######## shift_seq_unit ########
### Where the registers sit, shift_seq_unit

(4 px per um)
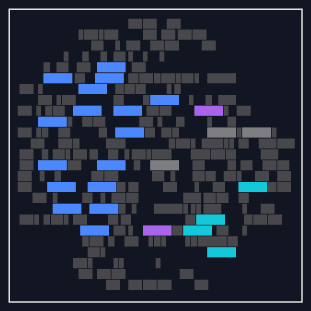

[config.mk]
export PLATFORM = sky130hd
export DESIGN_NAME = shift_seq_unit
export DESIGN_NICKNAME = d
export VERILOG_FILES = /design/src/rtl/shift_seq_unit.sv
export SDC_FILE = /design/constraint.sdc
export NUM_CORES = 1
export LEC_CHECK = 0
export CORE_UTILIZATION = 28
export DETAILED_ROUTE_END_ITERATION = 8
export SYNTH_ARGS = -nofsm -noshare
export SYNTH_HDL_FRONTEND = slang
export SYNTH_SLANG_ARGS = --single-unit
[constraint.sdc]
create_clock -name clk -period 2.02 [get_ports clk]
set_clock_uncertainty 0.05 [all_clocks]
set_input_delay 0.404 -clock clk [delete_from_list [all_inputs] [get_ports clk]]
set_output_delay 0.404 -clock clk [all_outputs]
set_load 0.02 [all_outputs]
[src/rtl/shift_seq_unit.sv]
// Sequential shifter/rotator. Each accepted request runs one single-bit
// step per clock for 'amt' clocks, then holds the result until it is taken.
module shift_seq_unit #(
  parameter int WIDTH = 16,
  parameter int AW    = 4
) (
  input  logic             clk,
  input  logic             rst,
  input  logic             in_valid,
  output logic             in_ready,
  input  logic [1:0]       op,
  input  logic [AW-1:0]    amt,
  input  logic [WIDTH-1:0] din,
  output logic [WIDTH-1:0] dout,
  output logic             carry,
  output logic             zero,
  output logic             out_valid,
  input  logic             out_ready,
  output logic             busy
);

  typedef enum logic [1:0] {
    IDLE = 2'd0,
    RUN  = 2'd1,
    DONE = 2'd2
  } state_t;

  localparam logic [1:0] OP_SHL = 2'b00;
  localparam logic [1:0] OP_SHR = 2'b01;
  localparam logic [1:0] OP_ROL = 2'b10;
  localparam logic [1:0] OP_ROR = 2'b11;

  state_t           state, state_nxt;
  logic [WIDTH-1:0] work_q;
  logic [1:0]       op_q;
  logic [AW-1:0]    cnt_q;
  logic             carry_q;

  logic             accept;
  logic [WIDTH-1:0] step_val;
  logic             step_carry;

  assign accept = in_valid && (state == IDLE);

  // One single-bit step of the captured operation on the working register.
  always_comb begin
    step_val   = work_q;
    step_carry = 1'b0;
    case (op_q)
      OP_SHL: begin
        step_val   = {work_q[WIDTH-2:0], 1'b0};
        step_carry = work_q[WIDTH-1];
      end
      OP_SHR: begin
        step_val   = {1'b0, work_q[WIDTH-1:1]};
        step_carry = work_q[0];
      end
      OP_ROL: begin
        step_val   = {work_q[WIDTH-2:0], work_q[WIDTH-1]};
        step_carry = work_q[WIDTH-1];
      end
      OP_ROR: begin
        step_val   = {work_q[0], work_q[WIDTH-1:1]};
        step_carry = work_q[0];
      end
      default: begin
        step_val   = work_q;
        step_carry = 1'b0;
      end
    endcase
  end

  always_ff @(posedge clk) begin
    if (rst) state <= IDLE;
    else     state <= state_nxt;
  end

  always_comb begin
    state_nxt = state;
    case (state)
      IDLE: if (accept) state_nxt = (amt == '0) ? DONE : RUN;
      RUN:  if (cnt_q == AW'(1)) state_nxt = DONE;
      DONE: if (out_ready) state_nxt = IDLE;
      default: state_nxt = IDLE;
    endcase
  end

  // Datapath only moves on accept and in RUN, so DONE/IDLE hold the result.
  always_ff @(posedge clk) begin
    if (rst) begin
      work_q  <= '0;
      op_q    <= OP_SHL;
      cnt_q   <= '0;
      carry_q <= 1'b0;
    end else if (accept) begin
      work_q  <= din;
      op_q    <= op;
      cnt_q   <= amt;
      carry_q <= 1'b0;
    end else if (state == RUN) begin
      work_q  <= step_val;
      carry_q <= step_carry;
      cnt_q   <= cnt_q - AW'(1);
    end
  end

  assign in_ready  = (state == IDLE);
  assign out_valid = (state == DONE);
  assign busy      = (state == RUN) || (state == DONE);
  assign dout      = work_q;
  assign carry     = carry_q;
  assign zero      = (work_q == '0);

  // RUN is only entered with a nonzero count, so the counter never wraps.
  a_run_cnt_nonzero: assert property (@(posedge clk) disable iff (rst)
    (state == RUN) |-> (cnt_q != '0));

  a_hold_under_backpressure: assert property (@(posedge clk) disable iff (rst)
    (out_valid && !out_ready) |=> ($stable(dout) && $stable(carry) && out_valid));

endmodule

######## wb_burst_master ########
[config.mk]
export PLATFORM = sky130hd
export DESIGN_NAME = wb_burst_master
export DESIGN_NICKNAME = d
export VERILOG_FILES = /design/src/rtl/wb_burst_master.sv
export SDC_FILE = /design/constraint.sdc
export NUM_CORES = 1
export LEC_CHECK = 0
export ABC_CLOCK_PERIOD_IN_PS = 4800
export CORE_MARGIN = 1
export CORE_UTILIZATION = 30
export DETAILED_ROUTE_END_ITERATION = 12
export HOLD_SLACK_MARGIN = 0.12
export PLACE_DENSITY = 0.59
export RECOVER_POWER = 50
export SYNTH_ARGS = -nofsm -noshare
export SYNTH_HDL_FRONTEND = slang
export SYNTH_SLANG_ARGS = --single-unit
[constraint.sdc]
create_clock -name wb_clk_i -period 4.8 [get_ports wb_clk_i]
set_clock_uncertainty 0.2 [all_clocks]
set_input_delay 1.2 -clock wb_clk_i [delete_from_list [all_inputs] [get_ports wb_clk_i]]
set_output_delay 1.2 -clock wb_clk_i [all_outputs]
set_load 0.01 [all_outputs]
[src/rtl/wb_burst_master.sv]
// Wishbone B3 classic-cycle burst master.
// Issues single-beat accesses under one held CYC, aborts on ack timeout.
module wb_burst_master #(
   parameter int AW          = 32,
   parameter int LW          = 8,
   parameter int TIMEOUT_CYC = 1024
) (
   input  logic          wb_clk_i,
   input  logic          wb_rst_i,
   input  logic          cmd_valid,
   output logic          cmd_ready,
   input  logic          cmd_we,
   input  logic [AW-1:0] cmd_addr,
   input  logic [LW-1:0] cmd_len,
   input  logic [31:0]   wdata,
   input  logic          wdata_valid,
   output logic          wdata_ready,
   output logic [31:0]   rdata,
   output logic          rdata_valid,
   output logic          busy,
   output logic          timeout_err,
   output logic [AW-1:0] wb_adr_o,
   output logic [31:0]   wb_dat_o,
   output logic [3:0]    wb_sel_o,
   output logic          wb_we_o,
   output logic          wb_stb_o,
   output logic          wb_cyc_o,
   input  logic [31:0]   wb_dat_i,
   input  logic          wb_ack_i
);

   localparam int TW = $clog2(TIMEOUT_CYC);
   localparam logic [TW-1:0] TLAST = TW'(TIMEOUT_CYC - 1);

   typedef enum logic [1:0] {
      IDLE,
      WDATA,
      ACCESS
   } state_t;

   state_t        state_r, state_nx;
   logic          we_r, we_nx;
   logic [AW-1:0] adr_r, adr_nx;
   logic [31:0]   dat_r, dat_nx;
   logic [LW-1:0] cnt_r, cnt_nx;
   logic          stb_r, stb_nx;
   logic          cyc_r, cyc_nx;
   logic [31:0]   rdata_r, rdata_nx;
   logic          rvld_r, rvld_nx;
   logic          terr_r, terr_nx;
   logic [TW-1:0] tcnt_r, tcnt_nx;
   logic          ack;
   logic          last;

   // An ack only counts while the strobe is up.
   assign ack  = wb_ack_i & stb_r;
   assign last = (cnt_r == '0);

   assign busy        = (state_r != IDLE);
   assign rdata       = rdata_r;
   assign rdata_valid = rvld_r;
   assign timeout_err = terr_r;
   assign wb_adr_o    = adr_r;
   assign wb_dat_o    = dat_r;
   assign wb_sel_o    = {4{stb_r}};
   assign wb_we_o     = we_r & cyc_r;
   assign wb_stb_o    = stb_r;
   assign wb_cyc_o    = cyc_r;

   // State and datapath registers; reset drops the bus at once.
   always_ff @(posedge wb_clk_i or posedge wb_rst_i) begin
      if (wb_rst_i) begin
         state_r <= IDLE;
         we_r    <= 1'b0;
         adr_r   <= '0;
         dat_r   <= '0;
         cnt_r   <= '0;
         stb_r   <= 1'b0;
         cyc_r   <= 1'b0;
         rdata_r <= '0;
         rvld_r  <= 1'b0;
         terr_r  <= 1'b0;
         tcnt_r  <= '0;
      end else begin
         state_r <= state_nx;
         we_r    <= we_nx;
         adr_r   <= adr_nx;
         dat_r   <= dat_nx;
         cnt_r   <= cnt_nx;
         stb_r   <= stb_nx;
         cyc_r   <= cyc_nx;
         rdata_r <= rdata_nx;
         rvld_r  <= rvld_nx;
         terr_r  <= terr_nx;
         tcnt_r  <= tcnt_nx;
      end
   end

   // Next-state, bus sequencing, handshakes and ack timeout.
   always_comb begin
      state_nx    = state_r;
      we_nx       = we_r;
      adr_nx      = adr_r;
      dat_nx      = dat_r;
      cnt_nx      = cnt_r;
      stb_nx      = stb_r;
      cyc_nx      = cyc_r;
      rdata_nx    = rdata_r;
      rvld_nx     = 1'b0;
      terr_nx     = 1'b0;
      tcnt_nx     = '0;
      cmd_ready   = 1'b0;
      wdata_ready = 1'b0;
      unique case (state_r)
         IDLE: begin
            cmd_ready = ~wb_rst_i;
            stb_nx    = 1'b0;
            cyc_nx    = 1'b0;
            if (cmd_valid && !wb_rst_i) begin
               we_nx  = cmd_we;
               adr_nx = cmd_addr & ~AW'(3);
               cnt_nx = cmd_len;
               if (cmd_we) begin
                  state_nx = WDATA;
               end else begin
                  state_nx = ACCESS;
                  stb_nx   = 1'b1;
                  cyc_nx   = 1'b1;
               end
            end
         end
         WDATA: begin
            wdata_ready = 1'b1;
            if (wdata_valid) begin
               dat_nx   = wdata;
               state_nx = ACCESS;
               stb_nx   = 1'b1;
               cyc_nx   = 1'b1;
            end
         end
         ACCESS: begin
            if (ack) begin
               if (!we_r) begin
                  rdata_nx = wb_dat_i;
                  rvld_nx  = 1'b1;
               end
               if (last) begin
                  state_nx = IDLE;
                  stb_nx   = 1'b0;
                  cyc_nx   = 1'b0;
               end else begin
                  adr_nx = adr_r + AW'(4);
                  cnt_nx = cnt_r - LW'(1);
                  if (we_r) begin
                     if (wdata_valid) begin
                        wdata_ready = 1'b1;
                        dat_nx      = wdata;
                     end else begin
                        stb_nx   = 1'b0;
                        state_nx = WDATA;
                     end
                  end
               end
            end else if (tcnt_r == TLAST) begin
               state_nx = IDLE;
               stb_nx   = 1'b0;
               cyc_nx   = 1'b0;
               terr_nx  = 1'b1;
            end else begin
               tcnt_nx = tcnt_r + TW'(1);
            end
         end
         default: begin
            state_nx = IDLE;
            stb_nx   = 1'b0;
            cyc_nx   = 1'b0;
         end
      endcase
   end

endmodule

######## clk_freq_meter ########
### src/rtl/clk_freq_meter_pkg.sv
`default_nettype none
// ============================================================================
// Module   : clk_freq_meter_pkg
// Purpose  : Shared types and constants for the clock frequency meter:
//            FSM state encoding and the window-counter width helper.
// Revision : 1.0 - initial release
// ============================================================================
package clk_freq_meter_pkg;

    // Measurement sequencer states
    typedef enum logic [1:0] {
        ST_IDLE = 2'd0,
        ST_ARM  = 2'd1,
        ST_GATE = 2'd2,
        ST_DONE = 2'd3
    } state_t;

    // Default window length and the matching window-counter width
    localparam int C_DEF_GATE_CYCLES = 64;
    localparam int C_WIN_W           = $clog2(C_DEF_GATE_CYCLES);

    // Window counter width for an arbitrary window length; it only ever holds
    // GATE_CYCLES-1 down to 0, so $clog2(GATE_CYCLES) bits suffice (min 1).
    function automatic int win_width(input int gate_cycles);
        return (gate_cycles < 2) ? 1 : $clog2(gate_cycles);
    endfunction

endpackage
`default_nettype wire

### src/rtl/sync_edge_detect.sv
`default_nettype none
// ============================================================================
// Module   : sync_edge_detect
// Purpose  : Multi-stage synchroniser for an asynchronous single-bit input,
//            followed by a one-cycle rising-edge pulse generator.
// Revision : 1.0 - initial release
// ============================================================================
module sync_edge_detect
    import clk_freq_meter_pkg::*;
#(
    parameter int SYNC_STAGES = 2
) (
    input  logic clk_in,
    input  logic reset,
    input  logic d_async,
    output logic d_sync,
    output logic rise
);

    logic [SYNC_STAGES-1:0] r_sync;
    logic                   r_prev;

    // Shift the asynchronous input through the synchroniser and keep one
    // cycle of history of the synchronised value for edge detection.
    always_ff @(posedge clk_in) begin
        if (reset) begin
            r_sync <= '0;
            r_prev <= 1'b0;
        end else begin
            r_sync <= {r_sync[SYNC_STAGES-2:0], d_async};
            r_prev <= r_sync[SYNC_STAGES-1];
        end
    end

    assign d_sync = r_sync[SYNC_STAGES-1];
    assign rise   = r_sync[SYNC_STAGES-1] & ~r_prev;

endmodule
`default_nettype wire

### src/rtl/clk_freq_meter.sv
`default_nettype none
// ============================================================================
// Module   : clk_freq_meter
// Purpose  : Counts rising edges of an asynchronous slow signal over a fixed
//            window of GATE_CYCLES system clocks and reports the result with
//            a one-cycle valid strobe and a saturation flag.
// Revision : 1.0 - initial release
// ============================================================================
module clk_freq_meter
    import clk_freq_meter_pkg::*;
#(
    parameter int GATE_CYCLES = 64,
    parameter int CNT_W       = 16,
    parameter int SYNC_STAGES = 2
) (
    input  logic             clk_in,
    input  logic             reset,
    input  logic             sig_in,
    input  logic             start,
    output logic             busy,
    output logic [CNT_W-1:0] count_out,
    output logic             count_valid,
    output logic             overflow
);

    localparam int               WIN_W      = win_width(GATE_CYCLES);
    localparam logic [WIN_W-1:0] C_WIN_LOAD = WIN_W'(GATE_CYCLES - 1);
    localparam logic [CNT_W-1:0] C_CNT_MAX  = '1;

    state_t             r_state;
    state_t             w_next_state;
    logic [WIN_W-1:0]   r_win;
    logic [CNT_W-1:0]   r_edges;
    logic               r_sat;
    logic               r_busy;
    logic [CNT_W-1:0]   r_count_out;
    logic               r_count_valid;
    logic               r_overflow;
    logic               w_sig_sync;
    logic               w_rise;
    logic               w_edge;

    sync_edge_detect #(
        .SYNC_STAGES (SYNC_STAGES)
    ) u_sync_edge_detect (
        .clk_in  (clk_in),
        .reset   (reset),
        .d_async (sig_in),
        .d_sync  (w_sig_sync),
        .rise    (w_rise)
    );

    // A rise pulse always coincides with a high synchronised level; the
    // qualification keeps the counted event tied to the settled value.
    assign w_edge = w_rise & w_sig_sync;

    // State register
    always_ff @(posedge clk_in) begin
        if (reset) begin
            r_state <= ST_IDLE;
        end else begin
            r_state <= w_next_state;
        end
    end

    // Next-state decode: one ARM cycle, GATE until the window counter hits 0,
    // one DONE cycle, then back to IDLE. start is only looked at in IDLE.
    always_comb begin
        w_next_state = r_state;
        unique case (r_state)
            ST_IDLE: if (start) w_next_state = ST_ARM;
            ST_ARM:  w_next_state = ST_GATE;
            ST_GATE: if (r_win == '0) w_next_state = ST_DONE;
            ST_DONE: w_next_state = ST_IDLE;
            default: w_next_state = ST_IDLE;
        endcase
    end

    // Datapath: window/edge counters, sticky saturation, result registers
    // and the registered busy decode.
    always_ff @(posedge clk_in) begin
        if (reset) begin
            r_win         <= '0;
            r_edges       <= '0;
            r_sat         <= 1'b0;
            r_busy        <= 1'b0;
            r_count_out   <= '0;
            r_count_valid <= 1'b0;
            r_overflow    <= 1'b0;
        end else begin
            r_count_valid <= 1'b0;
            r_busy        <= (w_next_state == ST_ARM) || (w_next_state == ST_GATE);
            case (r_state)
                ST_ARM: begin
                    r_edges <= '0;
                    r_sat   <= 1'b0;
                    r_win   <= C_WIN_LOAD;
                end
                ST_GATE: begin
                    // An edge in the final window cycle is still counted.
                    if (w_edge) begin
                        if (r_edges == C_CNT_MAX) begin
                            r_sat <= 1'b1;
                        end else begin
                            r_edges <= r_edges + 1'b1;
                        end
                    end
                    if (r_win != '0) begin
                        r_win <= r_win - 1'b1;
                    end
                end
                ST_DONE: begin
                    // Result becomes visible in the first IDLE cycle.
                    r_count_out   <= r_edges;
                    r_overflow    <= r_sat;
                    r_count_valid <= 1'b1;
                end
                default: begin
                end
            endcase
        end
    end

    assign busy        = r_busy;
    assign count_out   = r_count_out;
    assign count_valid = r_count_valid;
    assign overflow    = r_overflow;

endmodule
`default_nettype wire

### config.mk
export PLATFORM = sky130hd
export DESIGN_NAME = clk_freq_meter
export DESIGN_NICKNAME = d
export VERILOG_FILES = /design/src/rtl/clk_freq_meter_pkg.sv /design/src/rtl/sync_edge_detect.sv /design/src/rtl/clk_freq_meter.sv
export SDC_FILE = /design/constraint.sdc
export NUM_CORES = 1
export LEC_CHECK = 0
export CAP_MARGIN = 20
export CELL_PAD_IN_SITES_DETAIL_PLACEMENT = 0
export CELL_PAD_IN_SITES_GLOBAL_PLACEMENT = 1
export CORE_MARGIN = 2
export CORE_UTILIZATION = 40
export DETAILED_ROUTE_END_ITERATION = 16
export PLACE_DENSITY = 0.85
export RECOVER_POWER = 50
export SLEW_MARGIN = 5
export SYNTH_ARGS = -nofsm -noshare
export SYNTH_HDL_FRONTEND = slang
export SYNTH_HIERARCHICAL = 1
export SYNTH_SLANG_ARGS = --single-unit
export TNS_END_PERCENT = 30
### constraint.sdc
create_clock -name clk_in -period 2.2 [get_ports clk_in]
set_input_delay 0.33 -clock clk_in [delete_from_list [all_inputs] [get_ports clk_in]]
set_output_delay 0.33 -clock clk_in [all_outputs]
set_load 0.02 [all_outputs]
######## instr_fetch ########
## config.mk

```make
export PLATFORM = sky130hd
export DESIGN_NAME = instr_fetch
export DESIGN_NICKNAME = d
export VERILOG_FILES = /design/src/rtl/instr_fetch_pkg.sv /design/src/rtl/instr_fetch_return_stack.sv /design/src/rtl/instr_fetch.sv
export SDC_FILE = /design/constraint.sdc
export NUM_CORES = 1
export LEC_CHECK = 0
export CAP_MARGIN = 20
export CORE_MARGIN = 2
export CORE_UTILIZATION = 50
export CTS_BUF_LIST = sky130_fd_sc_hd__clkbuf_16
export CTS_CLUSTER_DIAMETER = 100
export DETAILED_ROUTE_END_ITERATION = 10
export GPL_TIMING_DRIVEN = 0
export PLACE_DENSITY = 0.69
export SLEW_MARGIN = 20
export SYNTH_ARGS = -nofsm -noshare
export SYNTH_HDL_FRONTEND = slang
export SYNTH_SLANG_ARGS = --single-unit
export TNS_END_PERCENT = 10
```

## constraint.sdc

```tcl
create_clock -name clk -period 4.8 [get_ports clk]
set_input_delay 0.96 -clock clk [delete_from_list [all_inputs] [get_ports clk]]
set_output_delay 0.96 -clock clk [all_outputs]
set_load 0.03 [all_outputs]
```

## src/rtl/instr_fetch_pkg.sv

```systemverilog
// rtl/instr_fetch_pkg.sv - shared widths, fetch states and fault codes for the fetch stage
package instr_fetch_pkg;

  localparam int ADDR_W  = 11;
  localparam int INSTR_W = 19;

  typedef enum logic [1:0] {
    S_BOOT,
    S_RUN,
    S_FAULT
  } fetch_state_t;

  localparam logic [1:0] FAULT_NONE      = 2'd0;
  localparam logic [1:0] FAULT_OVERFLOW  = 2'd1;
  localparam logic [1:0] FAULT_UNDERFLOW = 2'd2;

endpackage

```

## src/rtl/instr_fetch_return_stack.sv

```systemverilog
// rtl/instr_fetch_return_stack.sv - return-address stack; sp counts live entries (0..DEPTH)
module return_stack #(
  parameter int DEPTH = 16,
  parameter int WIDTH = 11,
  localparam int SP_W = $clog2(DEPTH) + 1
) (
  input  logic             clk,
  input  logic             rst,
  input  logic             push,
  input  logic             pop,
  input  logic [WIDTH-1:0] push_data,
  output logic [WIDTH-1:0] top_data,
  output logic [SP_W-1:0]  sp,
  output logic             full,
  output logic             empty
);

  localparam int IDX_W = $clog2(DEPTH);

  logic [WIDTH-1:0] ras [DEPTH];

  // Index arithmetic is modulo DEPTH, so sp==DEPTH still reads the last slot.
  assign top_data = ras[sp[IDX_W-1:0] - IDX_W'(1)];
  assign full     = (sp == SP_W'(DEPTH));
  assign empty    = (sp == '0);

  always_ff @(posedge clk) begin
    if (rst) begin
      sp <= '0;
    end else if (push) begin
      ras[sp[IDX_W-1:0]] <= push_data;
      sp                 <= sp + SP_W'(1);
    end else if (pop) begin
      sp <= sp - SP_W'(1);
    end
  end

endmodule

```

## src/rtl/instr_fetch.sv

```systemverilog
// rtl/instr_fetch.sv - fetch stage: PC, redirect mux, return stack and registered instruction output
module instr_fetch
  import instr_fetch_pkg::*;
#(
  parameter int RAS_DEPTH = 16
) (
  input  logic               clk,
  input  logic               rst,
  output logic [ADDR_W-1:0]  imem_addr,
  input  logic [INSTR_W-1:0] imem_rdata,
  input  logic               stall,
  input  logic               jump_en,
  input  logic [ADDR_W-1:0]  jump_target,
  input  logic               branch_taken,
  input  logic [7:0]         branch_target,
  input  logic               call_en,
  input  logic [ADDR_W-1:0]  call_target,
  input  logic               ret_en,
  output logic [INSTR_W-1:0] instr,
  output logic [ADDR_W-1:0]  instr_pc,
  output logic               instr_valid,
  output logic               fault,
  output logic [1:0]         fault_code
);

  localparam int SP_W = $clog2(RAS_DEPTH) + 1;

  fetch_state_t      state;
  logic [ADDR_W-1:0] pc_q, pc_inc, ret_addr, target, ras_top;
  logic              accept, do_ret, do_call, do_jump, do_branch;
  logic              ovf, unf, push, pop, redirect;
  logic [SP_W-1:0]   ras_sp;
  logic              ras_full, ras_empty;

  return_stack #(
    .DEPTH (RAS_DEPTH),
    .WIDTH (ADDR_W)
  ) u_ras (
    .clk       (clk),
    .rst       (rst),
    .push      (push),
    .pop       (pop),
    .push_data (ret_addr),
    .top_data  (ras_top),
    .sp        (ras_sp),
    .full      (ras_full),
    .empty     (ras_empty)
  );

  always_comb begin
    accept    = (state == S_RUN) && instr_valid && !stall;
    do_ret    = accept && ret_en;
    do_call   = accept && call_en && !ret_en;
    do_jump   = accept && jump_en && !ret_en && !call_en;
    do_branch = accept && branch_taken && !ret_en && !call_en && !jump_en;
    unf       = do_ret && ras_empty;
    ovf       = do_call && ras_full;
    pop       = do_ret && (ras_sp != '0);
    push      = do_call && !ras_full;
    redirect  = pop || push || do_jump || do_branch;
    pc_inc    = pc_q + ADDR_W'(1);
    ret_addr  = instr_pc + ADDR_W'(1);

    target = ADDR_W'(branch_target);
    if (pop)          target = ras_top;
    else if (push)    target = call_target;
    else if (do_jump) target = jump_target;

    // Stalls and faults re-issue pc_q so the word in the memory register stays aligned with it.
    imem_addr = pc_q;
    case (state)
      S_BOOT:  imem_addr = '0;
      S_RUN:   if (!stall && !unf && !ovf) imem_addr = redirect ? target : pc_inc;
      default: imem_addr = pc_q;
    endcase
  end

  always_ff @(posedge clk) begin
    if (rst) begin
      state       <= S_BOOT;
      pc_q        <= '0;
      instr       <= '0;
      instr_pc    <= '0;
      instr_valid <= 1'b0;
      fault       <= 1'b0;
      fault_code  <= FAULT_NONE;
    end else begin
      case (state)
        S_BOOT: begin
          state <= S_RUN;
          pc_q  <= '0;
        end
        S_RUN: begin
          if (!stall) begin
            if (ovf || unf) begin
              state       <= S_FAULT;
              fault       <= 1'b1;
              fault_code  <= ovf ? FAULT_OVERFLOW : FAULT_UNDERFLOW;
              instr_valid <= 1'b0;
            end else if (redirect) begin
              instr_valid <= 1'b0;
              pc_q        <= target;
            end else begin
              instr       <= imem_rdata;
              instr_pc    <= pc_q;
              instr_valid <= 1'b1;
              pc_q        <= pc_inc;
            end
          end
        end
        default: begin
          instr_valid <= 1'b0;
        end
      endcase
    end
  end

endmodule

```

######## imem_loader ########
[config.mk]
export PLATFORM = sky130hd
export DESIGN_NAME = imem_loader
export DESIGN_NICKNAME = d
export VERILOG_FILES = /design/src/rtl/imem_loader_pkg.sv /design/src/rtl/imem_loader_cksum.sv /design/src/rtl/imem_loader.sv
export SDC_FILE = /design/constraint.sdc
export NUM_CORES = 1
export LEC_CHECK = 0
export CORE_MARGIN = 4
export CORE_UTILIZATION = 40
export DETAILED_ROUTE_END_ITERATION = 16
export PLACE_DENSITY_LB_ADDON = 0.05
export SLEW_MARGIN = 20
export SYNTH_ARGS = -nofsm -noshare
export SYNTH_HDL_FRONTEND = slang
export SYNTH_SLANG_ARGS = --single-unit
[constraint.sdc]
create_clock -name CLK -period 2.1 [get_ports CLK]
set_input_delay 0.21 -clock CLK [delete_from_list [all_inputs] [get_ports CLK]]
set_output_delay 0.21 -clock CLK [all_outputs]
set_load 0.005 [all_outputs]
[src/rtl/imem_loader_pkg.sv]
// Shared definitions for the instruction-memory loader: FSM states and frame geometry.
package imem_loader_pkg;

   typedef enum logic [2:0] {
      ST_IDLE,
      ST_LEN_HI,
      ST_LEN_LO,
      ST_DATA,
      ST_CHECK,
      ST_DONE,
      ST_ERR
   } state_e;

   localparam int unsigned HDR_BYTES      = 2;
   localparam int unsigned BYTES_PER_WORD = 4;

endpackage

[src/rtl/imem_loader_cksum.sv]
// XOR accumulator for the payload checksum; clear takes priority over enable.
module imem_loader_cksum (
   input  logic       clk,
   input  logic       rst,
   input  logic       clr,
   input  logic       en,
   input  logic [7:0] din,
   output logic [7:0] sum
);

   logic [7:0] sum_q;
   logic [7:0] sum_d;

   // Next running checksum
   always_comb begin
      sum_d = sum_q;
      if (clr) begin
         sum_d = '0;
      end else if (en) begin
         sum_d = sum_q ^ din;
      end
   end

   // Checksum register
   always_ff @(posedge clk or posedge rst) begin
      if (rst) begin
         sum_q <= '0;
      end else begin
         sum_q <= sum_d;
      end
   end

   assign sum = sum_q;

endmodule

[src/rtl/imem_loader.sv]
// Instruction-memory loader: parses LEN_HI/LEN_LO/payload/CHK byte frames, writes
// the payload byte-by-byte into instruction memory and holds the CPU until a good load.
module imem_loader
   import imem_loader_pkg::*;
#(
   parameter int unsigned MEM_BYTES = 1024,
   parameter int unsigned ADDR_W    = 10
) (
   input  logic              CLK,
   input  logic              RESET,
   input  logic              start,
   input  logic              rx_valid,
   input  logic [7:0]        rx_data,
   output logic              rx_ready,
   output logic              mem_we,
   output logic [ADDR_W-1:0] mem_addr,
   output logic [7:0]        mem_wdata,
   output logic              cpu_hold,
   output logic              done,
   output logic              error,
   output logic [15:0]       word_count
);

   localparam logic [17:0] MEM_BYTES_18 = 18'(MEM_BYTES);
   localparam logic [17:0] BPW_18       = 18'(BYTES_PER_WORD);

   state_e              state_q, state_d;
   logic [15:0]         wc_q, wc_d;
   logic [ADDR_W:0]     cnt_q, cnt_d;
   logic                we_q, we_d;
   logic [ADDR_W-1:0]   addr_q, addr_d;
   logic [7:0]          wdata_q, wdata_d;

   logic                xfer;
   logic                ck_clr;
   logic                ck_en;
   logic [7:0]          ck_sum;
   logic [15:0]         hdr_n;
   logic [17:0]         hdr_bytes;
   logic [17:0]         total_bytes;
   logic [17:0]         cnt_next_18;

   imem_loader_cksum u_cksum (
      .clk (CLK),
      .rst (RESET),
      .clr (ck_clr),
      .en  (ck_en),
      .din (rx_data),
      .sum (ck_sum)
   );

   // Stream acceptance is purely a function of the current state
   always_comb begin
      rx_ready = 1'b0;
      case (state_q)
         ST_LEN_HI, ST_LEN_LO, ST_DATA, ST_CHECK: rx_ready = 1'b1;
         default:                                  rx_ready = 1'b0;
      endcase
   end

   assign xfer = rx_valid & rx_ready;

   // Length arithmetic: incoming header, latched frame size and post-increment byte count
   always_comb begin
      hdr_n       = {wc_q[15:8], rx_data};
      hdr_bytes   = 18'(hdr_n) * BPW_18;
      total_bytes = 18'(wc_q) * BPW_18;
      cnt_next_18 = 18'(cnt_q) + 18'd1;
   end

   // Next-state, counters, write port and checksum control
   always_comb begin
      state_d = state_q;
      wc_d    = wc_q;
      cnt_d   = cnt_q;
      we_d    = 1'b0;
      addr_d  = addr_q;
      wdata_d = wdata_q;
      ck_clr  = 1'b0;
      ck_en   = 1'b0;

      case (state_q)
         ST_IDLE, ST_DONE, ST_ERR: begin
            if (start) begin
               state_d = ST_LEN_HI;
               cnt_d   = '0;
               ck_clr  = 1'b1;
            end
         end
         ST_LEN_HI: begin
            if (xfer) begin
               wc_d[15:8] = rx_data;
               state_d    = ST_LEN_LO;
            end
         end
         ST_LEN_LO: begin
            if (xfer) begin
               wc_d[7:0] = rx_data;
               if (hdr_bytes > MEM_BYTES_18) begin
                  state_d = ST_ERR;
               end else if (hdr_n == '0) begin
                  state_d = ST_CHECK;
               end else begin
                  state_d = ST_DATA;
               end
            end
         end
         ST_DATA: begin
            if (xfer) begin
               we_d    = 1'b1;
               addr_d  = cnt_q[ADDR_W-1:0];
               wdata_d = rx_data;
               cnt_d   = cnt_q + 1'b1;
               ck_en   = 1'b1;
               if (cnt_next_18 == total_bytes) begin
                  state_d = ST_CHECK;
               end
            end
         end
         ST_CHECK: begin
            if (xfer) begin
               state_d = (rx_data == ck_sum) ? ST_DONE : ST_ERR;
            end
         end
         default: state_d = ST_IDLE;
      endcase
   end

   // State, counter and write-port registers
   always_ff @(posedge CLK or posedge RESET) begin
      if (RESET) begin
         state_q <= ST_IDLE;
         wc_q    <= '0;
         cnt_q   <= '0;
         we_q    <= 1'b0;
         addr_q  <= '0;
         wdata_q <= '0;
      end else begin
         state_q <= state_d;
         wc_q    <= wc_d;
         cnt_q   <= cnt_d;
         we_q    <= we_d;
         addr_q  <= addr_d;
         wdata_q <= wdata_d;
      end
   end

   assign mem_we     = we_q;
   assign mem_addr   = addr_q;
   assign mem_wdata  = wdata_q;
   assign word_count = wc_q;
   assign done       = (state_q == ST_DONE);
   assign error      = (state_q == ST_ERR);
   assign cpu_hold   = (state_q != ST_DONE);

endmodule
### Wire density map, instr_fetch

(2 px per um) 29 x 29 tiles, from dark purple (low) to yellow (high), scaled to the fullest tile. Values are wire area over tile area, all layers added.
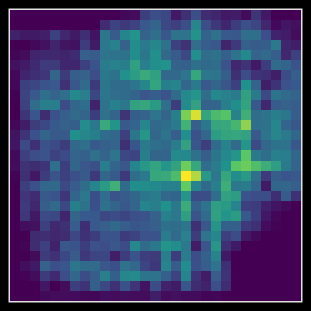
emptiest ninth of the die: south-east
fullest tile: 0.78
tiles over half the peak: 9.0%
nearly empty tiles: 13%
mean over tiles: 0.20

==> ci_impl_report.md, instr_fetch <==
## PnR job results

| Metric | Value |
|---|---|
| Setup crit start kind | flop |
| Vias per cell | 6.08 |
| Crit-path max FO | 10 |
| Port Buf Inserts | 98 |
| Count leader, synth | edfxtp_1 |
| Post-Place Cell Area | 11400 um2 |
| Most crowded layer after global routing | met2 |
| Seq share, synth | 63.1% |
| Area share, top type | 52.7% |
| Run status | finished clean |
| Vias in the first global route | 6829 |
| R2R depth | 9 |
| Postcts setup bufs | 3 |
| Yosys aoi share | 10.0% |
| Most frequent cells in the layout | edfxtp_1 (176), clkdlybuf4s50_1 (87), a21oi_1 (61) |
| Total Power | 4160 uW |
-- instr_fetch: state kept, by name (all words and copies together) (netlist names) --
| register | flops |
|---|---|
| state | 2 |
| u_ras.sp | 5 |
| fault_code | 2 |
| u_ras.ras | 176 |
| fault | 1 |
| instr | 19 |
| pc_q | 11 |
| instr_valid | 1 |
| instr_pc | 11 |
-- instr_fetch: area by class of cell --
| cell class | count | area (um2) |
|---|---|---|
| flip-flops and latches | 228 | 6330 |
| clock buffers | 25 | 626 |
| repair buffers | 102 | 986 |
| inverters | 18 | 67.6 |
| plain buffers | 46 | 273 |
| well taps | 265 | 332 |
| clock inverters | 18 | 141 |
| fillers | 1472 | 7290 |
| multi-input cells | 418 | 3550 |
-- instr_fetch: power breakdown --
group          internal [uW]  switching [uW]
Combinational            101             122
Sequential              2110            9.41
Clock                   1050             761
Total                   3260             893
-- instr_fetch: final timing paths --
kind	from	to	slack [ns]
hold reg to reg	instr[10]	instr[10]	0.48
setup / recovery	u_ras.sp[0]	imem_addr[7]	0.12
setup reg to reg	u_ras.sp[0]	u_ras.ras[2][1]	1.32
hold / removal	instr[10]	instr[10]	0.48
### Wire density map, shift_seq_unit

(4 px per um) 15 x 15 tiles, from dark purple (low) to yellow (high), scaled to the fullest tile. Values are wire area over tile area, all layers added.
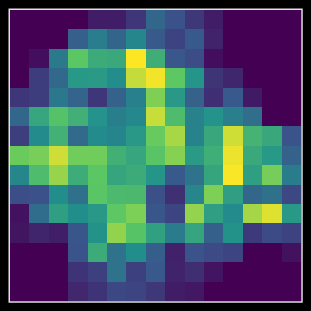
emptiest ninth of the die: north-east
mean over tiles: 0.11
nearly empty tiles: 21%
drt total wl: 3730 um
wire per inst: 12.9 um
Tot GR Track Use: 14.5%

### Power grid, shift_seq_unit

(6 px per um) Pins as bars on the die edge.
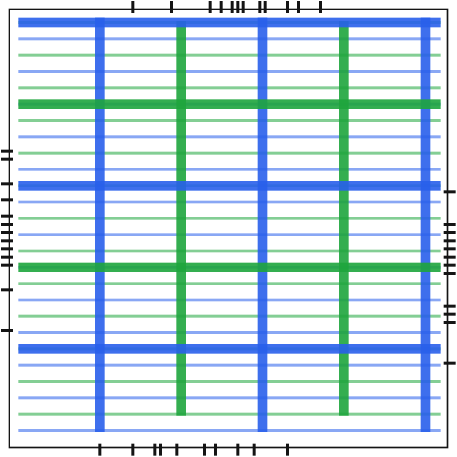
legend:
  VDD:
    color: green
  VSS:
    color: blue
met4 straps: 5
met5 straps: 5
rows: 25
met1 rails: 26

About 'Where the registers sit' of shift_seq_unit:
legend:
  `dout`:
    color: blue
    flops: 16
  `op_q`:
    color: purple
    flops: 2
  `cnt_q`:
    color: cyan
    flops: 4
not colored: 3
P_seq: 814 uW
sequential cell area: 500 um2
fraction of area in registers: 23.9%
final core occ: 43.8%

==> ci_impl_report.md, shift_seq_unit <==
## PnR job results

| Metric | Value |
|---|---|
| Run status | finished clean |
| DRC Markers | 0 |
| Clock group share of total power | 10.5% |
| Top_reg_cell synth | dfxtp_1 |
| Starting density of the core | 29.3% |
| Pwr dens | 1420 nW/um2 |
| Asr flop ratio synth | 0% |
| F_max | 525 MHz |
| Crit-path max cell delay | 0.60 ns |
| Clock root cell | clkbuf_8 |
| DR top layer | met4 |
| Met3 global-route usage | 3.87% |
| Clock transition at path regs | 0.09 ns |
| Met1 WL | 1880 um |
| Die area | 5300 um2 |
| Post-Place Cell Area | 2050 um2 |
| Comb pwr share | 62.2% |
| Synth Instances | 170 |
| DRT Pass-1 Iters | 4 |
| DPL Wire Length | 2600 um |
| Number of logged tool warnings | 29 |
| Hold Crit Endpoint | op_q[1] |
| Synth area leaders | dfxtp_1 (36%), mux2i_1 (11%), a211o_1 (9.4%), a21oi_1 (6.8%), nand2_1 (6.7%) |
| Commonest Layout Cell | clkdlybuf4s50_1 |
| Hold depth | 2 |
| Postcts setup bufs | 0 |
| Clk sinks | 25 |
| Hold_buf cts | 0 |
| Crit path to | out_valid |
| Layout cells sized above 1 | 9.87% |
| Fillers | 497 |
| RSZ-0062 raised after global routing | no |
| Port Buf Inserts | 46 |
| First-pass GRT wire length | 6180 um |
| Gp weighted congestion | 0.730 |
| Critical path depth | 3 |
| CTS buffer count | 3 |
| Area share, top type | 35.7% |
| Peak supply drop | 0.000723 V |
| Yosys warning count | 0 |
| Post-synth regs | 25 |
| Setup crit start | state[0] |
| Max-Cap Viols | 0 |
| Final Slew Violations | 0 |
| Synth top cells by count | dfxtp_1 (25), nand2_1 (25), nor2_1 (21) |
==> shift_seq_unit: area by class of cell <==
class	count	area, um2	share of cell area, %
Multi-Input combinational cell	128	831	39.7
Timing Repair Buffer	62	614	29.3
Sequential cell	25	500	23.9
Tap cell	67	83.8	4.00
Clock buffer	3	41.3	1.97
Inverter	4	15.0	0.717
Clock inverter	1	8.76	0.418
==> shift_seq_unit: worst min-delay path: stages, from the launching register on <==
cell     delay, ns
dfxtp_1       0.34
nand2_1       0.06
a21oi_1       0.05
==> shift_seq_unit: through the flow <==
stage,utilization [%],setup slack (ns),cells,hold WS [ns]
final,43.8,0.116,290,0.440
after global routing,43.8,0.0464,290,0.487
after CTS,43.8,0.00168,290,0.449
after global placement,42.8,0.113,286,0.426
after floorplan,-,0.365,170,0.400
after detailed placement,42.8,0.102,286,0.433
==> shift_seq_unit: kinds of logic after synthesis <==
logic type,after synthesis,share of synthesized area [%]
buf+inv,17,5.17
fa+ha+maj,5,4.46
flops,25,35.7
compound gates,43,21.5
xor+xnor,3,1.87
mux,16,11.8
simple gates,61,19.6
==> shift_seq_unit: state kept, by name (all words and copies together), names as in the netlist <==
name   flops
op_q       2
carry      1
dout      16
cnt_q      4
state      2
### Layout detail, imem_loader

Region (22, 41) to (72, 91) um. Cells in gray, sequential cells in the stronger gray; small squares are vias.
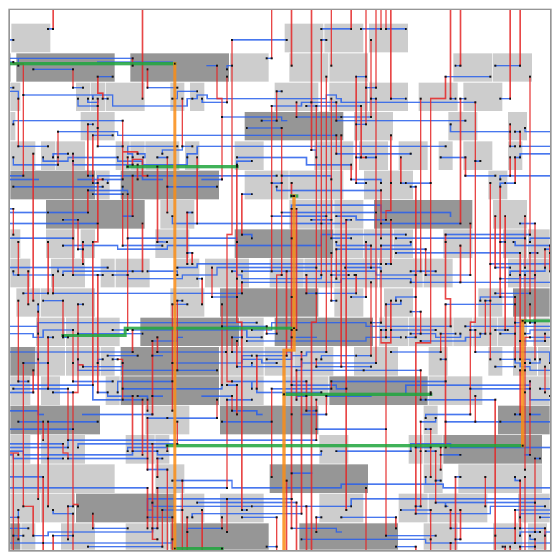
legend:
  M4:
    color: orange
  M2:
    color: red
  M1:
    color: blue
  M3:
    color: green
netlist names of flops here include: `word_count` (14), `u_cksum.sum` (4), `mem_wdata` (2)
cells with their middle in the window: 151
sequential cells in the window: 22
most frequent: buf_4 (22), dfrtp_1 (21), clkdlybuf4s50_1 (16)

==> ci_impl_report.md, imem_loader <==
## PnR job results

| Metric | Value |
|---|---|
| Hold_buf cts | 0 |
| Post-Place Cell Area | 3850 um2 |
| Final nets | 412 |
| Lkg Pwr | 0.00188 uW |
| Post-synth top area cell | dfrtp_1 |
| DR vias | 2489 |
| Failing checks | setup timing |
| Final setup fails | 3 |
| Run status | complete, but fails checks |
| Final worst setup slack | -0.0940 ns |
| Seq share, synth | 47.8% |
| Layout cells sized above 1 | 22.8% |
| Area share, top type | 47.8% |
| Post-DRT Antenna Nets | 0 |
| Sequential power share | 35.4% |
| CTS buffer count | 9 |
| Synth area leaders | dfrtp_1 (48%), nand2_1 (8.9%), xor2_1 (6.5%), mux2_1 (3.0%), mux2_2 (3.0%) |
-- imem_loader: final cells by class --
| class | count | area, um2 | share of cell area, % |
|---|---|---|---|
| well taps | 99 | 124 | 3.01 |
| repair buffers | 93 | 836 | 20.3 |
| multi-input cells | 233 | 1490 | 36.3 |
| clock buffers | 9 | 124 | 3.01 |
| clock inverters | 7 | 95.1 | 2.31 |
| inverters | 4 | 15.0 | 0.365 |
| flip-flops and latches | 57 | 1430 | 34.7 |
-- imem_loader: kinds of logic after synthesis --
kind of cell / synth area share, %
simple gates: 21.5
compound gates: 10.2
flops: 47.8
xor+xnor: 8.80
buf+inv: 3.65
mux: 7.21
fa+ha+maj: 0.838
-- imem_loader: path summary, 6_finish.rpt --
check	slack [ns]	startpoint	cells after the start	to
worst max-delay path	-0.09	word_count[12]	6	state_q[2]
worst min-delay path	0.24	RESET	3	mem_addr[2]
worst max register to register	-0.09	word_count[12]	6	state_q[2]
worst min register to register	0.47	mem_addr[8]	2	mem_addr[8]
max in group asynchronous	1.58	RESET	3	state_q[0]
min in group CLK	0.47	mem_addr[8]	2	mem_addr[8]
### Layout detail, clk_freq_meter

Region (14, 29) to (64, 79) um. Cells in gray, sequential cells in the stronger gray; small squares are vias.
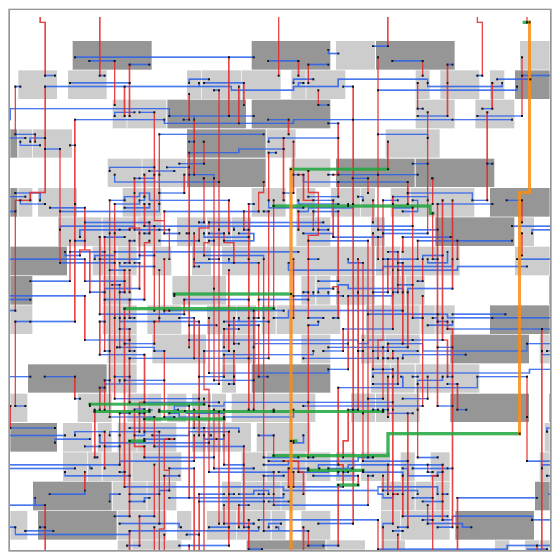
legend:
  M1:
    color: blue
  M4:
    color: orange
  M3:
    color: green
  M2:
    color: red
cells with their middle in the window: 149
netlist names of flops here include: `r_edges` (13), `count_out` (5)
sequential cells in the window: 21
most frequent: dfxtp_1 (21), nor2_1 (15), nand2_1 (10)

==> ci_impl_report.md, clk_freq_meter <==
## PnR job results

| Metric | Value |
|---|---|
| Run status | finished clean |
| P_sw | 734 uW |
| Clock Path Buffers | 2 |
| Met2 WL | 1890 um |
| Die area | 6170 um2 |
| Relative slew slack | 53.6% |
| Lkg Pwr | 0.000953 uW |
| Die Y | 78.5 um |
| Delay-heaviest family, CP | AND-OR/OR-AND gates |
| Fin Clk Skew | 0.00886 ns |
| Crit Path Category | flop to flop |
| Syn Nets | 247 |
| Hold Crit Endpoint | u_sync_edge_detect/r_sync[1] |
| Clock group share of total power | 28.7% |
| First-pass GRT wire length | 7530 um |
| Final Slew Violations | 0 |
| Core area | 5440 um2 |
| Top_reg_cell synth | dfxtp_1 |
| Pint | 1540 uW |
| Final worst setup slack | 0.257 ns |
| Crit path to | r_edges[11] |
| Port Buf Inserts | 22 |
| Critical path depth | 7 |
| F_max | 515 MHz |
| CTS buffer count | 5 |
| Met1 WL | 2270 um |
| Peak supply drop | 0.000440 V |
| Total Power | 2280 uW |
| Met2 GRT Util | 23.6% |
| Critical Path AT | 2.15 ns |
| Hold_buf cts | 0 |
| Worst skew pair latency | 0.30 ns |
| Ports | 23 |
| Fillers | 514 |
| Rows | 27 |
| DR top layer | met4 |
| Pin count of the biggest net entering global routing | 35 |
| Simple-Gate Fraction of Synth Area | 23.1% |
| Clock transition at path regs | 0.09 ns |
| Yosys aoi share | 18.2% |
| Vias in the first global route | 1575 |
==> clk_freq_meter: final cells by class <==
| class | count | area, um2 | share of cell area [%] |
|---|---|---|---|
| inverter | 9 | 33.8 | 1.29 |
| multi-input combinational | 171 | 1180 | 45.0 |
| tap | 72 | 90.1 | 3.43 |
| clock buffer | 6 | 82.6 | 3.14 |
| timing repair buffer | 28 | 263 | 10.0 |
| sequential | 47 | 941 | 35.8 |
| clock inverter | 2 | 35.0 | 1.33 |
==> clk_freq_meter: power groups by stage <==
| stage | clock (uW) | combinational, uW | sequential, uW |
|---|---|---|---|
| after floorplan | 0 | 469 | 1000 |
| after global placement | 0 | 629 | 1010 |
| after detailed placement | 0 | 630 | 1010 |
| after CTS | 676 | 635 | 990 |
| after global routing | 710 | 710 | 1000 |
| final | 655 | 634 | 990 |
==> clk_freq_meter: sequential cells by signal, summed over array words and instances (netlist names) <==
signal                     flops
overflow                       1
r_state                        2
u_sync_edge_detect/r_prev      1
r_sat                          1
r_win                          6
u_sync_edge_detect/r_sync      2
busy                           1
count_valid                    1
r_edges                       16
count_out                     16
### Power grid, wb_burst_master

(3 px per um) Pins as bars on the die edge.
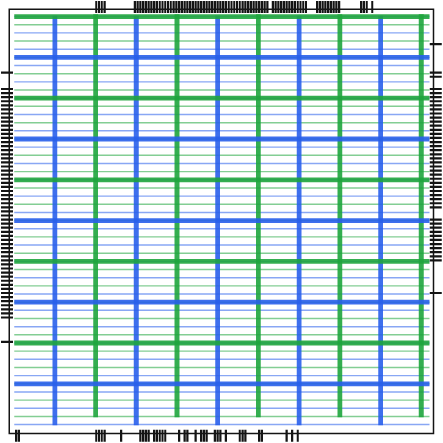
legend:
  VSS:
    color: blue
  VDD:
    color: green
met4 straps: 10
rows: 50
signal pins: 218
met1 rails: 51

==> ci_impl_report.md, wb_burst_master <==
## PnR job results

| Metric | Value |
|---|---|
| Non-clock buffer share | 25.0% |
| Die Y | 141 um |
| TritonCTS clock tree | built |
| Top_reg_cell synth | dfrtp_1 |
| DPL Wire Length | 11300 um |
| Clk sinks | 119 |
| F_max | 226 MHz |
| Multi-input combinational area share | 29.8% |
| Clock transition at path regs | 0.06 ns |
| Synth area leaders | dfrtp_1 (51%), mux2_2 (12%), a21oi_1 (3.0%), a2bb2oi_1 (3.0%), nand2_1 (2.8%) |
| Clock buffers | 19 |
| Max-Cap Viols | 3 |
| Synth Area per Inst | 11.0 um2 |
| Worst-margin pin slew | 2.28 ns |
| DR vias | 4917 |
| Flip-flops | 119 |
| Minimum clock period | 4.42 ns |
| Sequential power share | 32.6% |
| H-tree levels | 4 |
| R2R depth | 8 |
| Crit-path max FO | 4 |
| Period utilization | 92.0% |
| MI comb cells | 363 |
| Total grt overflow | 0 |
| Tot GR Track Use | 16.6% |
| Sw frac | 36.2% |
| Synthesis area per yosys | 5790 um2 |
| Clock group | 1270 uW |
| Yosys stat cell total | 525 |
| Dominant combinational family | multiplexers |
| Postcts setup bufs | 0 |
| Vias in the first global route | 4940 |
| Yosys aoi share | 13.8% |
| Pint | 3590 uW |
| Post-synth regs | 119 |
| Run status | complete, but fails checks |
| Failing checks | capacitance limit, slew limit |
| Final Slew Violations | 184 |
[wb_burst_master: final timing paths]
path                            slack (ns)           end    startpoint
max in group asynchronous             0.77   rdata_valid      wb_rst_i
worst max-delay path                  0.38   wdata_ready      wb_ack_i
worst min-delay path                  0.29  wb_dat_o[22]  wb_dat_o[22]
worst max register to register        0.65      cnt_r[6]    state_r[0]
min in group asynchronous             1.70   wb_dat_o[6]      wb_rst_i
worst min register to register        0.29  wb_dat_o[22]  wb_dat_o[22]
[wb_burst_master: worst max-delay path, cell delays in order]
cell and delay (ns):
clkdlybuf4s50_1 0.53, nand3_1 0.18, nor3b_2 0.31, a21oi_1 0.11, nor2b_1 0.13, clkdlybuf4s50_1 0.56
[wb_burst_master: metal layers]
metal  vias up  routed length [um]  track usage [%]
met5         -                   0                0
met4         0                 180             6.01
met3        14                1070             5.10
met2       154                7770             27.2
met1      2407                7000             20.5
li1       2342                   -                -
[wb_burst_master: metrics by stage]
stage	hold slack (ns)	setup slack (ns)
after floorplan	0.255	0.243
after global placement	0.270	0.379
after detailed placement	0.280	0.380
after CTS	0.301	0.366
after global routing	0.303	0.222
final	0.287	0.382

## Gallery

Sizing map.
shot_01.png
(2 px per um)
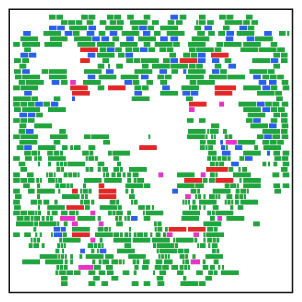
shot_02.png
(3 px per um)
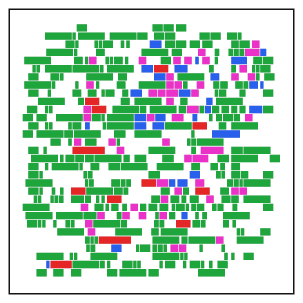
shot_03.png
(4 px per um)
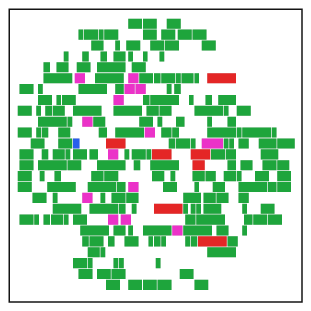
shot_04.png
(4 px per um)
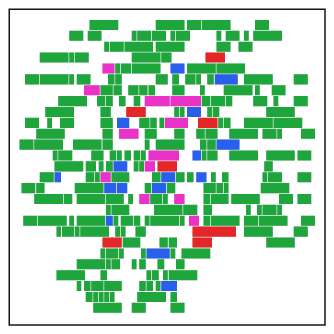
shot_05.png
(2 px per um)
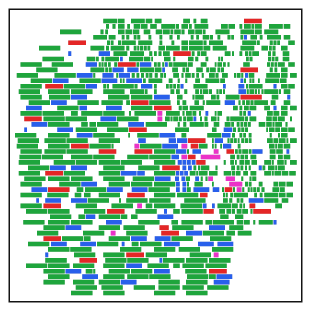
The one with the smallest die is shot_03.png.
The one with the fewest cells is shot_03.png.
shot_03.png comes from shift_seq_unit.
shot_01.png comes from wb_burst_master.
shot_04.png comes from clk_freq_meter.
shot_02.png comes from imem_loader.
shot_05.png comes from instr_fetch.

Key to shot_01.png:
legend:
  x3 and x4:
    color: magenta
    cells: 17
    most_used: clkinv_4
  x2:
    color: blue
    cells: 77
    most_used: mux2_2
  x1 and smaller:
    color: green
    cells: 631
    most_used: clkdlybuf4s50_1
  x6 and larger:
    color: red
    cells: 22
    most_used: clkbuf_16


######## qmca_readout_seq_flat ########
### Wire density map, qmca_readout_seq_flat

(3 px per um) 26 x 26 tiles, from dark purple (low) to yellow (high), scaled to the fullest tile. Values are wire area over tile area, all layers added.
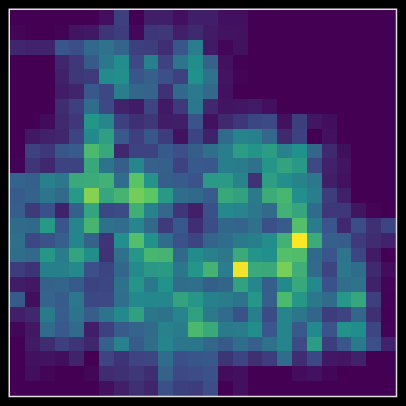

**src/rtl/qmca_readout_seq_if.sv**
```systemverilog
// Readout sequencer bus bundle: event FIFO read side plus USB byte port.
// master = sequencer, slave = FIFO/consumer side.
interface qmca_readout_seq_if;
  logic [14:0] evt_cnt_rd;
  logic        evt_empty;
  logic        evt_rd;
  logic [7:0]  evt_dout;
  logic        usb_rd;
  logic        usb_valid;
  logic [7:0]  usb_data;

  modport master (
    input  evt_cnt_rd,
    input  evt_empty,
    input  evt_dout,
    input  usb_rd,
    output evt_rd,
    output usb_valid,
    output usb_data
  );

  modport slave (
    output evt_cnt_rd,
    output evt_empty,
    output evt_dout,
    output usb_rd,
    input  evt_rd,
    input  usb_valid,
    input  usb_data
  );
endinterface

```
**src/rtl/qmca_readout_seq.sv**
```systemverilog
// Frame sequencer: waits for one full event in the FIFO, then emits a 4-byte header followed
// by the payload, streamed from a 2-entry prefetch buffer at one byte per cycle.
module qmca_readout_seq #(
  parameter logic [7:0] HDR_MAGIC = 8'hA5
) (
  input  logic                       bus_clk,
  input  logic                       bus_rst_n,
  input  logic                       conf_en,
  input  logic [11:0]                conf_evt_size,
  input  logic [1:0]                 conf_channel,
  input  logic                       err_clr,
  qmca_readout_seq_if.master         bus,
  output logic                       busy,
  output logic [15:0]                frame_cnt,
  output logic                       err_underrun
);

  typedef enum logic [2:0] {
    StIdle,
    StWait,
    StHdr,
    StData,
    StDone
  } state_e;

  state_e      state_q, state_d;
  logic [11:0] size_q, size_d;
  logic [1:0]  ch_q, ch_d;
  logic [7:0]  seq_q, seq_d;
  logic [15:0] frame_cnt_q, frame_cnt_d;
  logic        err_q, err_d;
  logic [1:0]  hdr_idx_q, hdr_idx_d;
  logic [14:0] pay_rem_q, pay_rem_d;
  logic [14:0] fetch_rem_q, fetch_rem_d;

  // Prefetch buffer: two-entry ring, plus one read in flight from the FIFO.
  logic [7:0]  buf_q [2];
  logic        wr_ptr_q, wr_ptr_d;
  logic        rd_ptr_q, rd_ptr_d;
  logic [1:0]  occ_q, occ_d;
  logic        inflight_q;

  logic [14:0] pay_bytes;
  logic        start_hdr;
  logic        pop;
  logic [1:0]  occ_avail;
  logic        fetch_rd;
  logic        underrun;
  logic        usb_valid;
  logic [7:0]  usb_data;
  logic [7:0]  hdr_byte;

  assign pay_bytes = {size_q, 3'b000};
  assign start_hdr = (state_q == StWait) && conf_en && (bus.evt_cnt_rd >= pay_bytes);
  assign pop       = (state_q == StData) && bus.usb_rd && (occ_q != 2'd0);

  // Count a slot as free when it is popped this cycle, so a pop and refill can overlap and
  // the payload sustains one byte per cycle.
  assign occ_avail = occ_q - {1'b0, pop};
  assign fetch_rd  = (fetch_rem_q != '0) && ((occ_avail + {1'b0, inflight_q}) < 2'd2) &&
                     !bus.evt_empty;
  assign underrun  = (fetch_rem_q != '0) && bus.evt_empty;

  always_comb begin
    hdr_byte = HDR_MAGIC;
    unique case (hdr_idx_q)
      2'd0:    hdr_byte = HDR_MAGIC;
      2'd1:    hdr_byte = {ch_q, 2'b00, size_q[11:8]};
      2'd2:    hdr_byte = size_q[7:0];
      default: hdr_byte = seq_q;
    endcase
  end

  always_comb begin
    state_d     = state_q;
    size_d      = size_q;
    ch_d        = ch_q;
    seq_d       = seq_q;
    frame_cnt_d = frame_cnt_q;
    hdr_idx_d   = hdr_idx_q;
    pay_rem_d   = pay_rem_q;
    usb_valid   = 1'b0;
    usb_data    = 8'h00;

    unique case (state_q)
      StIdle: begin
        if (conf_en && (conf_evt_size != 12'd0)) begin
          state_d = StWait;
          size_d  = conf_evt_size;
          ch_d    = conf_channel;
        end
      end
      StWait: begin
        if (!conf_en) begin
          state_d = StIdle;
        end else if (start_hdr) begin
          state_d   = StHdr;
          hdr_idx_d = 2'd0;
          pay_rem_d = pay_bytes;
        end
      end
      StHdr: begin
        usb_valid = 1'b1;
        usb_data  = hdr_byte;
        if (bus.usb_rd) begin
          hdr_idx_d = hdr_idx_q + 2'd1;
          if (hdr_idx_q == 2'd3) begin
            state_d = StData;
          end
        end
      end
      StData: begin
        usb_valid = (occ_q != 2'd0);
        usb_data  = buf_q[rd_ptr_q];
        if (pop) begin
          pay_rem_d = pay_rem_q - 15'd1;
          if (pay_rem_q == 15'd1) begin
            state_d = StDone;
          end
        end
      end
      StDone: begin
        frame_cnt_d = frame_cnt_q + 16'd1;
        seq_d       = seq_q + 8'd1;
        state_d     = StIdle;
      end
      default: state_d = StIdle;
    endcase
  end

  always_comb begin
    fetch_rem_d = fetch_rem_q;
    if (start_hdr) begin
      fetch_rem_d = pay_bytes;
    end else if (fetch_rd) begin
      fetch_rem_d = fetch_rem_q - 15'd1;
    end

    occ_d    = occ_q + {1'b0, inflight_q} - {1'b0, pop};
    wr_ptr_d = wr_ptr_q ^ inflight_q;
    rd_ptr_d = rd_ptr_q ^ pop;

    // Set has priority over clear.
    err_d = err_q;
    if (underrun) begin
      err_d = 1'b1;
    end else if (err_clr) begin
      err_d = 1'b0;
    end
  end

  always_ff @(posedge bus_clk or negedge bus_rst_n) begin
    if (!bus_rst_n) begin
      state_q     <= StIdle;
      size_q      <= '0;
      ch_q        <= '0;
      seq_q       <= '0;
      frame_cnt_q <= '0;
      err_q       <= 1'b0;
      hdr_idx_q   <= '0;
      pay_rem_q   <= '0;
      fetch_rem_q <= '0;
      wr_ptr_q    <= 1'b0;
      rd_ptr_q    <= 1'b0;
      occ_q       <= '0;
      inflight_q  <= 1'b0;
      buf_q[0]    <= '0;
      buf_q[1]    <= '0;
    end else begin
      state_q     <= state_d;
      size_q      <= size_d;
      ch_q        <= ch_d;
      seq_q       <= seq_d;
      frame_cnt_q <= frame_cnt_d;
      err_q       <= err_d;
      hdr_idx_q   <= hdr_idx_d;
      pay_rem_q   <= pay_rem_d;
      fetch_rem_q <= fetch_rem_d;
      wr_ptr_q    <= wr_ptr_d;
      rd_ptr_q    <= rd_ptr_d;
      occ_q       <= occ_d;
      inflight_q  <= fetch_rd;
      if (inflight_q) begin
        buf_q[wr_ptr_q] <= bus.evt_dout;
      end
    end
  end

  assign bus.evt_rd    = fetch_rd;
  assign bus.usb_valid = usb_valid;
  assign bus.usb_data  = usb_data;
  assign busy          = (state_q != StIdle);
  assign frame_cnt     = frame_cnt_q;
  assign err_underrun  = err_q;

endmodule
```
**src/flat_wrapper.sv**
```systemverilog
// flat-port wrapper written by rule: the top's interface ports become plain ports
module qmca_readout_seq_flat 
#(
  parameter logic [7:0] HDR_MAGIC = 8'hA5
)
  (bus_clk, bus_rst_n, conf_en, conf_evt_size, conf_channel, err_clr, busy, frame_cnt, err_underrun, bus_evt_cnt_rd, bus_evt_empty, bus_evt_dout, bus_usb_rd, bus_evt_rd, bus_usb_valid, bus_usb_data);
  qmca_readout_seq_if bus_i ();
  input  logic bus_clk;
  input  logic bus_rst_n;
  input  logic conf_en;
  input  logic [11:0] conf_evt_size;
  input  logic [1:0] conf_channel;
  input  logic err_clr;
  output logic busy;
  output logic [15:0] frame_cnt;
  output logic err_underrun;
  input wire logic [$bits(bus_i.evt_cnt_rd)-1:0] bus_evt_cnt_rd;
  input wire logic [$bits(bus_i.evt_empty)-1:0] bus_evt_empty;
  input wire logic [$bits(bus_i.evt_dout)-1:0] bus_evt_dout;
  input wire logic [$bits(bus_i.usb_rd)-1:0] bus_usb_rd;
  output wire logic [$bits(bus_i.evt_rd)-1:0] bus_evt_rd;
  output wire logic [$bits(bus_i.usb_valid)-1:0] bus_usb_valid;
  output wire logic [$bits(bus_i.usb_data)-1:0] bus_usb_data;
  assign bus_i.evt_cnt_rd = bus_evt_cnt_rd;
  assign bus_i.evt_empty = bus_evt_empty;
  assign bus_i.evt_dout = bus_evt_dout;
  assign bus_i.usb_rd = bus_usb_rd;
  assign bus_evt_rd = bus_i.evt_rd;
  assign bus_usb_valid = bus_i.usb_valid;
  assign bus_usb_data = bus_i.usb_data;
  qmca_readout_seq #(.HDR_MAGIC(HDR_MAGIC)) u_core (.bus_clk(bus_clk), .bus_rst_n(bus_rst_n), .conf_en(conf_en), .conf_evt_size(conf_evt_size), .conf_channel(conf_channel), .err_clr(err_clr), .bus(bus_i), .busy(busy), .frame_cnt(frame_cnt), .err_underrun(err_underrun));
endmodule
```
**config.mk**
```make
export PLATFORM = sky130hd
export DESIGN_NAME = qmca_readout_seq_flat
export DESIGN_NICKNAME = d
export VERILOG_FILES = /design/src/rtl/qmca_readout_seq_if.sv /design/src/rtl/qmca_readout_seq.sv /design/src/flat_wrapper.sv
export SDC_FILE = /design/constraint.sdc
export NUM_CORES = 1
export LEC_CHECK = 0
export ABC_AREA = 1
export CAP_MARGIN = 20
export CORE_MARGIN = 4
export CORE_UTILIZATION = 40
export CTS_BUF_LIST = sky130_fd_sc_hd__clkbuf_4 sky130_fd_sc_hd__clkbuf_8 sky130_fd_sc_hd__clkbuf_16
export DETAILED_ROUTE_END_ITERATION = 7
export PLACE_DENSITY = 0.66
export SLEW_MARGIN = 0
export SYNTH_ARGS = -nofsm -noshare
export SYNTH_HDL_FRONTEND = slang
export SYNTH_SLANG_ARGS = --single-unit
export TNS_END_PERCENT = 1
```
**constraint.sdc**
```tcl
create_clock -name bus_clk -period 3 [get_ports bus_clk]
set_clock_uncertainty 0.2 [all_clocks]
set_input_delay 0.6 -clock bus_clk [delete_from_list [all_inputs] [get_ports bus_clk]]
set_output_delay 0.6 -clock bus_clk [all_outputs]
set_load 0.01 [all_outputs]
```
######## alu_exec_stage ########
File: config.mk
export PLATFORM = sky130hd
export DESIGN_NAME = alu_exec_stage
export DESIGN_NICKNAME = d
export VERILOG_FILES = /design/src/rtl/alu_exec_stage.sv
export SDC_FILE = /design/constraint.sdc
export NUM_CORES = 1
export LEC_CHECK = 0
export CORE_MARGIN = 10
export CORE_UTILIZATION = 35
export DETAILED_ROUTE_END_ITERATION = 6
export PLACE_DENSITY = 0.76
export SLEW_MARGIN = 40
export SYNTH_ARGS = -nofsm -noshare
export SYNTH_HDL_FRONTEND = slang
export SYNTH_SLANG_ARGS = --single-unit
File: constraint.sdc
create_clock -name clk -period 1.55 [get_ports clk]
set_input_delay 0.465 -clock clk [delete_from_list [all_inputs] [get_ports clk]]
set_output_delay 0.465 -clock clk [all_outputs]
set_load 0.03 [all_outputs]
File: src/rtl/alu_exec_stage.sv
// alu_exec_stage: two-stage registered execute wrapper around a combinational ALU.
// S1 holds the operand bundle and drives the ALU. S2 captures the ALU result
// and presents it downstream over a valid/ready handshake.
// Optional feature macro: EXEC_STATS_EN adds the saturating retire counters
// stat_ops and stat_zeros.
module alu_exec_stage #(
    parameter int WIDTH = 32,
    parameter int OPW   = 4
) (
    input  logic             clk,
    input  logic             rst_n,
    input  logic             flush,
    input  logic             in_valid,
    output logic             in_ready,
    input  logic [OPW-1:0]   in_op,
    input  logic [WIDTH-1:0] in_a,
    input  logic [WIDTH-1:0] in_b,
    output logic [OPW-1:0]   alu_op,
    output logic [WIDTH-1:0] alu_a,
    output logic [WIDTH-1:0] alu_b,
    input  logic [WIDTH-1:0] alu_result,
    input  logic             alu_zero,
    output logic             out_valid,
    input  logic             out_ready,
    output logic [WIDTH-1:0] out_result,
`ifdef EXEC_STATS_EN
    output logic             out_zero,
    output logic [15:0]      stat_ops,
    output logic [15:0]      stat_zeros
`else
    output logic             out_zero
`endif
);

    logic             s1_valid_q, s1_valid_d;
    logic [OPW-1:0]   s1_op_q, s1_op_d;
    logic [WIDTH-1:0] s1_a_q, s1_a_d;
    logic [WIDTH-1:0] s1_b_q, s1_b_d;
    logic             s2_valid_q, s2_valid_d;
    logic [WIDTH-1:0] out_result_q, out_result_d;
    logic             out_zero_q, out_zero_d;

    logic s2_free;
    logic s1_adv;
    logic accept;
    logic retire;

    // Handshake decode: S2 frees when empty or draining, S1 moves when S2 frees.
    always_comb begin
        s2_free  = !s2_valid_q || out_ready;
        s1_adv   = s1_valid_q && s2_free;
        in_ready = !flush && (!s1_valid_q || s2_free);
        accept   = in_valid && in_ready;
        retire   = s2_valid_q && out_ready;
    end

    // Next-state for both stages; flush only clears the valids, data holds.
    always_comb begin
        s1_valid_d   = s1_valid_q;
        s1_op_d      = s1_op_q;
        s1_a_d       = s1_a_q;
        s1_b_d       = s1_b_q;
        s2_valid_d   = s2_valid_q;
        out_result_d = out_result_q;
        out_zero_d   = out_zero_q;
        if (flush) begin
            s1_valid_d = 1'b0;
            s2_valid_d = 1'b0;
        end else begin
            if (accept) begin
                s1_valid_d = 1'b1;
                s1_op_d    = in_op;
                s1_a_d     = in_a;
                s1_b_d     = in_b;
            end else if (s1_adv) begin
                s1_valid_d = 1'b0;
            end
            if (s1_adv) begin
                s2_valid_d   = 1'b1;
                out_result_d = alu_result;
                out_zero_d   = alu_zero;
            end else if (retire) begin
                s2_valid_d = 1'b0;
            end
        end
    end

    // Pipeline registers for S1 (operands) and S2 (result).
    always_ff @(posedge clk or negedge rst_n) begin
        if (!rst_n) begin
            s1_valid_q   <= 1'b0;
            s1_op_q      <= '0;
            s1_a_q       <= '0;
            s1_b_q       <= '0;
            s2_valid_q   <= 1'b0;
            out_result_q <= '0;
            out_zero_q   <= 1'b0;
        end else begin
            s1_valid_q   <= s1_valid_d;
            s1_op_q      <= s1_op_d;
            s1_a_q       <= s1_a_d;
            s1_b_q       <= s1_b_d;
            s2_valid_q   <= s2_valid_d;
            out_result_q <= out_result_d;
            out_zero_q   <= out_zero_d;
        end
    end

    assign alu_op     = s1_op_q;
    assign alu_a      = s1_a_q;
    assign alu_b      = s1_b_q;
    assign out_valid  = s2_valid_q;
    assign out_result = out_result_q;
    assign out_zero   = out_zero_q;

`ifdef EXEC_STATS_EN
    logic [15:0] stat_ops_q, stat_ops_d;
    logic [15:0] stat_zeros_q, stat_zeros_d;

    function automatic logic [15:0] sat_inc(input logic [15:0] v);
        return (v == 16'hFFFF) ? v : v + 16'd1;
    endfunction

    // Retire counters advance on every output handshake; flush leaves them alone.
    always_comb begin
        stat_ops_d   = stat_ops_q;
        stat_zeros_d = stat_zeros_q;
        if (retire) begin
            stat_ops_d = sat_inc(stat_ops_q);
            if (out_zero_q) begin
                stat_zeros_d = sat_inc(stat_zeros_q);
            end
        end
    end

    // Counter registers, cleared only by reset.
    always_ff @(posedge clk or negedge rst_n) begin
        if (!rst_n) begin
            stat_ops_q   <= '0;
            stat_zeros_q <= '0;
        end else begin
            stat_ops_q   <= stat_ops_d;
            stat_zeros_q <= stat_zeros_d;
        end
    end

    assign stat_ops   = stat_ops_q;
    assign stat_zeros = stat_zeros_q;
`endif

endmodule

######## uart_fir_link_ctrl ########
**src/rtl/uart_fir_pkg.sv**
```systemverilog
// Shared definitions for the UART <-> FIR link controller:
// byte width, TX sequencer state encoding, and a counter-width helper.
package uart_fir_pkg;

    localparam int BYTE_W = 8;

    typedef enum logic [1:0] {
        ST_IDLE    = 2'd0,
        ST_START   = 2'd1,
        ST_WAIT_HI = 2'd2,
        ST_WAIT_LO = 2'd3
    } tx_state_e;

    // Width of a counter spanning 0..n-1; never narrower than one bit.
    function automatic int cnt_w(input int n);
        return (n > 1) ? $clog2(n) : 1;
    endfunction

endpackage

```
**src/rtl/uart_sample_assembler.sv**
```systemverilog
// Collects UART bytes MSB-first into IN_W-bit samples and emits a
// one-cycle strobe with the finished sample, which is held until the next.
module uart_sample_assembler
    import uart_fir_pkg::*;
#(
    parameter int IN_W = 16
) (
    input  logic            i_clk,
    input  logic            i_rst_n,
    input  logic [7:0]      i_byte,
    input  logic            i_byte_vld,
    output logic [IN_W-1:0] o_sample,
    output logic            o_sample_vld
);

    localparam int NBYTES = IN_W / BYTE_W;
    localparam int CNT_W  = cnt_w(NBYTES);
    localparam logic [CNT_W-1:0] LAST = CNT_W'(NBYTES - 1);

    logic [IN_W-1:0]  r_asm;
    logic [CNT_W-1:0] r_cnt;
    logic [IN_W-1:0]  r_sample;
    logic             r_sample_vld;
    logic [IN_W-1:0]  w_asm_nxt;

    // Earlier bytes move up; the newest byte always lands in the low byte.
    always_comb begin
        w_asm_nxt = (r_asm << BYTE_W) | IN_W'(i_byte);
    end

    // Byte counting, sample capture on the last byte, single-cycle strobe.
    always_ff @(posedge i_clk or negedge i_rst_n) begin
        if (!i_rst_n) begin
            r_asm        <= '0;
            r_cnt        <= '0;
            r_sample     <= '0;
            r_sample_vld <= 1'b0;
        end else begin
            r_sample_vld <= 1'b0;
            if (i_byte_vld) begin
                r_asm <= w_asm_nxt;
                if (r_cnt == LAST) begin
                    r_cnt        <= '0;
                    r_sample     <= w_asm_nxt;
                    r_sample_vld <= 1'b1;
                end else begin
                    r_cnt <= r_cnt + CNT_W'(1);
                end
            end
        end
    end

    assign o_sample     = r_sample;
    assign o_sample_vld = r_sample_vld;

endmodule

```
**src/rtl/uart_fir_link_ctrl.sv**
```systemverilog
// UART <-> FIR link controller.
// RX: bytes are assembled into FIR input samples (uart_sample_assembler).
// TX: FIR results go through a one-entry pending buffer into a shift
//     register and are sent MSB byte first, handshaking on tx_busy.
// Optional: UART_CTRL_OVERRUN_EN adds a sticky overrun flag for results
//     dropped because the pending buffer was full; otherwise overrun is 0.
module uart_fir_link_ctrl
    import uart_fir_pkg::*;
#(
    parameter int IN_W  = 16,
    parameter int OUT_W = 16
) (
    input  logic             clk,
    input  logic             rst,
    input  logic [7:0]       rx_data,
    input  logic             rx_ready,
    input  logic             tx_busy,
    output logic             tx_start,
    output logic [7:0]       tx_data,
    output logic [IN_W-1:0]  fir_in_data,
    output logic             fir_in_valid,
    input  logic [OUT_W-1:0] fir_out_data,
    input  logic             fir_out_valid,
    output logic             overrun
);

    localparam int NB_OUT = OUT_W / BYTE_W;
    localparam int TCW    = cnt_w(NB_OUT);
    localparam logic [TCW-1:0] TX_LAST = TCW'(NB_OUT - 1);

    // ---------------- RX side ----------------
    uart_sample_assembler #(
        .IN_W (IN_W)
    ) u_asm (
        .i_clk        (clk),
        .i_rst_n      (rst),
        .i_byte       (rx_data),
        .i_byte_vld   (rx_ready),
        .o_sample     (fir_in_data),
        .o_sample_vld (fir_in_valid)
    );

    // ---------------- TX side ----------------
    tx_state_e        r_state;
    tx_state_e        w_state_nxt;
    logic [OUT_W-1:0] r_pend_data;
    logic             r_pend_full;
    logic [OUT_W-1:0] r_shift;
    logic [TCW-1:0]   r_tx_cnt;
    logic             r_hi_cnt;

    logic w_drain;
    logic w_load;
    logic w_shift_en;
    logic w_last;
    logic w_tx_start;

    // State register.
    always_ff @(posedge clk or negedge rst) begin
        if (!rst) r_state <= ST_IDLE;
        else      r_state <= w_state_nxt;
    end

    // Next state. START holds while busy so a start never overlaps busy;
    // WAIT_HI re-issues the byte if busy never shows up within two cycles.
    always_comb begin
        w_state_nxt = r_state;
        case (r_state)
            ST_IDLE:    if (r_pend_full && !tx_busy) w_state_nxt = ST_START;
            ST_START:   if (!tx_busy) w_state_nxt = ST_WAIT_HI;
            ST_WAIT_HI: begin
                if (tx_busy)       w_state_nxt = ST_WAIT_LO;
                else if (r_hi_cnt) w_state_nxt = ST_START;
            end
            ST_WAIT_LO: begin
                if (!tx_busy) w_state_nxt = w_last ? ST_IDLE : ST_START;
            end
            default:    w_state_nxt = ST_IDLE;
        endcase
    end

    // FSM outputs and datapath controls.
    always_comb begin
        w_last     = (r_tx_cnt == TX_LAST);
        w_drain    = (r_state == ST_IDLE)    && r_pend_full && !tx_busy;
        w_tx_start = (r_state == ST_START)   && !tx_busy;
        w_shift_en = (r_state == ST_WAIT_LO) && !tx_busy;
        w_load     = fir_out_valid && (!r_pend_full || w_drain);
    end

    // Pending buffer: accepts a result when empty or emptying this cycle.
    always_ff @(posedge clk or negedge rst) begin
        if (!rst) begin
            r_pend_data <= '0;
            r_pend_full <= 1'b0;
        end else if (w_load) begin
            r_pend_data <= fir_out_data;
            r_pend_full <= 1'b1;
        end else if (w_drain) begin
            r_pend_full <= 1'b0;
        end
    end

    // Shift register and byte counter; shifts only once busy has dropped,
    // so tx_data is stable for the whole busy window.
    always_ff @(posedge clk or negedge rst) begin
        if (!rst) begin
            r_shift  <= '0;
            r_tx_cnt <= '0;
        end else if (w_drain) begin
            r_shift  <= r_pend_data;
            r_tx_cnt <= '0;
        end else if (w_shift_en) begin
            r_shift <= r_shift << BYTE_W;
            if (!w_last) r_tx_cnt <= r_tx_cnt + TCW'(1);
        end
    end

    // Counts busy-less cycles spent in WAIT_HI.
    always_ff @(posedge clk or negedge rst) begin
        if (!rst) r_hi_cnt <= 1'b0;
        else      r_hi_cnt <= (r_state == ST_WAIT_HI) && !tx_busy && !r_hi_cnt;
    end

    assign tx_start = w_tx_start;
    assign tx_data  = r_shift[OUT_W-1 -: BYTE_W];

`ifdef UART_CTRL_OVERRUN_EN
    logic r_overrun;
    logic w_drop;

    // Sticky flag for results lost to a full, non-draining pending buffer.
    always_comb begin
        w_drop = fir_out_valid && r_pend_full && !w_drain;
    end

    // Overrun flag register, cleared only by reset.
    always_ff @(posedge clk or negedge rst) begin
        if (!rst)        r_overrun <= 1'b0;
        else if (w_drop) r_overrun <= 1'b1;
    end

    assign overrun = r_overrun;
`else
    assign overrun = 1'b0;
`endif

endmodule

```
**config.mk**
```make
export PLATFORM = sky130hd
export DESIGN_NAME = uart_fir_link_ctrl
export DESIGN_NICKNAME = d
export VERILOG_FILES = /design/src/rtl/uart_fir_pkg.sv /design/src/rtl/uart_sample_assembler.sv /design/src/rtl/uart_fir_link_ctrl.sv
export SDC_FILE = /design/constraint.sdc
export NUM_CORES = 1
export LEC_CHECK = 0
export ABC_CLOCK_PERIOD_IN_PS = 2800
export CAP_MARGIN = 20
export CORE_MARGIN = 1
export CORE_UTILIZATION = 52
export DETAILED_ROUTE_END_ITERATION = 10
export GPL_TIMING_DRIVEN = 1
export PLACE_DENSITY = 0.77
export REMOVE_ABC_BUFFERS = 1
export SYNTH_ARGS = -nofsm -noshare
export SYNTH_HDL_FRONTEND = slang
export SYNTH_SLANG_ARGS = --single-unit
```
**constraint.sdc**
```tcl
create_clock -name clk -period 2.8 [get_ports clk]
set_clock_uncertainty 0.2 [all_clocks]
set_input_delay 0.28 -clock clk [delete_from_list [all_inputs] [get_ports clk]]
set_output_delay 0.28 -clock clk [all_outputs]
set_load 0.05 [all_outputs]
```
######## uart_tx_arbiter ########
[config.mk]
export PLATFORM = sky130hd
export DESIGN_NAME = uart_tx_arbiter
export DESIGN_NICKNAME = d
export VERILOG_FILES = /design/src/rtl/uart_tx_arbiter.sv
export SDC_FILE = /design/constraint.sdc
export NUM_CORES = 1
export LEC_CHECK = 0
export CORE_MARGIN = 5
export CORE_UTILIZATION = 45
export DETAILED_ROUTE_END_ITERATION = 10
export MAX_ROUTING_LAYER = met4
export PLACE_DENSITY = 0.75
export SETUP_SLACK_MARGIN = 0.1
export SYNTH_ARGS = -nofsm -noshare
export SYNTH_HDL_FRONTEND = slang
export SYNTH_SLANG_ARGS = --single-unit
export TNS_END_PERCENT = 20
[constraint.sdc]
create_clock -name clk -period 1.7 [get_ports clk]
set_clock_uncertainty 0.1 [all_clocks]
set_input_delay 0.255 -clock clk [delete_from_list [all_inputs] [get_ports clk]]
set_output_delay 0.255 -clock clk [all_outputs]
set_load 0.05 [all_outputs]
[src/rtl/uart_tx_arbiter.sv]
// uart_tx_arbiter
// Round-robin sharing of one UART transmitter between the game-logic status
// channel (source 0) and the host message channel (source 1). Each granted
// byte is sent as a two-byte frame: source header, then payload. A watchdog
// aborts a frame if the TX never acknowledges a start by raising tx_busy.
module uart_tx_arbiter #(
    parameter logic [7:0] HDR0    = 8'hA0,
    parameter logic [7:0] HDR1    = 8'hB0,
    parameter int         TIMEOUT = 16
) (
    input  logic       clk,
    input  logic       rst,
    input  logic       src0_valid,
    input  logic [7:0] src0_data,
    output logic       src0_ack,
    input  logic       src1_valid,
    input  logic [7:0] src1_data,
    output logic       src1_ack,
    input  logic       tx_busy,
    output logic       tx_start,
    output logic [7:0] tx_byte,
    output logic [1:0] grant,
    output logic       arb_busy,
    output logic       tx_err,
    input  logic       err_clr,
    output logic [7:0] frame_cnt
);

    typedef enum logic [2:0] {
        IDLE     = 3'd0,
        HDR_SEND = 3'd1,
        HDR_HI   = 3'd2,
        HDR_LO   = 3'd3,
        DAT_SEND = 3'd4,
        DAT_HI   = 3'd5,
        DAT_LO   = 3'd6
    } state_t;

    // Last watchdog value that may still see tx_busy arrive in time.
    localparam logic [7:0] WD_LAST = 8'(TIMEOUT - 1);

    state_t     state_r;
    state_t     state_nxt_s;
    logic       last_grant_r;     // 1 = source 1 was served last
    logic       last_nxt_s;
    logic [7:0] payload_r;
    logic [7:0] payload_nxt_s;
    logic [7:0] wd_r;
    logic [7:0] wd_nxt_s;
    logic       ack0_nxt_s;
    logic       ack1_nxt_s;
    logic       start_nxt_s;
    logic [7:0] byte_nxt_s;
    logic [1:0] grant_nxt_s;
    logic       err_set_s;
    logic       frame_inc_s;

    // Header byte belonging to the source that owns the current frame.
    function automatic logic [7:0] hdr_byte(input logic sel);
        if (sel) begin
            return HDR1;
        end else begin
            return HDR0;
        end
    endfunction

    // State register.
    always_ff @(posedge clk or posedge rst) begin
        if (rst) begin
            state_r <= IDLE;
        end else begin
            state_r <= state_nxt_s;
        end
    end

    // Next-state logic and next values for every registered output.
    always_comb begin
        state_nxt_s   = state_r;
        ack0_nxt_s    = 1'b0;
        ack1_nxt_s    = 1'b0;
        start_nxt_s   = 1'b0;
        byte_nxt_s    = tx_byte;
        grant_nxt_s   = grant;
        last_nxt_s    = last_grant_r;
        payload_nxt_s = payload_r;
        wd_nxt_s      = wd_r;
        err_set_s     = 1'b0;
        frame_inc_s   = 1'b0;
        case (state_r)
            IDLE: begin
                // Source 0 wins unless source 1 also asks and source 0 went last.
                if (src0_valid && (!src1_valid || last_grant_r)) begin
                    ack0_nxt_s    = 1'b1;
                    payload_nxt_s = src0_data;
                    grant_nxt_s   = 2'b01;
                    last_nxt_s    = 1'b0;
                    state_nxt_s   = HDR_SEND;
                end else if (src1_valid) begin
                    ack1_nxt_s    = 1'b1;
                    payload_nxt_s = src1_data;
                    grant_nxt_s   = 2'b10;
                    last_nxt_s    = 1'b1;
                    state_nxt_s   = HDR_SEND;
                end else begin
                    grant_nxt_s   = 2'b00;
                end
            end
            HDR_SEND: begin
                if (!tx_busy) begin
                    start_nxt_s = 1'b1;
                    byte_nxt_s  = hdr_byte(last_grant_r);
                    wd_nxt_s    = 8'd0;
                    state_nxt_s = HDR_HI;
                end else begin
                    state_nxt_s = HDR_SEND;
                end
            end
            HDR_HI: begin
                if (tx_busy) begin
                    state_nxt_s = HDR_LO;
                end else if (wd_r == WD_LAST) begin
                    err_set_s   = 1'b1;
                    grant_nxt_s = 2'b00;
                    state_nxt_s = IDLE;
                end else begin
                    wd_nxt_s    = wd_r + 8'd1;
                end
            end
            HDR_LO: begin
                if (!tx_busy) begin
                    state_nxt_s = DAT_SEND;
                end else begin
                    state_nxt_s = HDR_LO;
                end
            end
            DAT_SEND: begin
                if (!tx_busy) begin
                    start_nxt_s = 1'b1;
                    byte_nxt_s  = payload_r;
                    wd_nxt_s    = 8'd0;
                    state_nxt_s = DAT_HI;
                end else begin
                    state_nxt_s = DAT_SEND;
                end
            end
            DAT_HI: begin
                if (tx_busy) begin
                    state_nxt_s = DAT_LO;
                end else if (wd_r == WD_LAST) begin
                    err_set_s   = 1'b1;
                    grant_nxt_s = 2'b00;
                    state_nxt_s = IDLE;
                end else begin
                    wd_nxt_s    = wd_r + 8'd1;
                end
            end
            DAT_LO: begin
                if (!tx_busy) begin
                    frame_inc_s = 1'b1;
                    grant_nxt_s = 2'b00;
                    state_nxt_s = IDLE;
                end else begin
                    state_nxt_s = DAT_LO;
                end
            end
            default: begin
                grant_nxt_s = 2'b00;
                state_nxt_s = IDLE;
            end
        endcase
    end

    // Registered outputs, payload, round-robin pointer and watchdog.
    always_ff @(posedge clk or posedge rst) begin
        if (rst) begin
            src0_ack     <= 1'b0;
            src1_ack     <= 1'b0;
            tx_start     <= 1'b0;
            tx_byte      <= 8'h00;
            grant        <= 2'b00;
            arb_busy     <= 1'b0;
            tx_err       <= 1'b0;
            frame_cnt    <= 8'd0;
            last_grant_r <= 1'b1;
            payload_r    <= 8'h00;
            wd_r         <= 8'd0;
        end else begin
            src0_ack     <= ack0_nxt_s;
            src1_ack     <= ack1_nxt_s;
            tx_start     <= start_nxt_s;
            tx_byte      <= byte_nxt_s;
            grant        <= grant_nxt_s;
            arb_busy     <= (state_nxt_s != IDLE);
            last_grant_r <= last_nxt_s;
            payload_r    <= payload_nxt_s;
            wd_r         <= wd_nxt_s;
            // A new timeout takes priority over a clear in the same cycle.
            if (err_set_s) begin
                tx_err <= 1'b1;
            end else if (err_clr) begin
                tx_err <= 1'b0;
            end else begin
                tx_err <= tx_err;
            end
            if (frame_inc_s) begin
                frame_cnt <= frame_cnt + 8'd1;
            end else begin
                frame_cnt <= frame_cnt;
            end
        end
    end

endmodule


## Gallery

Wire density map.
picture 1
(3 px per um) 25 x 25 tiles, from dark purple (low) to yellow (high), scaled to the fullest tile. Values are wire area over tile area, all layers added.
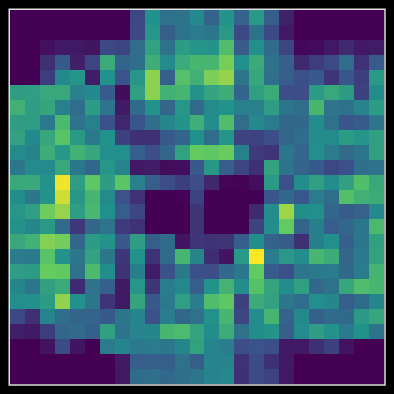
picture 2
(4 px per um) 16 x 16 tiles, from dark purple (low) to yellow (high), scaled to the fullest tile. Values are wire area over tile area, all layers added.
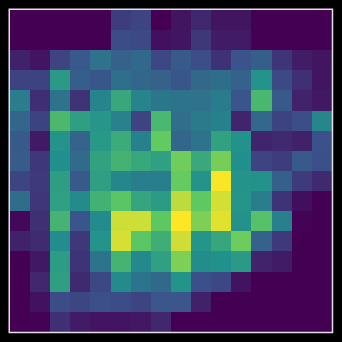
picture 3
(4 px per um) 15 x 15 tiles, from dark purple (low) to yellow (high), scaled to the fullest tile. Values are wire area over tile area, all layers added.
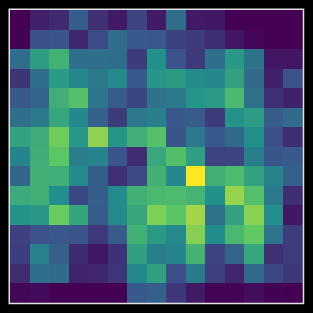
- largest die: picture 1
- smallest die: picture 3
Picture 2 is uart_tx_arbiter.
Picture 1 is alu_exec_stage.
Picture 3 is uart_fir_link_ctrl.

### Sizing map, alu_exec_stage

(2 px per um)
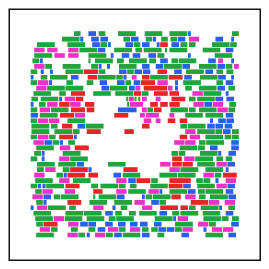
legend:
  x1 and smaller:
    color: green
    cells: 214
  x2:
    color: blue
    cells: 128
    most_used: clkdlybuf4s15_2
  x6 and larger:
    color: red
    cells: 52
    most_used: buf_12
  x3 and x4:
    color: magenta
    cells: 79
    most_used: mux2_4
nonclk buf count: 244
final worst setup slack: -0.264 ns
final instance area: 6970 um2
Area Overhead vs Synth: 81.5%

==> ci_impl_report.md, alu_exec_stage <==
## PnR job results

| Metric | Value |
|---|---|
| Pwr dens | 1160 nW/um2 |
| Post-DRT Antenna Nets | 0 |
| Seq share, synth | 67.1% |
| RSZ-0062 raised after global routing | yes |
| Final hold vios | 0 |
| Clock root cell | clkbuf_8 |
| Postcts setup bufs | 5 |
| Worst skew pair latency | 0.36 ns |
| Run status | complete, but fails checks |
| Asr flop ratio synth | 100% |
| Ports | 209 |
| Final setup fails | 100 |
| Crit end category | output pin |
| Starting density of the core | 35.6% |
| Post-synthesis adder-cell area fraction | 0% |
| Core area | 10800 um2 |
| Gp weighted congestion | 0.787 |
| Yosys stat cell total | 223 |
| Fin Clk Skew | 0.00786 ns |
| Pin count of the biggest net entering global routing | 51 |
| Failing checks | setup timing |
| Post-Place Cell Area | 6470 um2 |
| Synth area leaders | dfrtp_1 (67%), mux2_2 (24%), mux2_1 (5.9%), buf_2 (0.91%), nor3b_2 (0.65%) |
| Placed cell count | 581 |
| DR top layer | met4 |
| DR vias | 2843 |
| Final worst setup slack | -0.264 ns |
| Wire per inst | 20.6 um |
| Die Y | 125 um |
| CTS buffer count | 9 |
## alu_exec_stage: power breakdown
group | switching (uW) | total, uW | internal, uW | leakage (uW)
clock | 877 | 1670 | 792 | 0.0000936
sequential | 279 | 3420 | 3140 | 0.00121
combinational | 1500 | 2970 | 1470 | 0.00184
## alu_exec_stage: sequential cells by signal, indices dropped and copies added, names as in the netlist
register and count:
alu_a 32, alu_b 32, alu_op 4, out_result 32
out_valid 1, out_zero 1, s1_valid_q 1
## alu_exec_stage: final timing paths
kind / startpoint / end / slack [ns] / depth (start not counted)
max: out_valid / in_ready / -0.26 / 4
min: rst_n / out_result[29] / 0.50 / 2
max reg2reg: out_valid / alu_b[11] / -0.26 / 6
min reg2reg: alu_a[2] / alu_a[2] / 0.51 / 1
max in group asynchronous: rst_n / out_result[13] / 0.56 / 3
min in group clk: alu_a[2] / alu_a[2] / 0.51 / 1
## alu_exec_stage: area by class of cell
class,instances,area [um2]
Clock buffer,13,149
Clock inverter,3,42.5
Fill cell,837,3830
Multi-Input combinational cell,110,1460
Sequential cell,103,2580
Tap cell,140,175
Timing Repair Buffer,244,2560
### Sizing map, qmca_readout_seq_flat

(2 px per um)
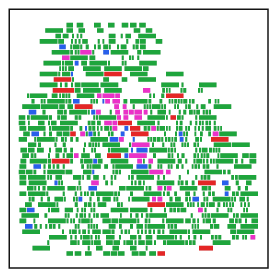
legend:
  x6 and larger:
    color: red
    cells: 17
    most_used: clkbuf_16
  x1 and smaller:
    color: green
    cells: 745
    most_used: nand2_1
  x2:
    color: blue
    cells: 32
    most_used: nor2_2
  x3 and x4:
    color: magenta
    cells: 40
    most_used: buf_4

About 'Wire density map' of qmca_readout_seq_flat:
tiles over half the peak: 11%
mean over tiles: 0.13
fullest tile: 0.57
emptiest ninth of the die: north-east
nearly empty tiles: 24%
Tot GR Track Use: 17.8%
wire per inst: 14.0 um

==> ci_impl_report.md, qmca_readout_seq_flat <==
## PnR job results

| Metric | Value |
|---|---|
| Fillers | 1382 |
| Worst-path cell chain | inv_2 -> nor2_4 -> inv_4 -> nor2_8 -> nand2_2 -> inv_2 -> ha_4 -> inv_2 -> ha_4 -> xor2_2 -> xnor2_2 -> nand3b_4 -> inv_4 -> buf_6 |
| Dominant combinational family | simple AND/OR/NAND/NOR gates |
| Seq share, synth | 40.9% |
| Ports | 71 |
| Crit path to | bus_evt_rd |
| H-tree levels | 3 |
| Gate Area | 3000 um2 |
| Hold Crit Endpoint | u_core.frame_cnt[14] |
| Top_reg_cell synth | dfrtp_1 |
| Pwr dens | 929 nW/um2 |
| Comb pwr share | 49.7% |
| Run status | finished clean |
| Post-DRT Antenna Nets | 0 |
| CTS buffer count | 9 |
| Post-Synthesis Cell Area | 5820 um2 |
| Lkg Pwr | 0.00354 uW |
| Worst hold path class | flop to flop |
| Crit Path Category | flop to output pin |
| TritonCTS clock tree | built |
| Yosys aoi share | 8.07% |
| Unique masters post-synth | 44 |
## qmca_readout_seq_flat: state kept, by name, summed over array words and instances, names as in the netlist, 3 cells and up
name / count
u_core.frame_cnt: 16
u_core.buf_q: 16
u_core.size_q: 12
u_core.seq_q: 8
u_core.state_q: 3
u_core.fetch_rem_q: 15
u_core.pay_rem_q: 15
## qmca_readout_seq_flat: routing by layer
layer / global-route usage (%) / share of wire, %
met5: 0 / 0
met2: 29.3 / 48
met1: 24.0 / 46
met3: 3.69 / 4.3
met4: 4.88 / 1.3
## qmca_readout_seq_flat: cell type report
class	instances	area share, %
clock buffers	9	3.14
inverters	97	5.21
multi-input cells	533	41.8
repair buffers	94	12.6
clock inverters	6	0.959
flip-flops and latches	95	33.1
well taps	180	3.14
## qmca_readout_seq_flat: critical path: cells and delay by family (launching register included)
kind / cells / cell delay [ns]
fa+ha+maj: 2 / 0.40
flops: 1 / 0.39
buf+inv: 6 / 0.39
xor+xnor: 2 / 0.38
simple gates: 4 / 0.27
## qmca_readout_seq_flat: repair_timing
action                                  4_1_cts  5_1_grt
buffers inserted                              3        0
gates resized                                24        4
endpoints found under the setup margin        7        9
endpoints found under the hold margin        30        0
pin swaps                                     4        4
hold buffers                                  1        0
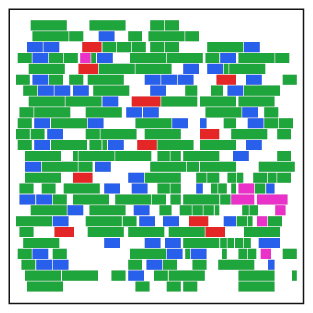
*Sizing map, uart_fir_link_ctrl*
(4 px per um)
legend:
  x6 and larger:
    color: red
    cells: 10
    most_used: clkbuf_8
  x1 and smaller:
    color: green
    cells: 158
    most_used: dfrtp_1
  x2:
    color: blue
    cells: 60
    most_used: mux2_2
  x3 and x4:
    color: magenta
    cells: 7
    most_used: buf_4

==> ci_impl_report.md, uart_fir_link_ctrl <==
## PnR job results

| Metric | Value |
|---|---|
| Ports | 56 |
| Crit Path Category | flop to flop |
| Vias per cell | 5.24 |
| Final core occ | 69.6% |
| XOR Share, Synth | 0.332% |
| Most frequent cells in the layout | dfrtp_1 (63), mux2_2 (54), clkdlybuf4s50_1 (52) |
| Critical Path AT | 2.12 ns |
| Run status | finished clean |
| Flip-flops | 63 |
| Layout cells sized above 1 | 32.8% |
| TAP cells | 67 |
| Crit Reg-Reg Startpoint | r_state[0] |
| Synth Area per Inst | 14.7 um2 |
| RSZ-0062 raised after global routing | no |
| Sequential power share | 39.5% |
| Post-Synthesis Cell Area | 2640 um2 |
| Clock group | 605 uW |
| Total grt overflow | 0 |
| Pint | 2410 uW |
| Total negative slack | 0 ns |
| Final worst setup slack | 0.680 ns |
| Post-synthesis adder-cell area fraction | 0% |
| Critical path depth | 3 |
| Clk sinks | 63 |
| Layout clock area frac | 4.35% |
uart_fir_link_ctrl: routing by layer:
layer  global-route usage, %  up-vias
li1                        -      733
met1                    24.3      797
met2                    34.4       49
met3                    8.43        4
met4                    7.84        0
met5                       0        -
uart_fir_link_ctrl: synthesized netlist by cell type:
library cell	n	area, um2
dfrtp_1	63	1580
mux2_2	54	608
buf_4	9	67.6
a22oi_1	5	37.5
o2bb2ai_1	5	43.8
buf_2	4	20.0
o21ai_0	4	20.0
a22o_1	3	26.3
nor2b_1	3	18.8
a21oi_1	2	10.0
buf_6	2	22.5
clkbuf_1	2	7.51
inv_1	2	7.51
nand2_1	2	7.51
nand2b_1	2	12.5
nor2_1	2	7.51
nor3b_1	2	15.0
a21o_1	1	7.51
a21oi_4	1	16.3
a2bb2oi_1	1	8.76
and3_1	1	6.26
conb_1	1	3.75
nand2_2	1	6.26
nand3b_1	1	7.51
nor4b_2	1	15.0
o22ai_1	1	6.26
o31ai_4	1	21.3
or3b_2	1	8.76
or3b_4	1	11.3
xor2_1	1	8.76
uart_fir_link_ctrl: timing repair:
action,CTS,global route
hold buffers,1,0
hold endpoints to repair,36,0
setup endpoints to repair,0,0
### Cell placement, uart_tx_arbiter

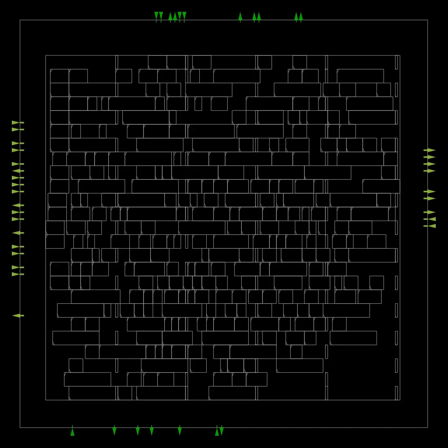
fraction of area in registers: 33.4%
Fillers: 372
Rows: 25

==> ci_impl_report.md, uart_tx_arbiter <==
## PnR job results

| Metric | Value |
|---|---|
| Worst-margin pin slew | 0.361 ns |
| Setup crit start | wd_r[6] |
| Clk sinks | 43 |
| Final setup fails | 3 |
| F_max | 564 MHz |
| Slowest cell on crit path | or4_4 |
| Critical path depth | 4 |
| Run status | complete, but fails checks |
| Peak supply drop | 0.000979 V |
| Post-synth regs | 43 |
| Minimum clock period | 1.77 ns |
| Synthesis area per yosys | 2230 um2 |
| Final worst setup slack | -0.0739 ns |
| Cts repair resizes | 12 |
| Commonest Layout Cell | buf_4 |
| Post-Synthesis Cell Area | 2230 um2 |
| Worst R2R End | wd_r[2] |
| Met1 WL | 2330 um |
| Failing checks | setup timing |
| Vias in the first global route | 2056 |
| Sequential power share | 32.0% |
| Relative slew slack | 75.8% |
| Post-synth top area cell | dfrtp_1 |
uart_tx_arbiter: area by class of cell:
class                      instances  area, um2  share of cell area [%]
timing repair buffer              92        786                    24.3
clock buffer                       6       72.6                    2.25
sequential                        43       1080                    33.4
tap                               67       83.8                    2.59
inverter                           6       22.5                   0.697
multi-input combinational        154       1170                    36.3
clock inverter                     2       12.5                   0.387
uart_tx_arbiter: cell families after synthesis:
logic type                 Yosys count  share of synthesized area (%)
xor gates and xnor gates             8                           3.14
AOI/OAI and AO/OA                   52                           16.6
muxes                               11                           4.99
buffers and inverters               18                           5.44
adders and majority gates            2                           1.12
and+or+nand+nor                     81                           20.5
DFF                                 43                           48.3
uart_tx_arbiter: state kept, by name, indices dropped and copies added, names as in the netlist:
| name | flops |
|---|---|
| arb_busy | 1 |
| frame_cnt | 8 |
| grant | 2 |
| last_grant_r | 1 |
| payload_r | 8 |
| src0_ack | 1 |
| src1_ack | 1 |
| state_r | 3 |
| tx_byte | 8 |
| tx_err | 1 |
| tx_start | 1 |
| wd_r | 8 |
uart_tx_arbiter: per-layer routing:
layer / up-vias / global-route usage (%)
li1: 972 / -
met1: 955 / 22.6
met2: 49 / 30.8
met3: 10 / 3.81
met4: 0 / 8.28
met5: - / -


==> layout pictures side by side <==
Layout detail.
(a)
Region (48, 77) to (98, 127) um. Cells in gray, sequential cells in the stronger gray; small squares are vias.
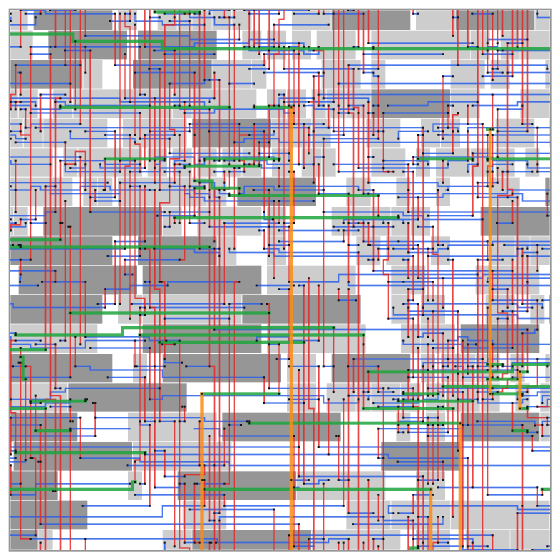
(b)
Region (15, 30) to (65, 80) um. Cells in gray, sequential cells in the stronger gray; small squares are vias.
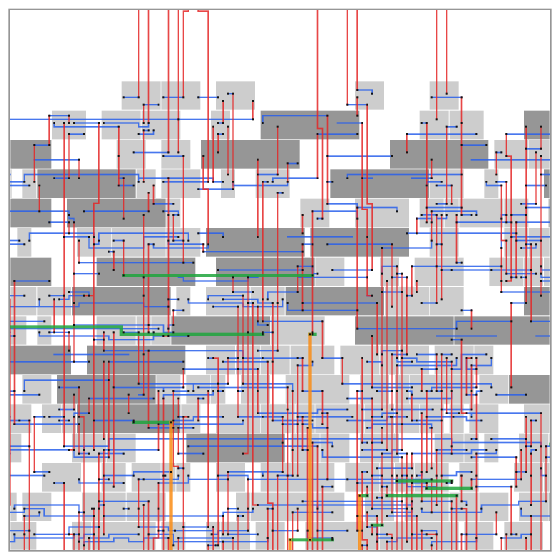
(c)
Region (45, 74) to (95, 124) um. Cells in gray, sequential cells in the stronger gray; small squares are vias.
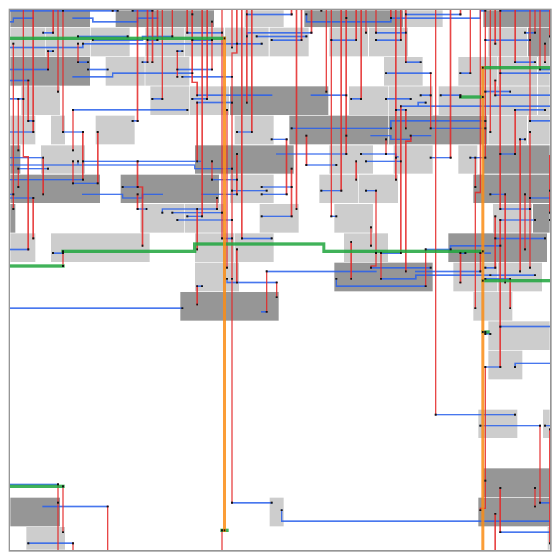
(d)
Region (39, 65) to (89, 115) um. Cells in gray, sequential cells in the stronger gray; small squares are vias.
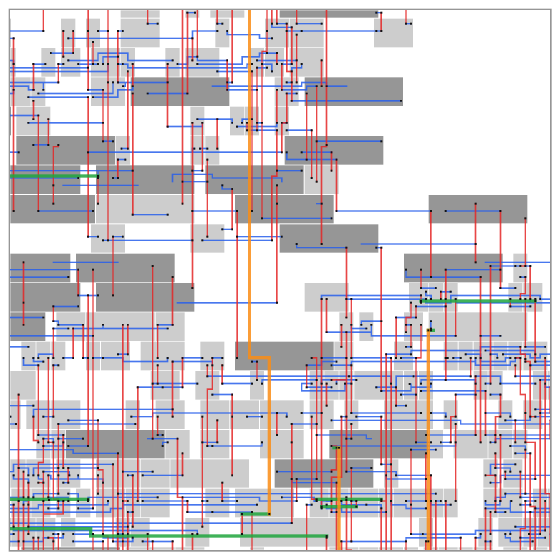
(e)
Region (37, 62) to (87, 112) um. Cells in gray, sequential cells in the stronger gray; small squares are vias.
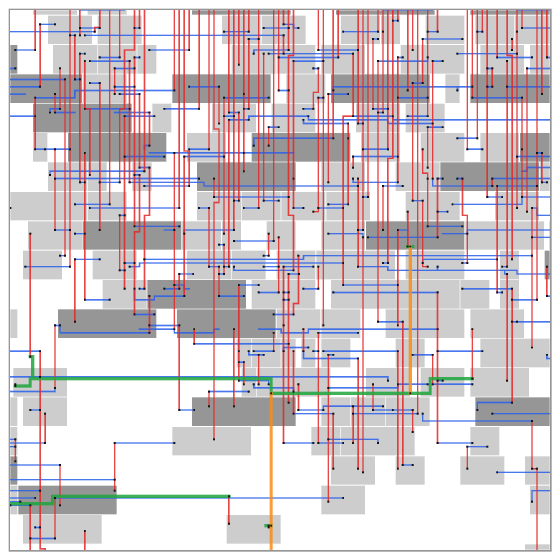
| picture | from |
|---|---|
| (a) | instr_fetch |
| (e) | alu_exec_stage |
| (c) | wb_burst_master |
| (b) | uart_tx_arbiter |
| (d) | qmca_readout_seq_flat |

Key to (d):
legend:
  M3:
    color: green
  M1:
    color: blue
  M2:
    color: red
  M4:
    color: orange
most frequent: nand2_1 (34), dfrtp_1 (20), nor2_1 (17)
sequential cells in the window: 20
netlist names of flops here include: `u_core.frame_cnt` (10), `u_core.pay_rem_q` (6), `u_core.state_q` (3)
cells with their middle in the window: 155


==> layout pictures side by side <==
Wire density map.
Plate I
(4 px per um) 16 x 16 tiles, from dark purple (low) to yellow (high), scaled to the fullest tile. Values are wire area over tile area, all layers added.
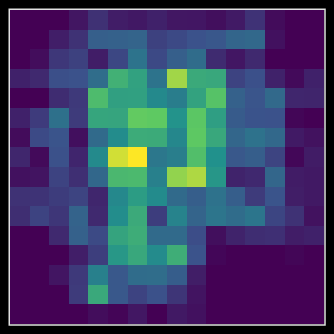
Plate II
(3 px per um) 28 x 28 tiles, from dark purple (low) to yellow (high), scaled to the fullest tile. Values are wire area over tile area, all layers added.
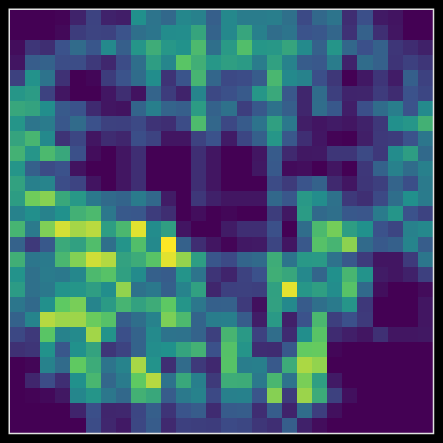
Plate III
(4 px per um) 19 x 19 tiles, from dark purple (low) to yellow (high), scaled to the fullest tile. Values are wire area over tile area, all layers added.
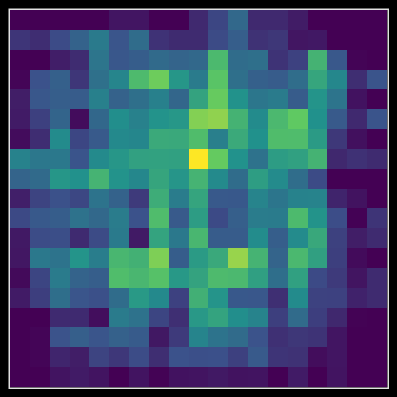
imem_loader: Plate III
clk_freq_meter: Plate I
wb_burst_master: Plate II
Of these, smallest die: Plate I
Of these, largest die: Plate II

Power is estimated from default activity; no workload was simulated.
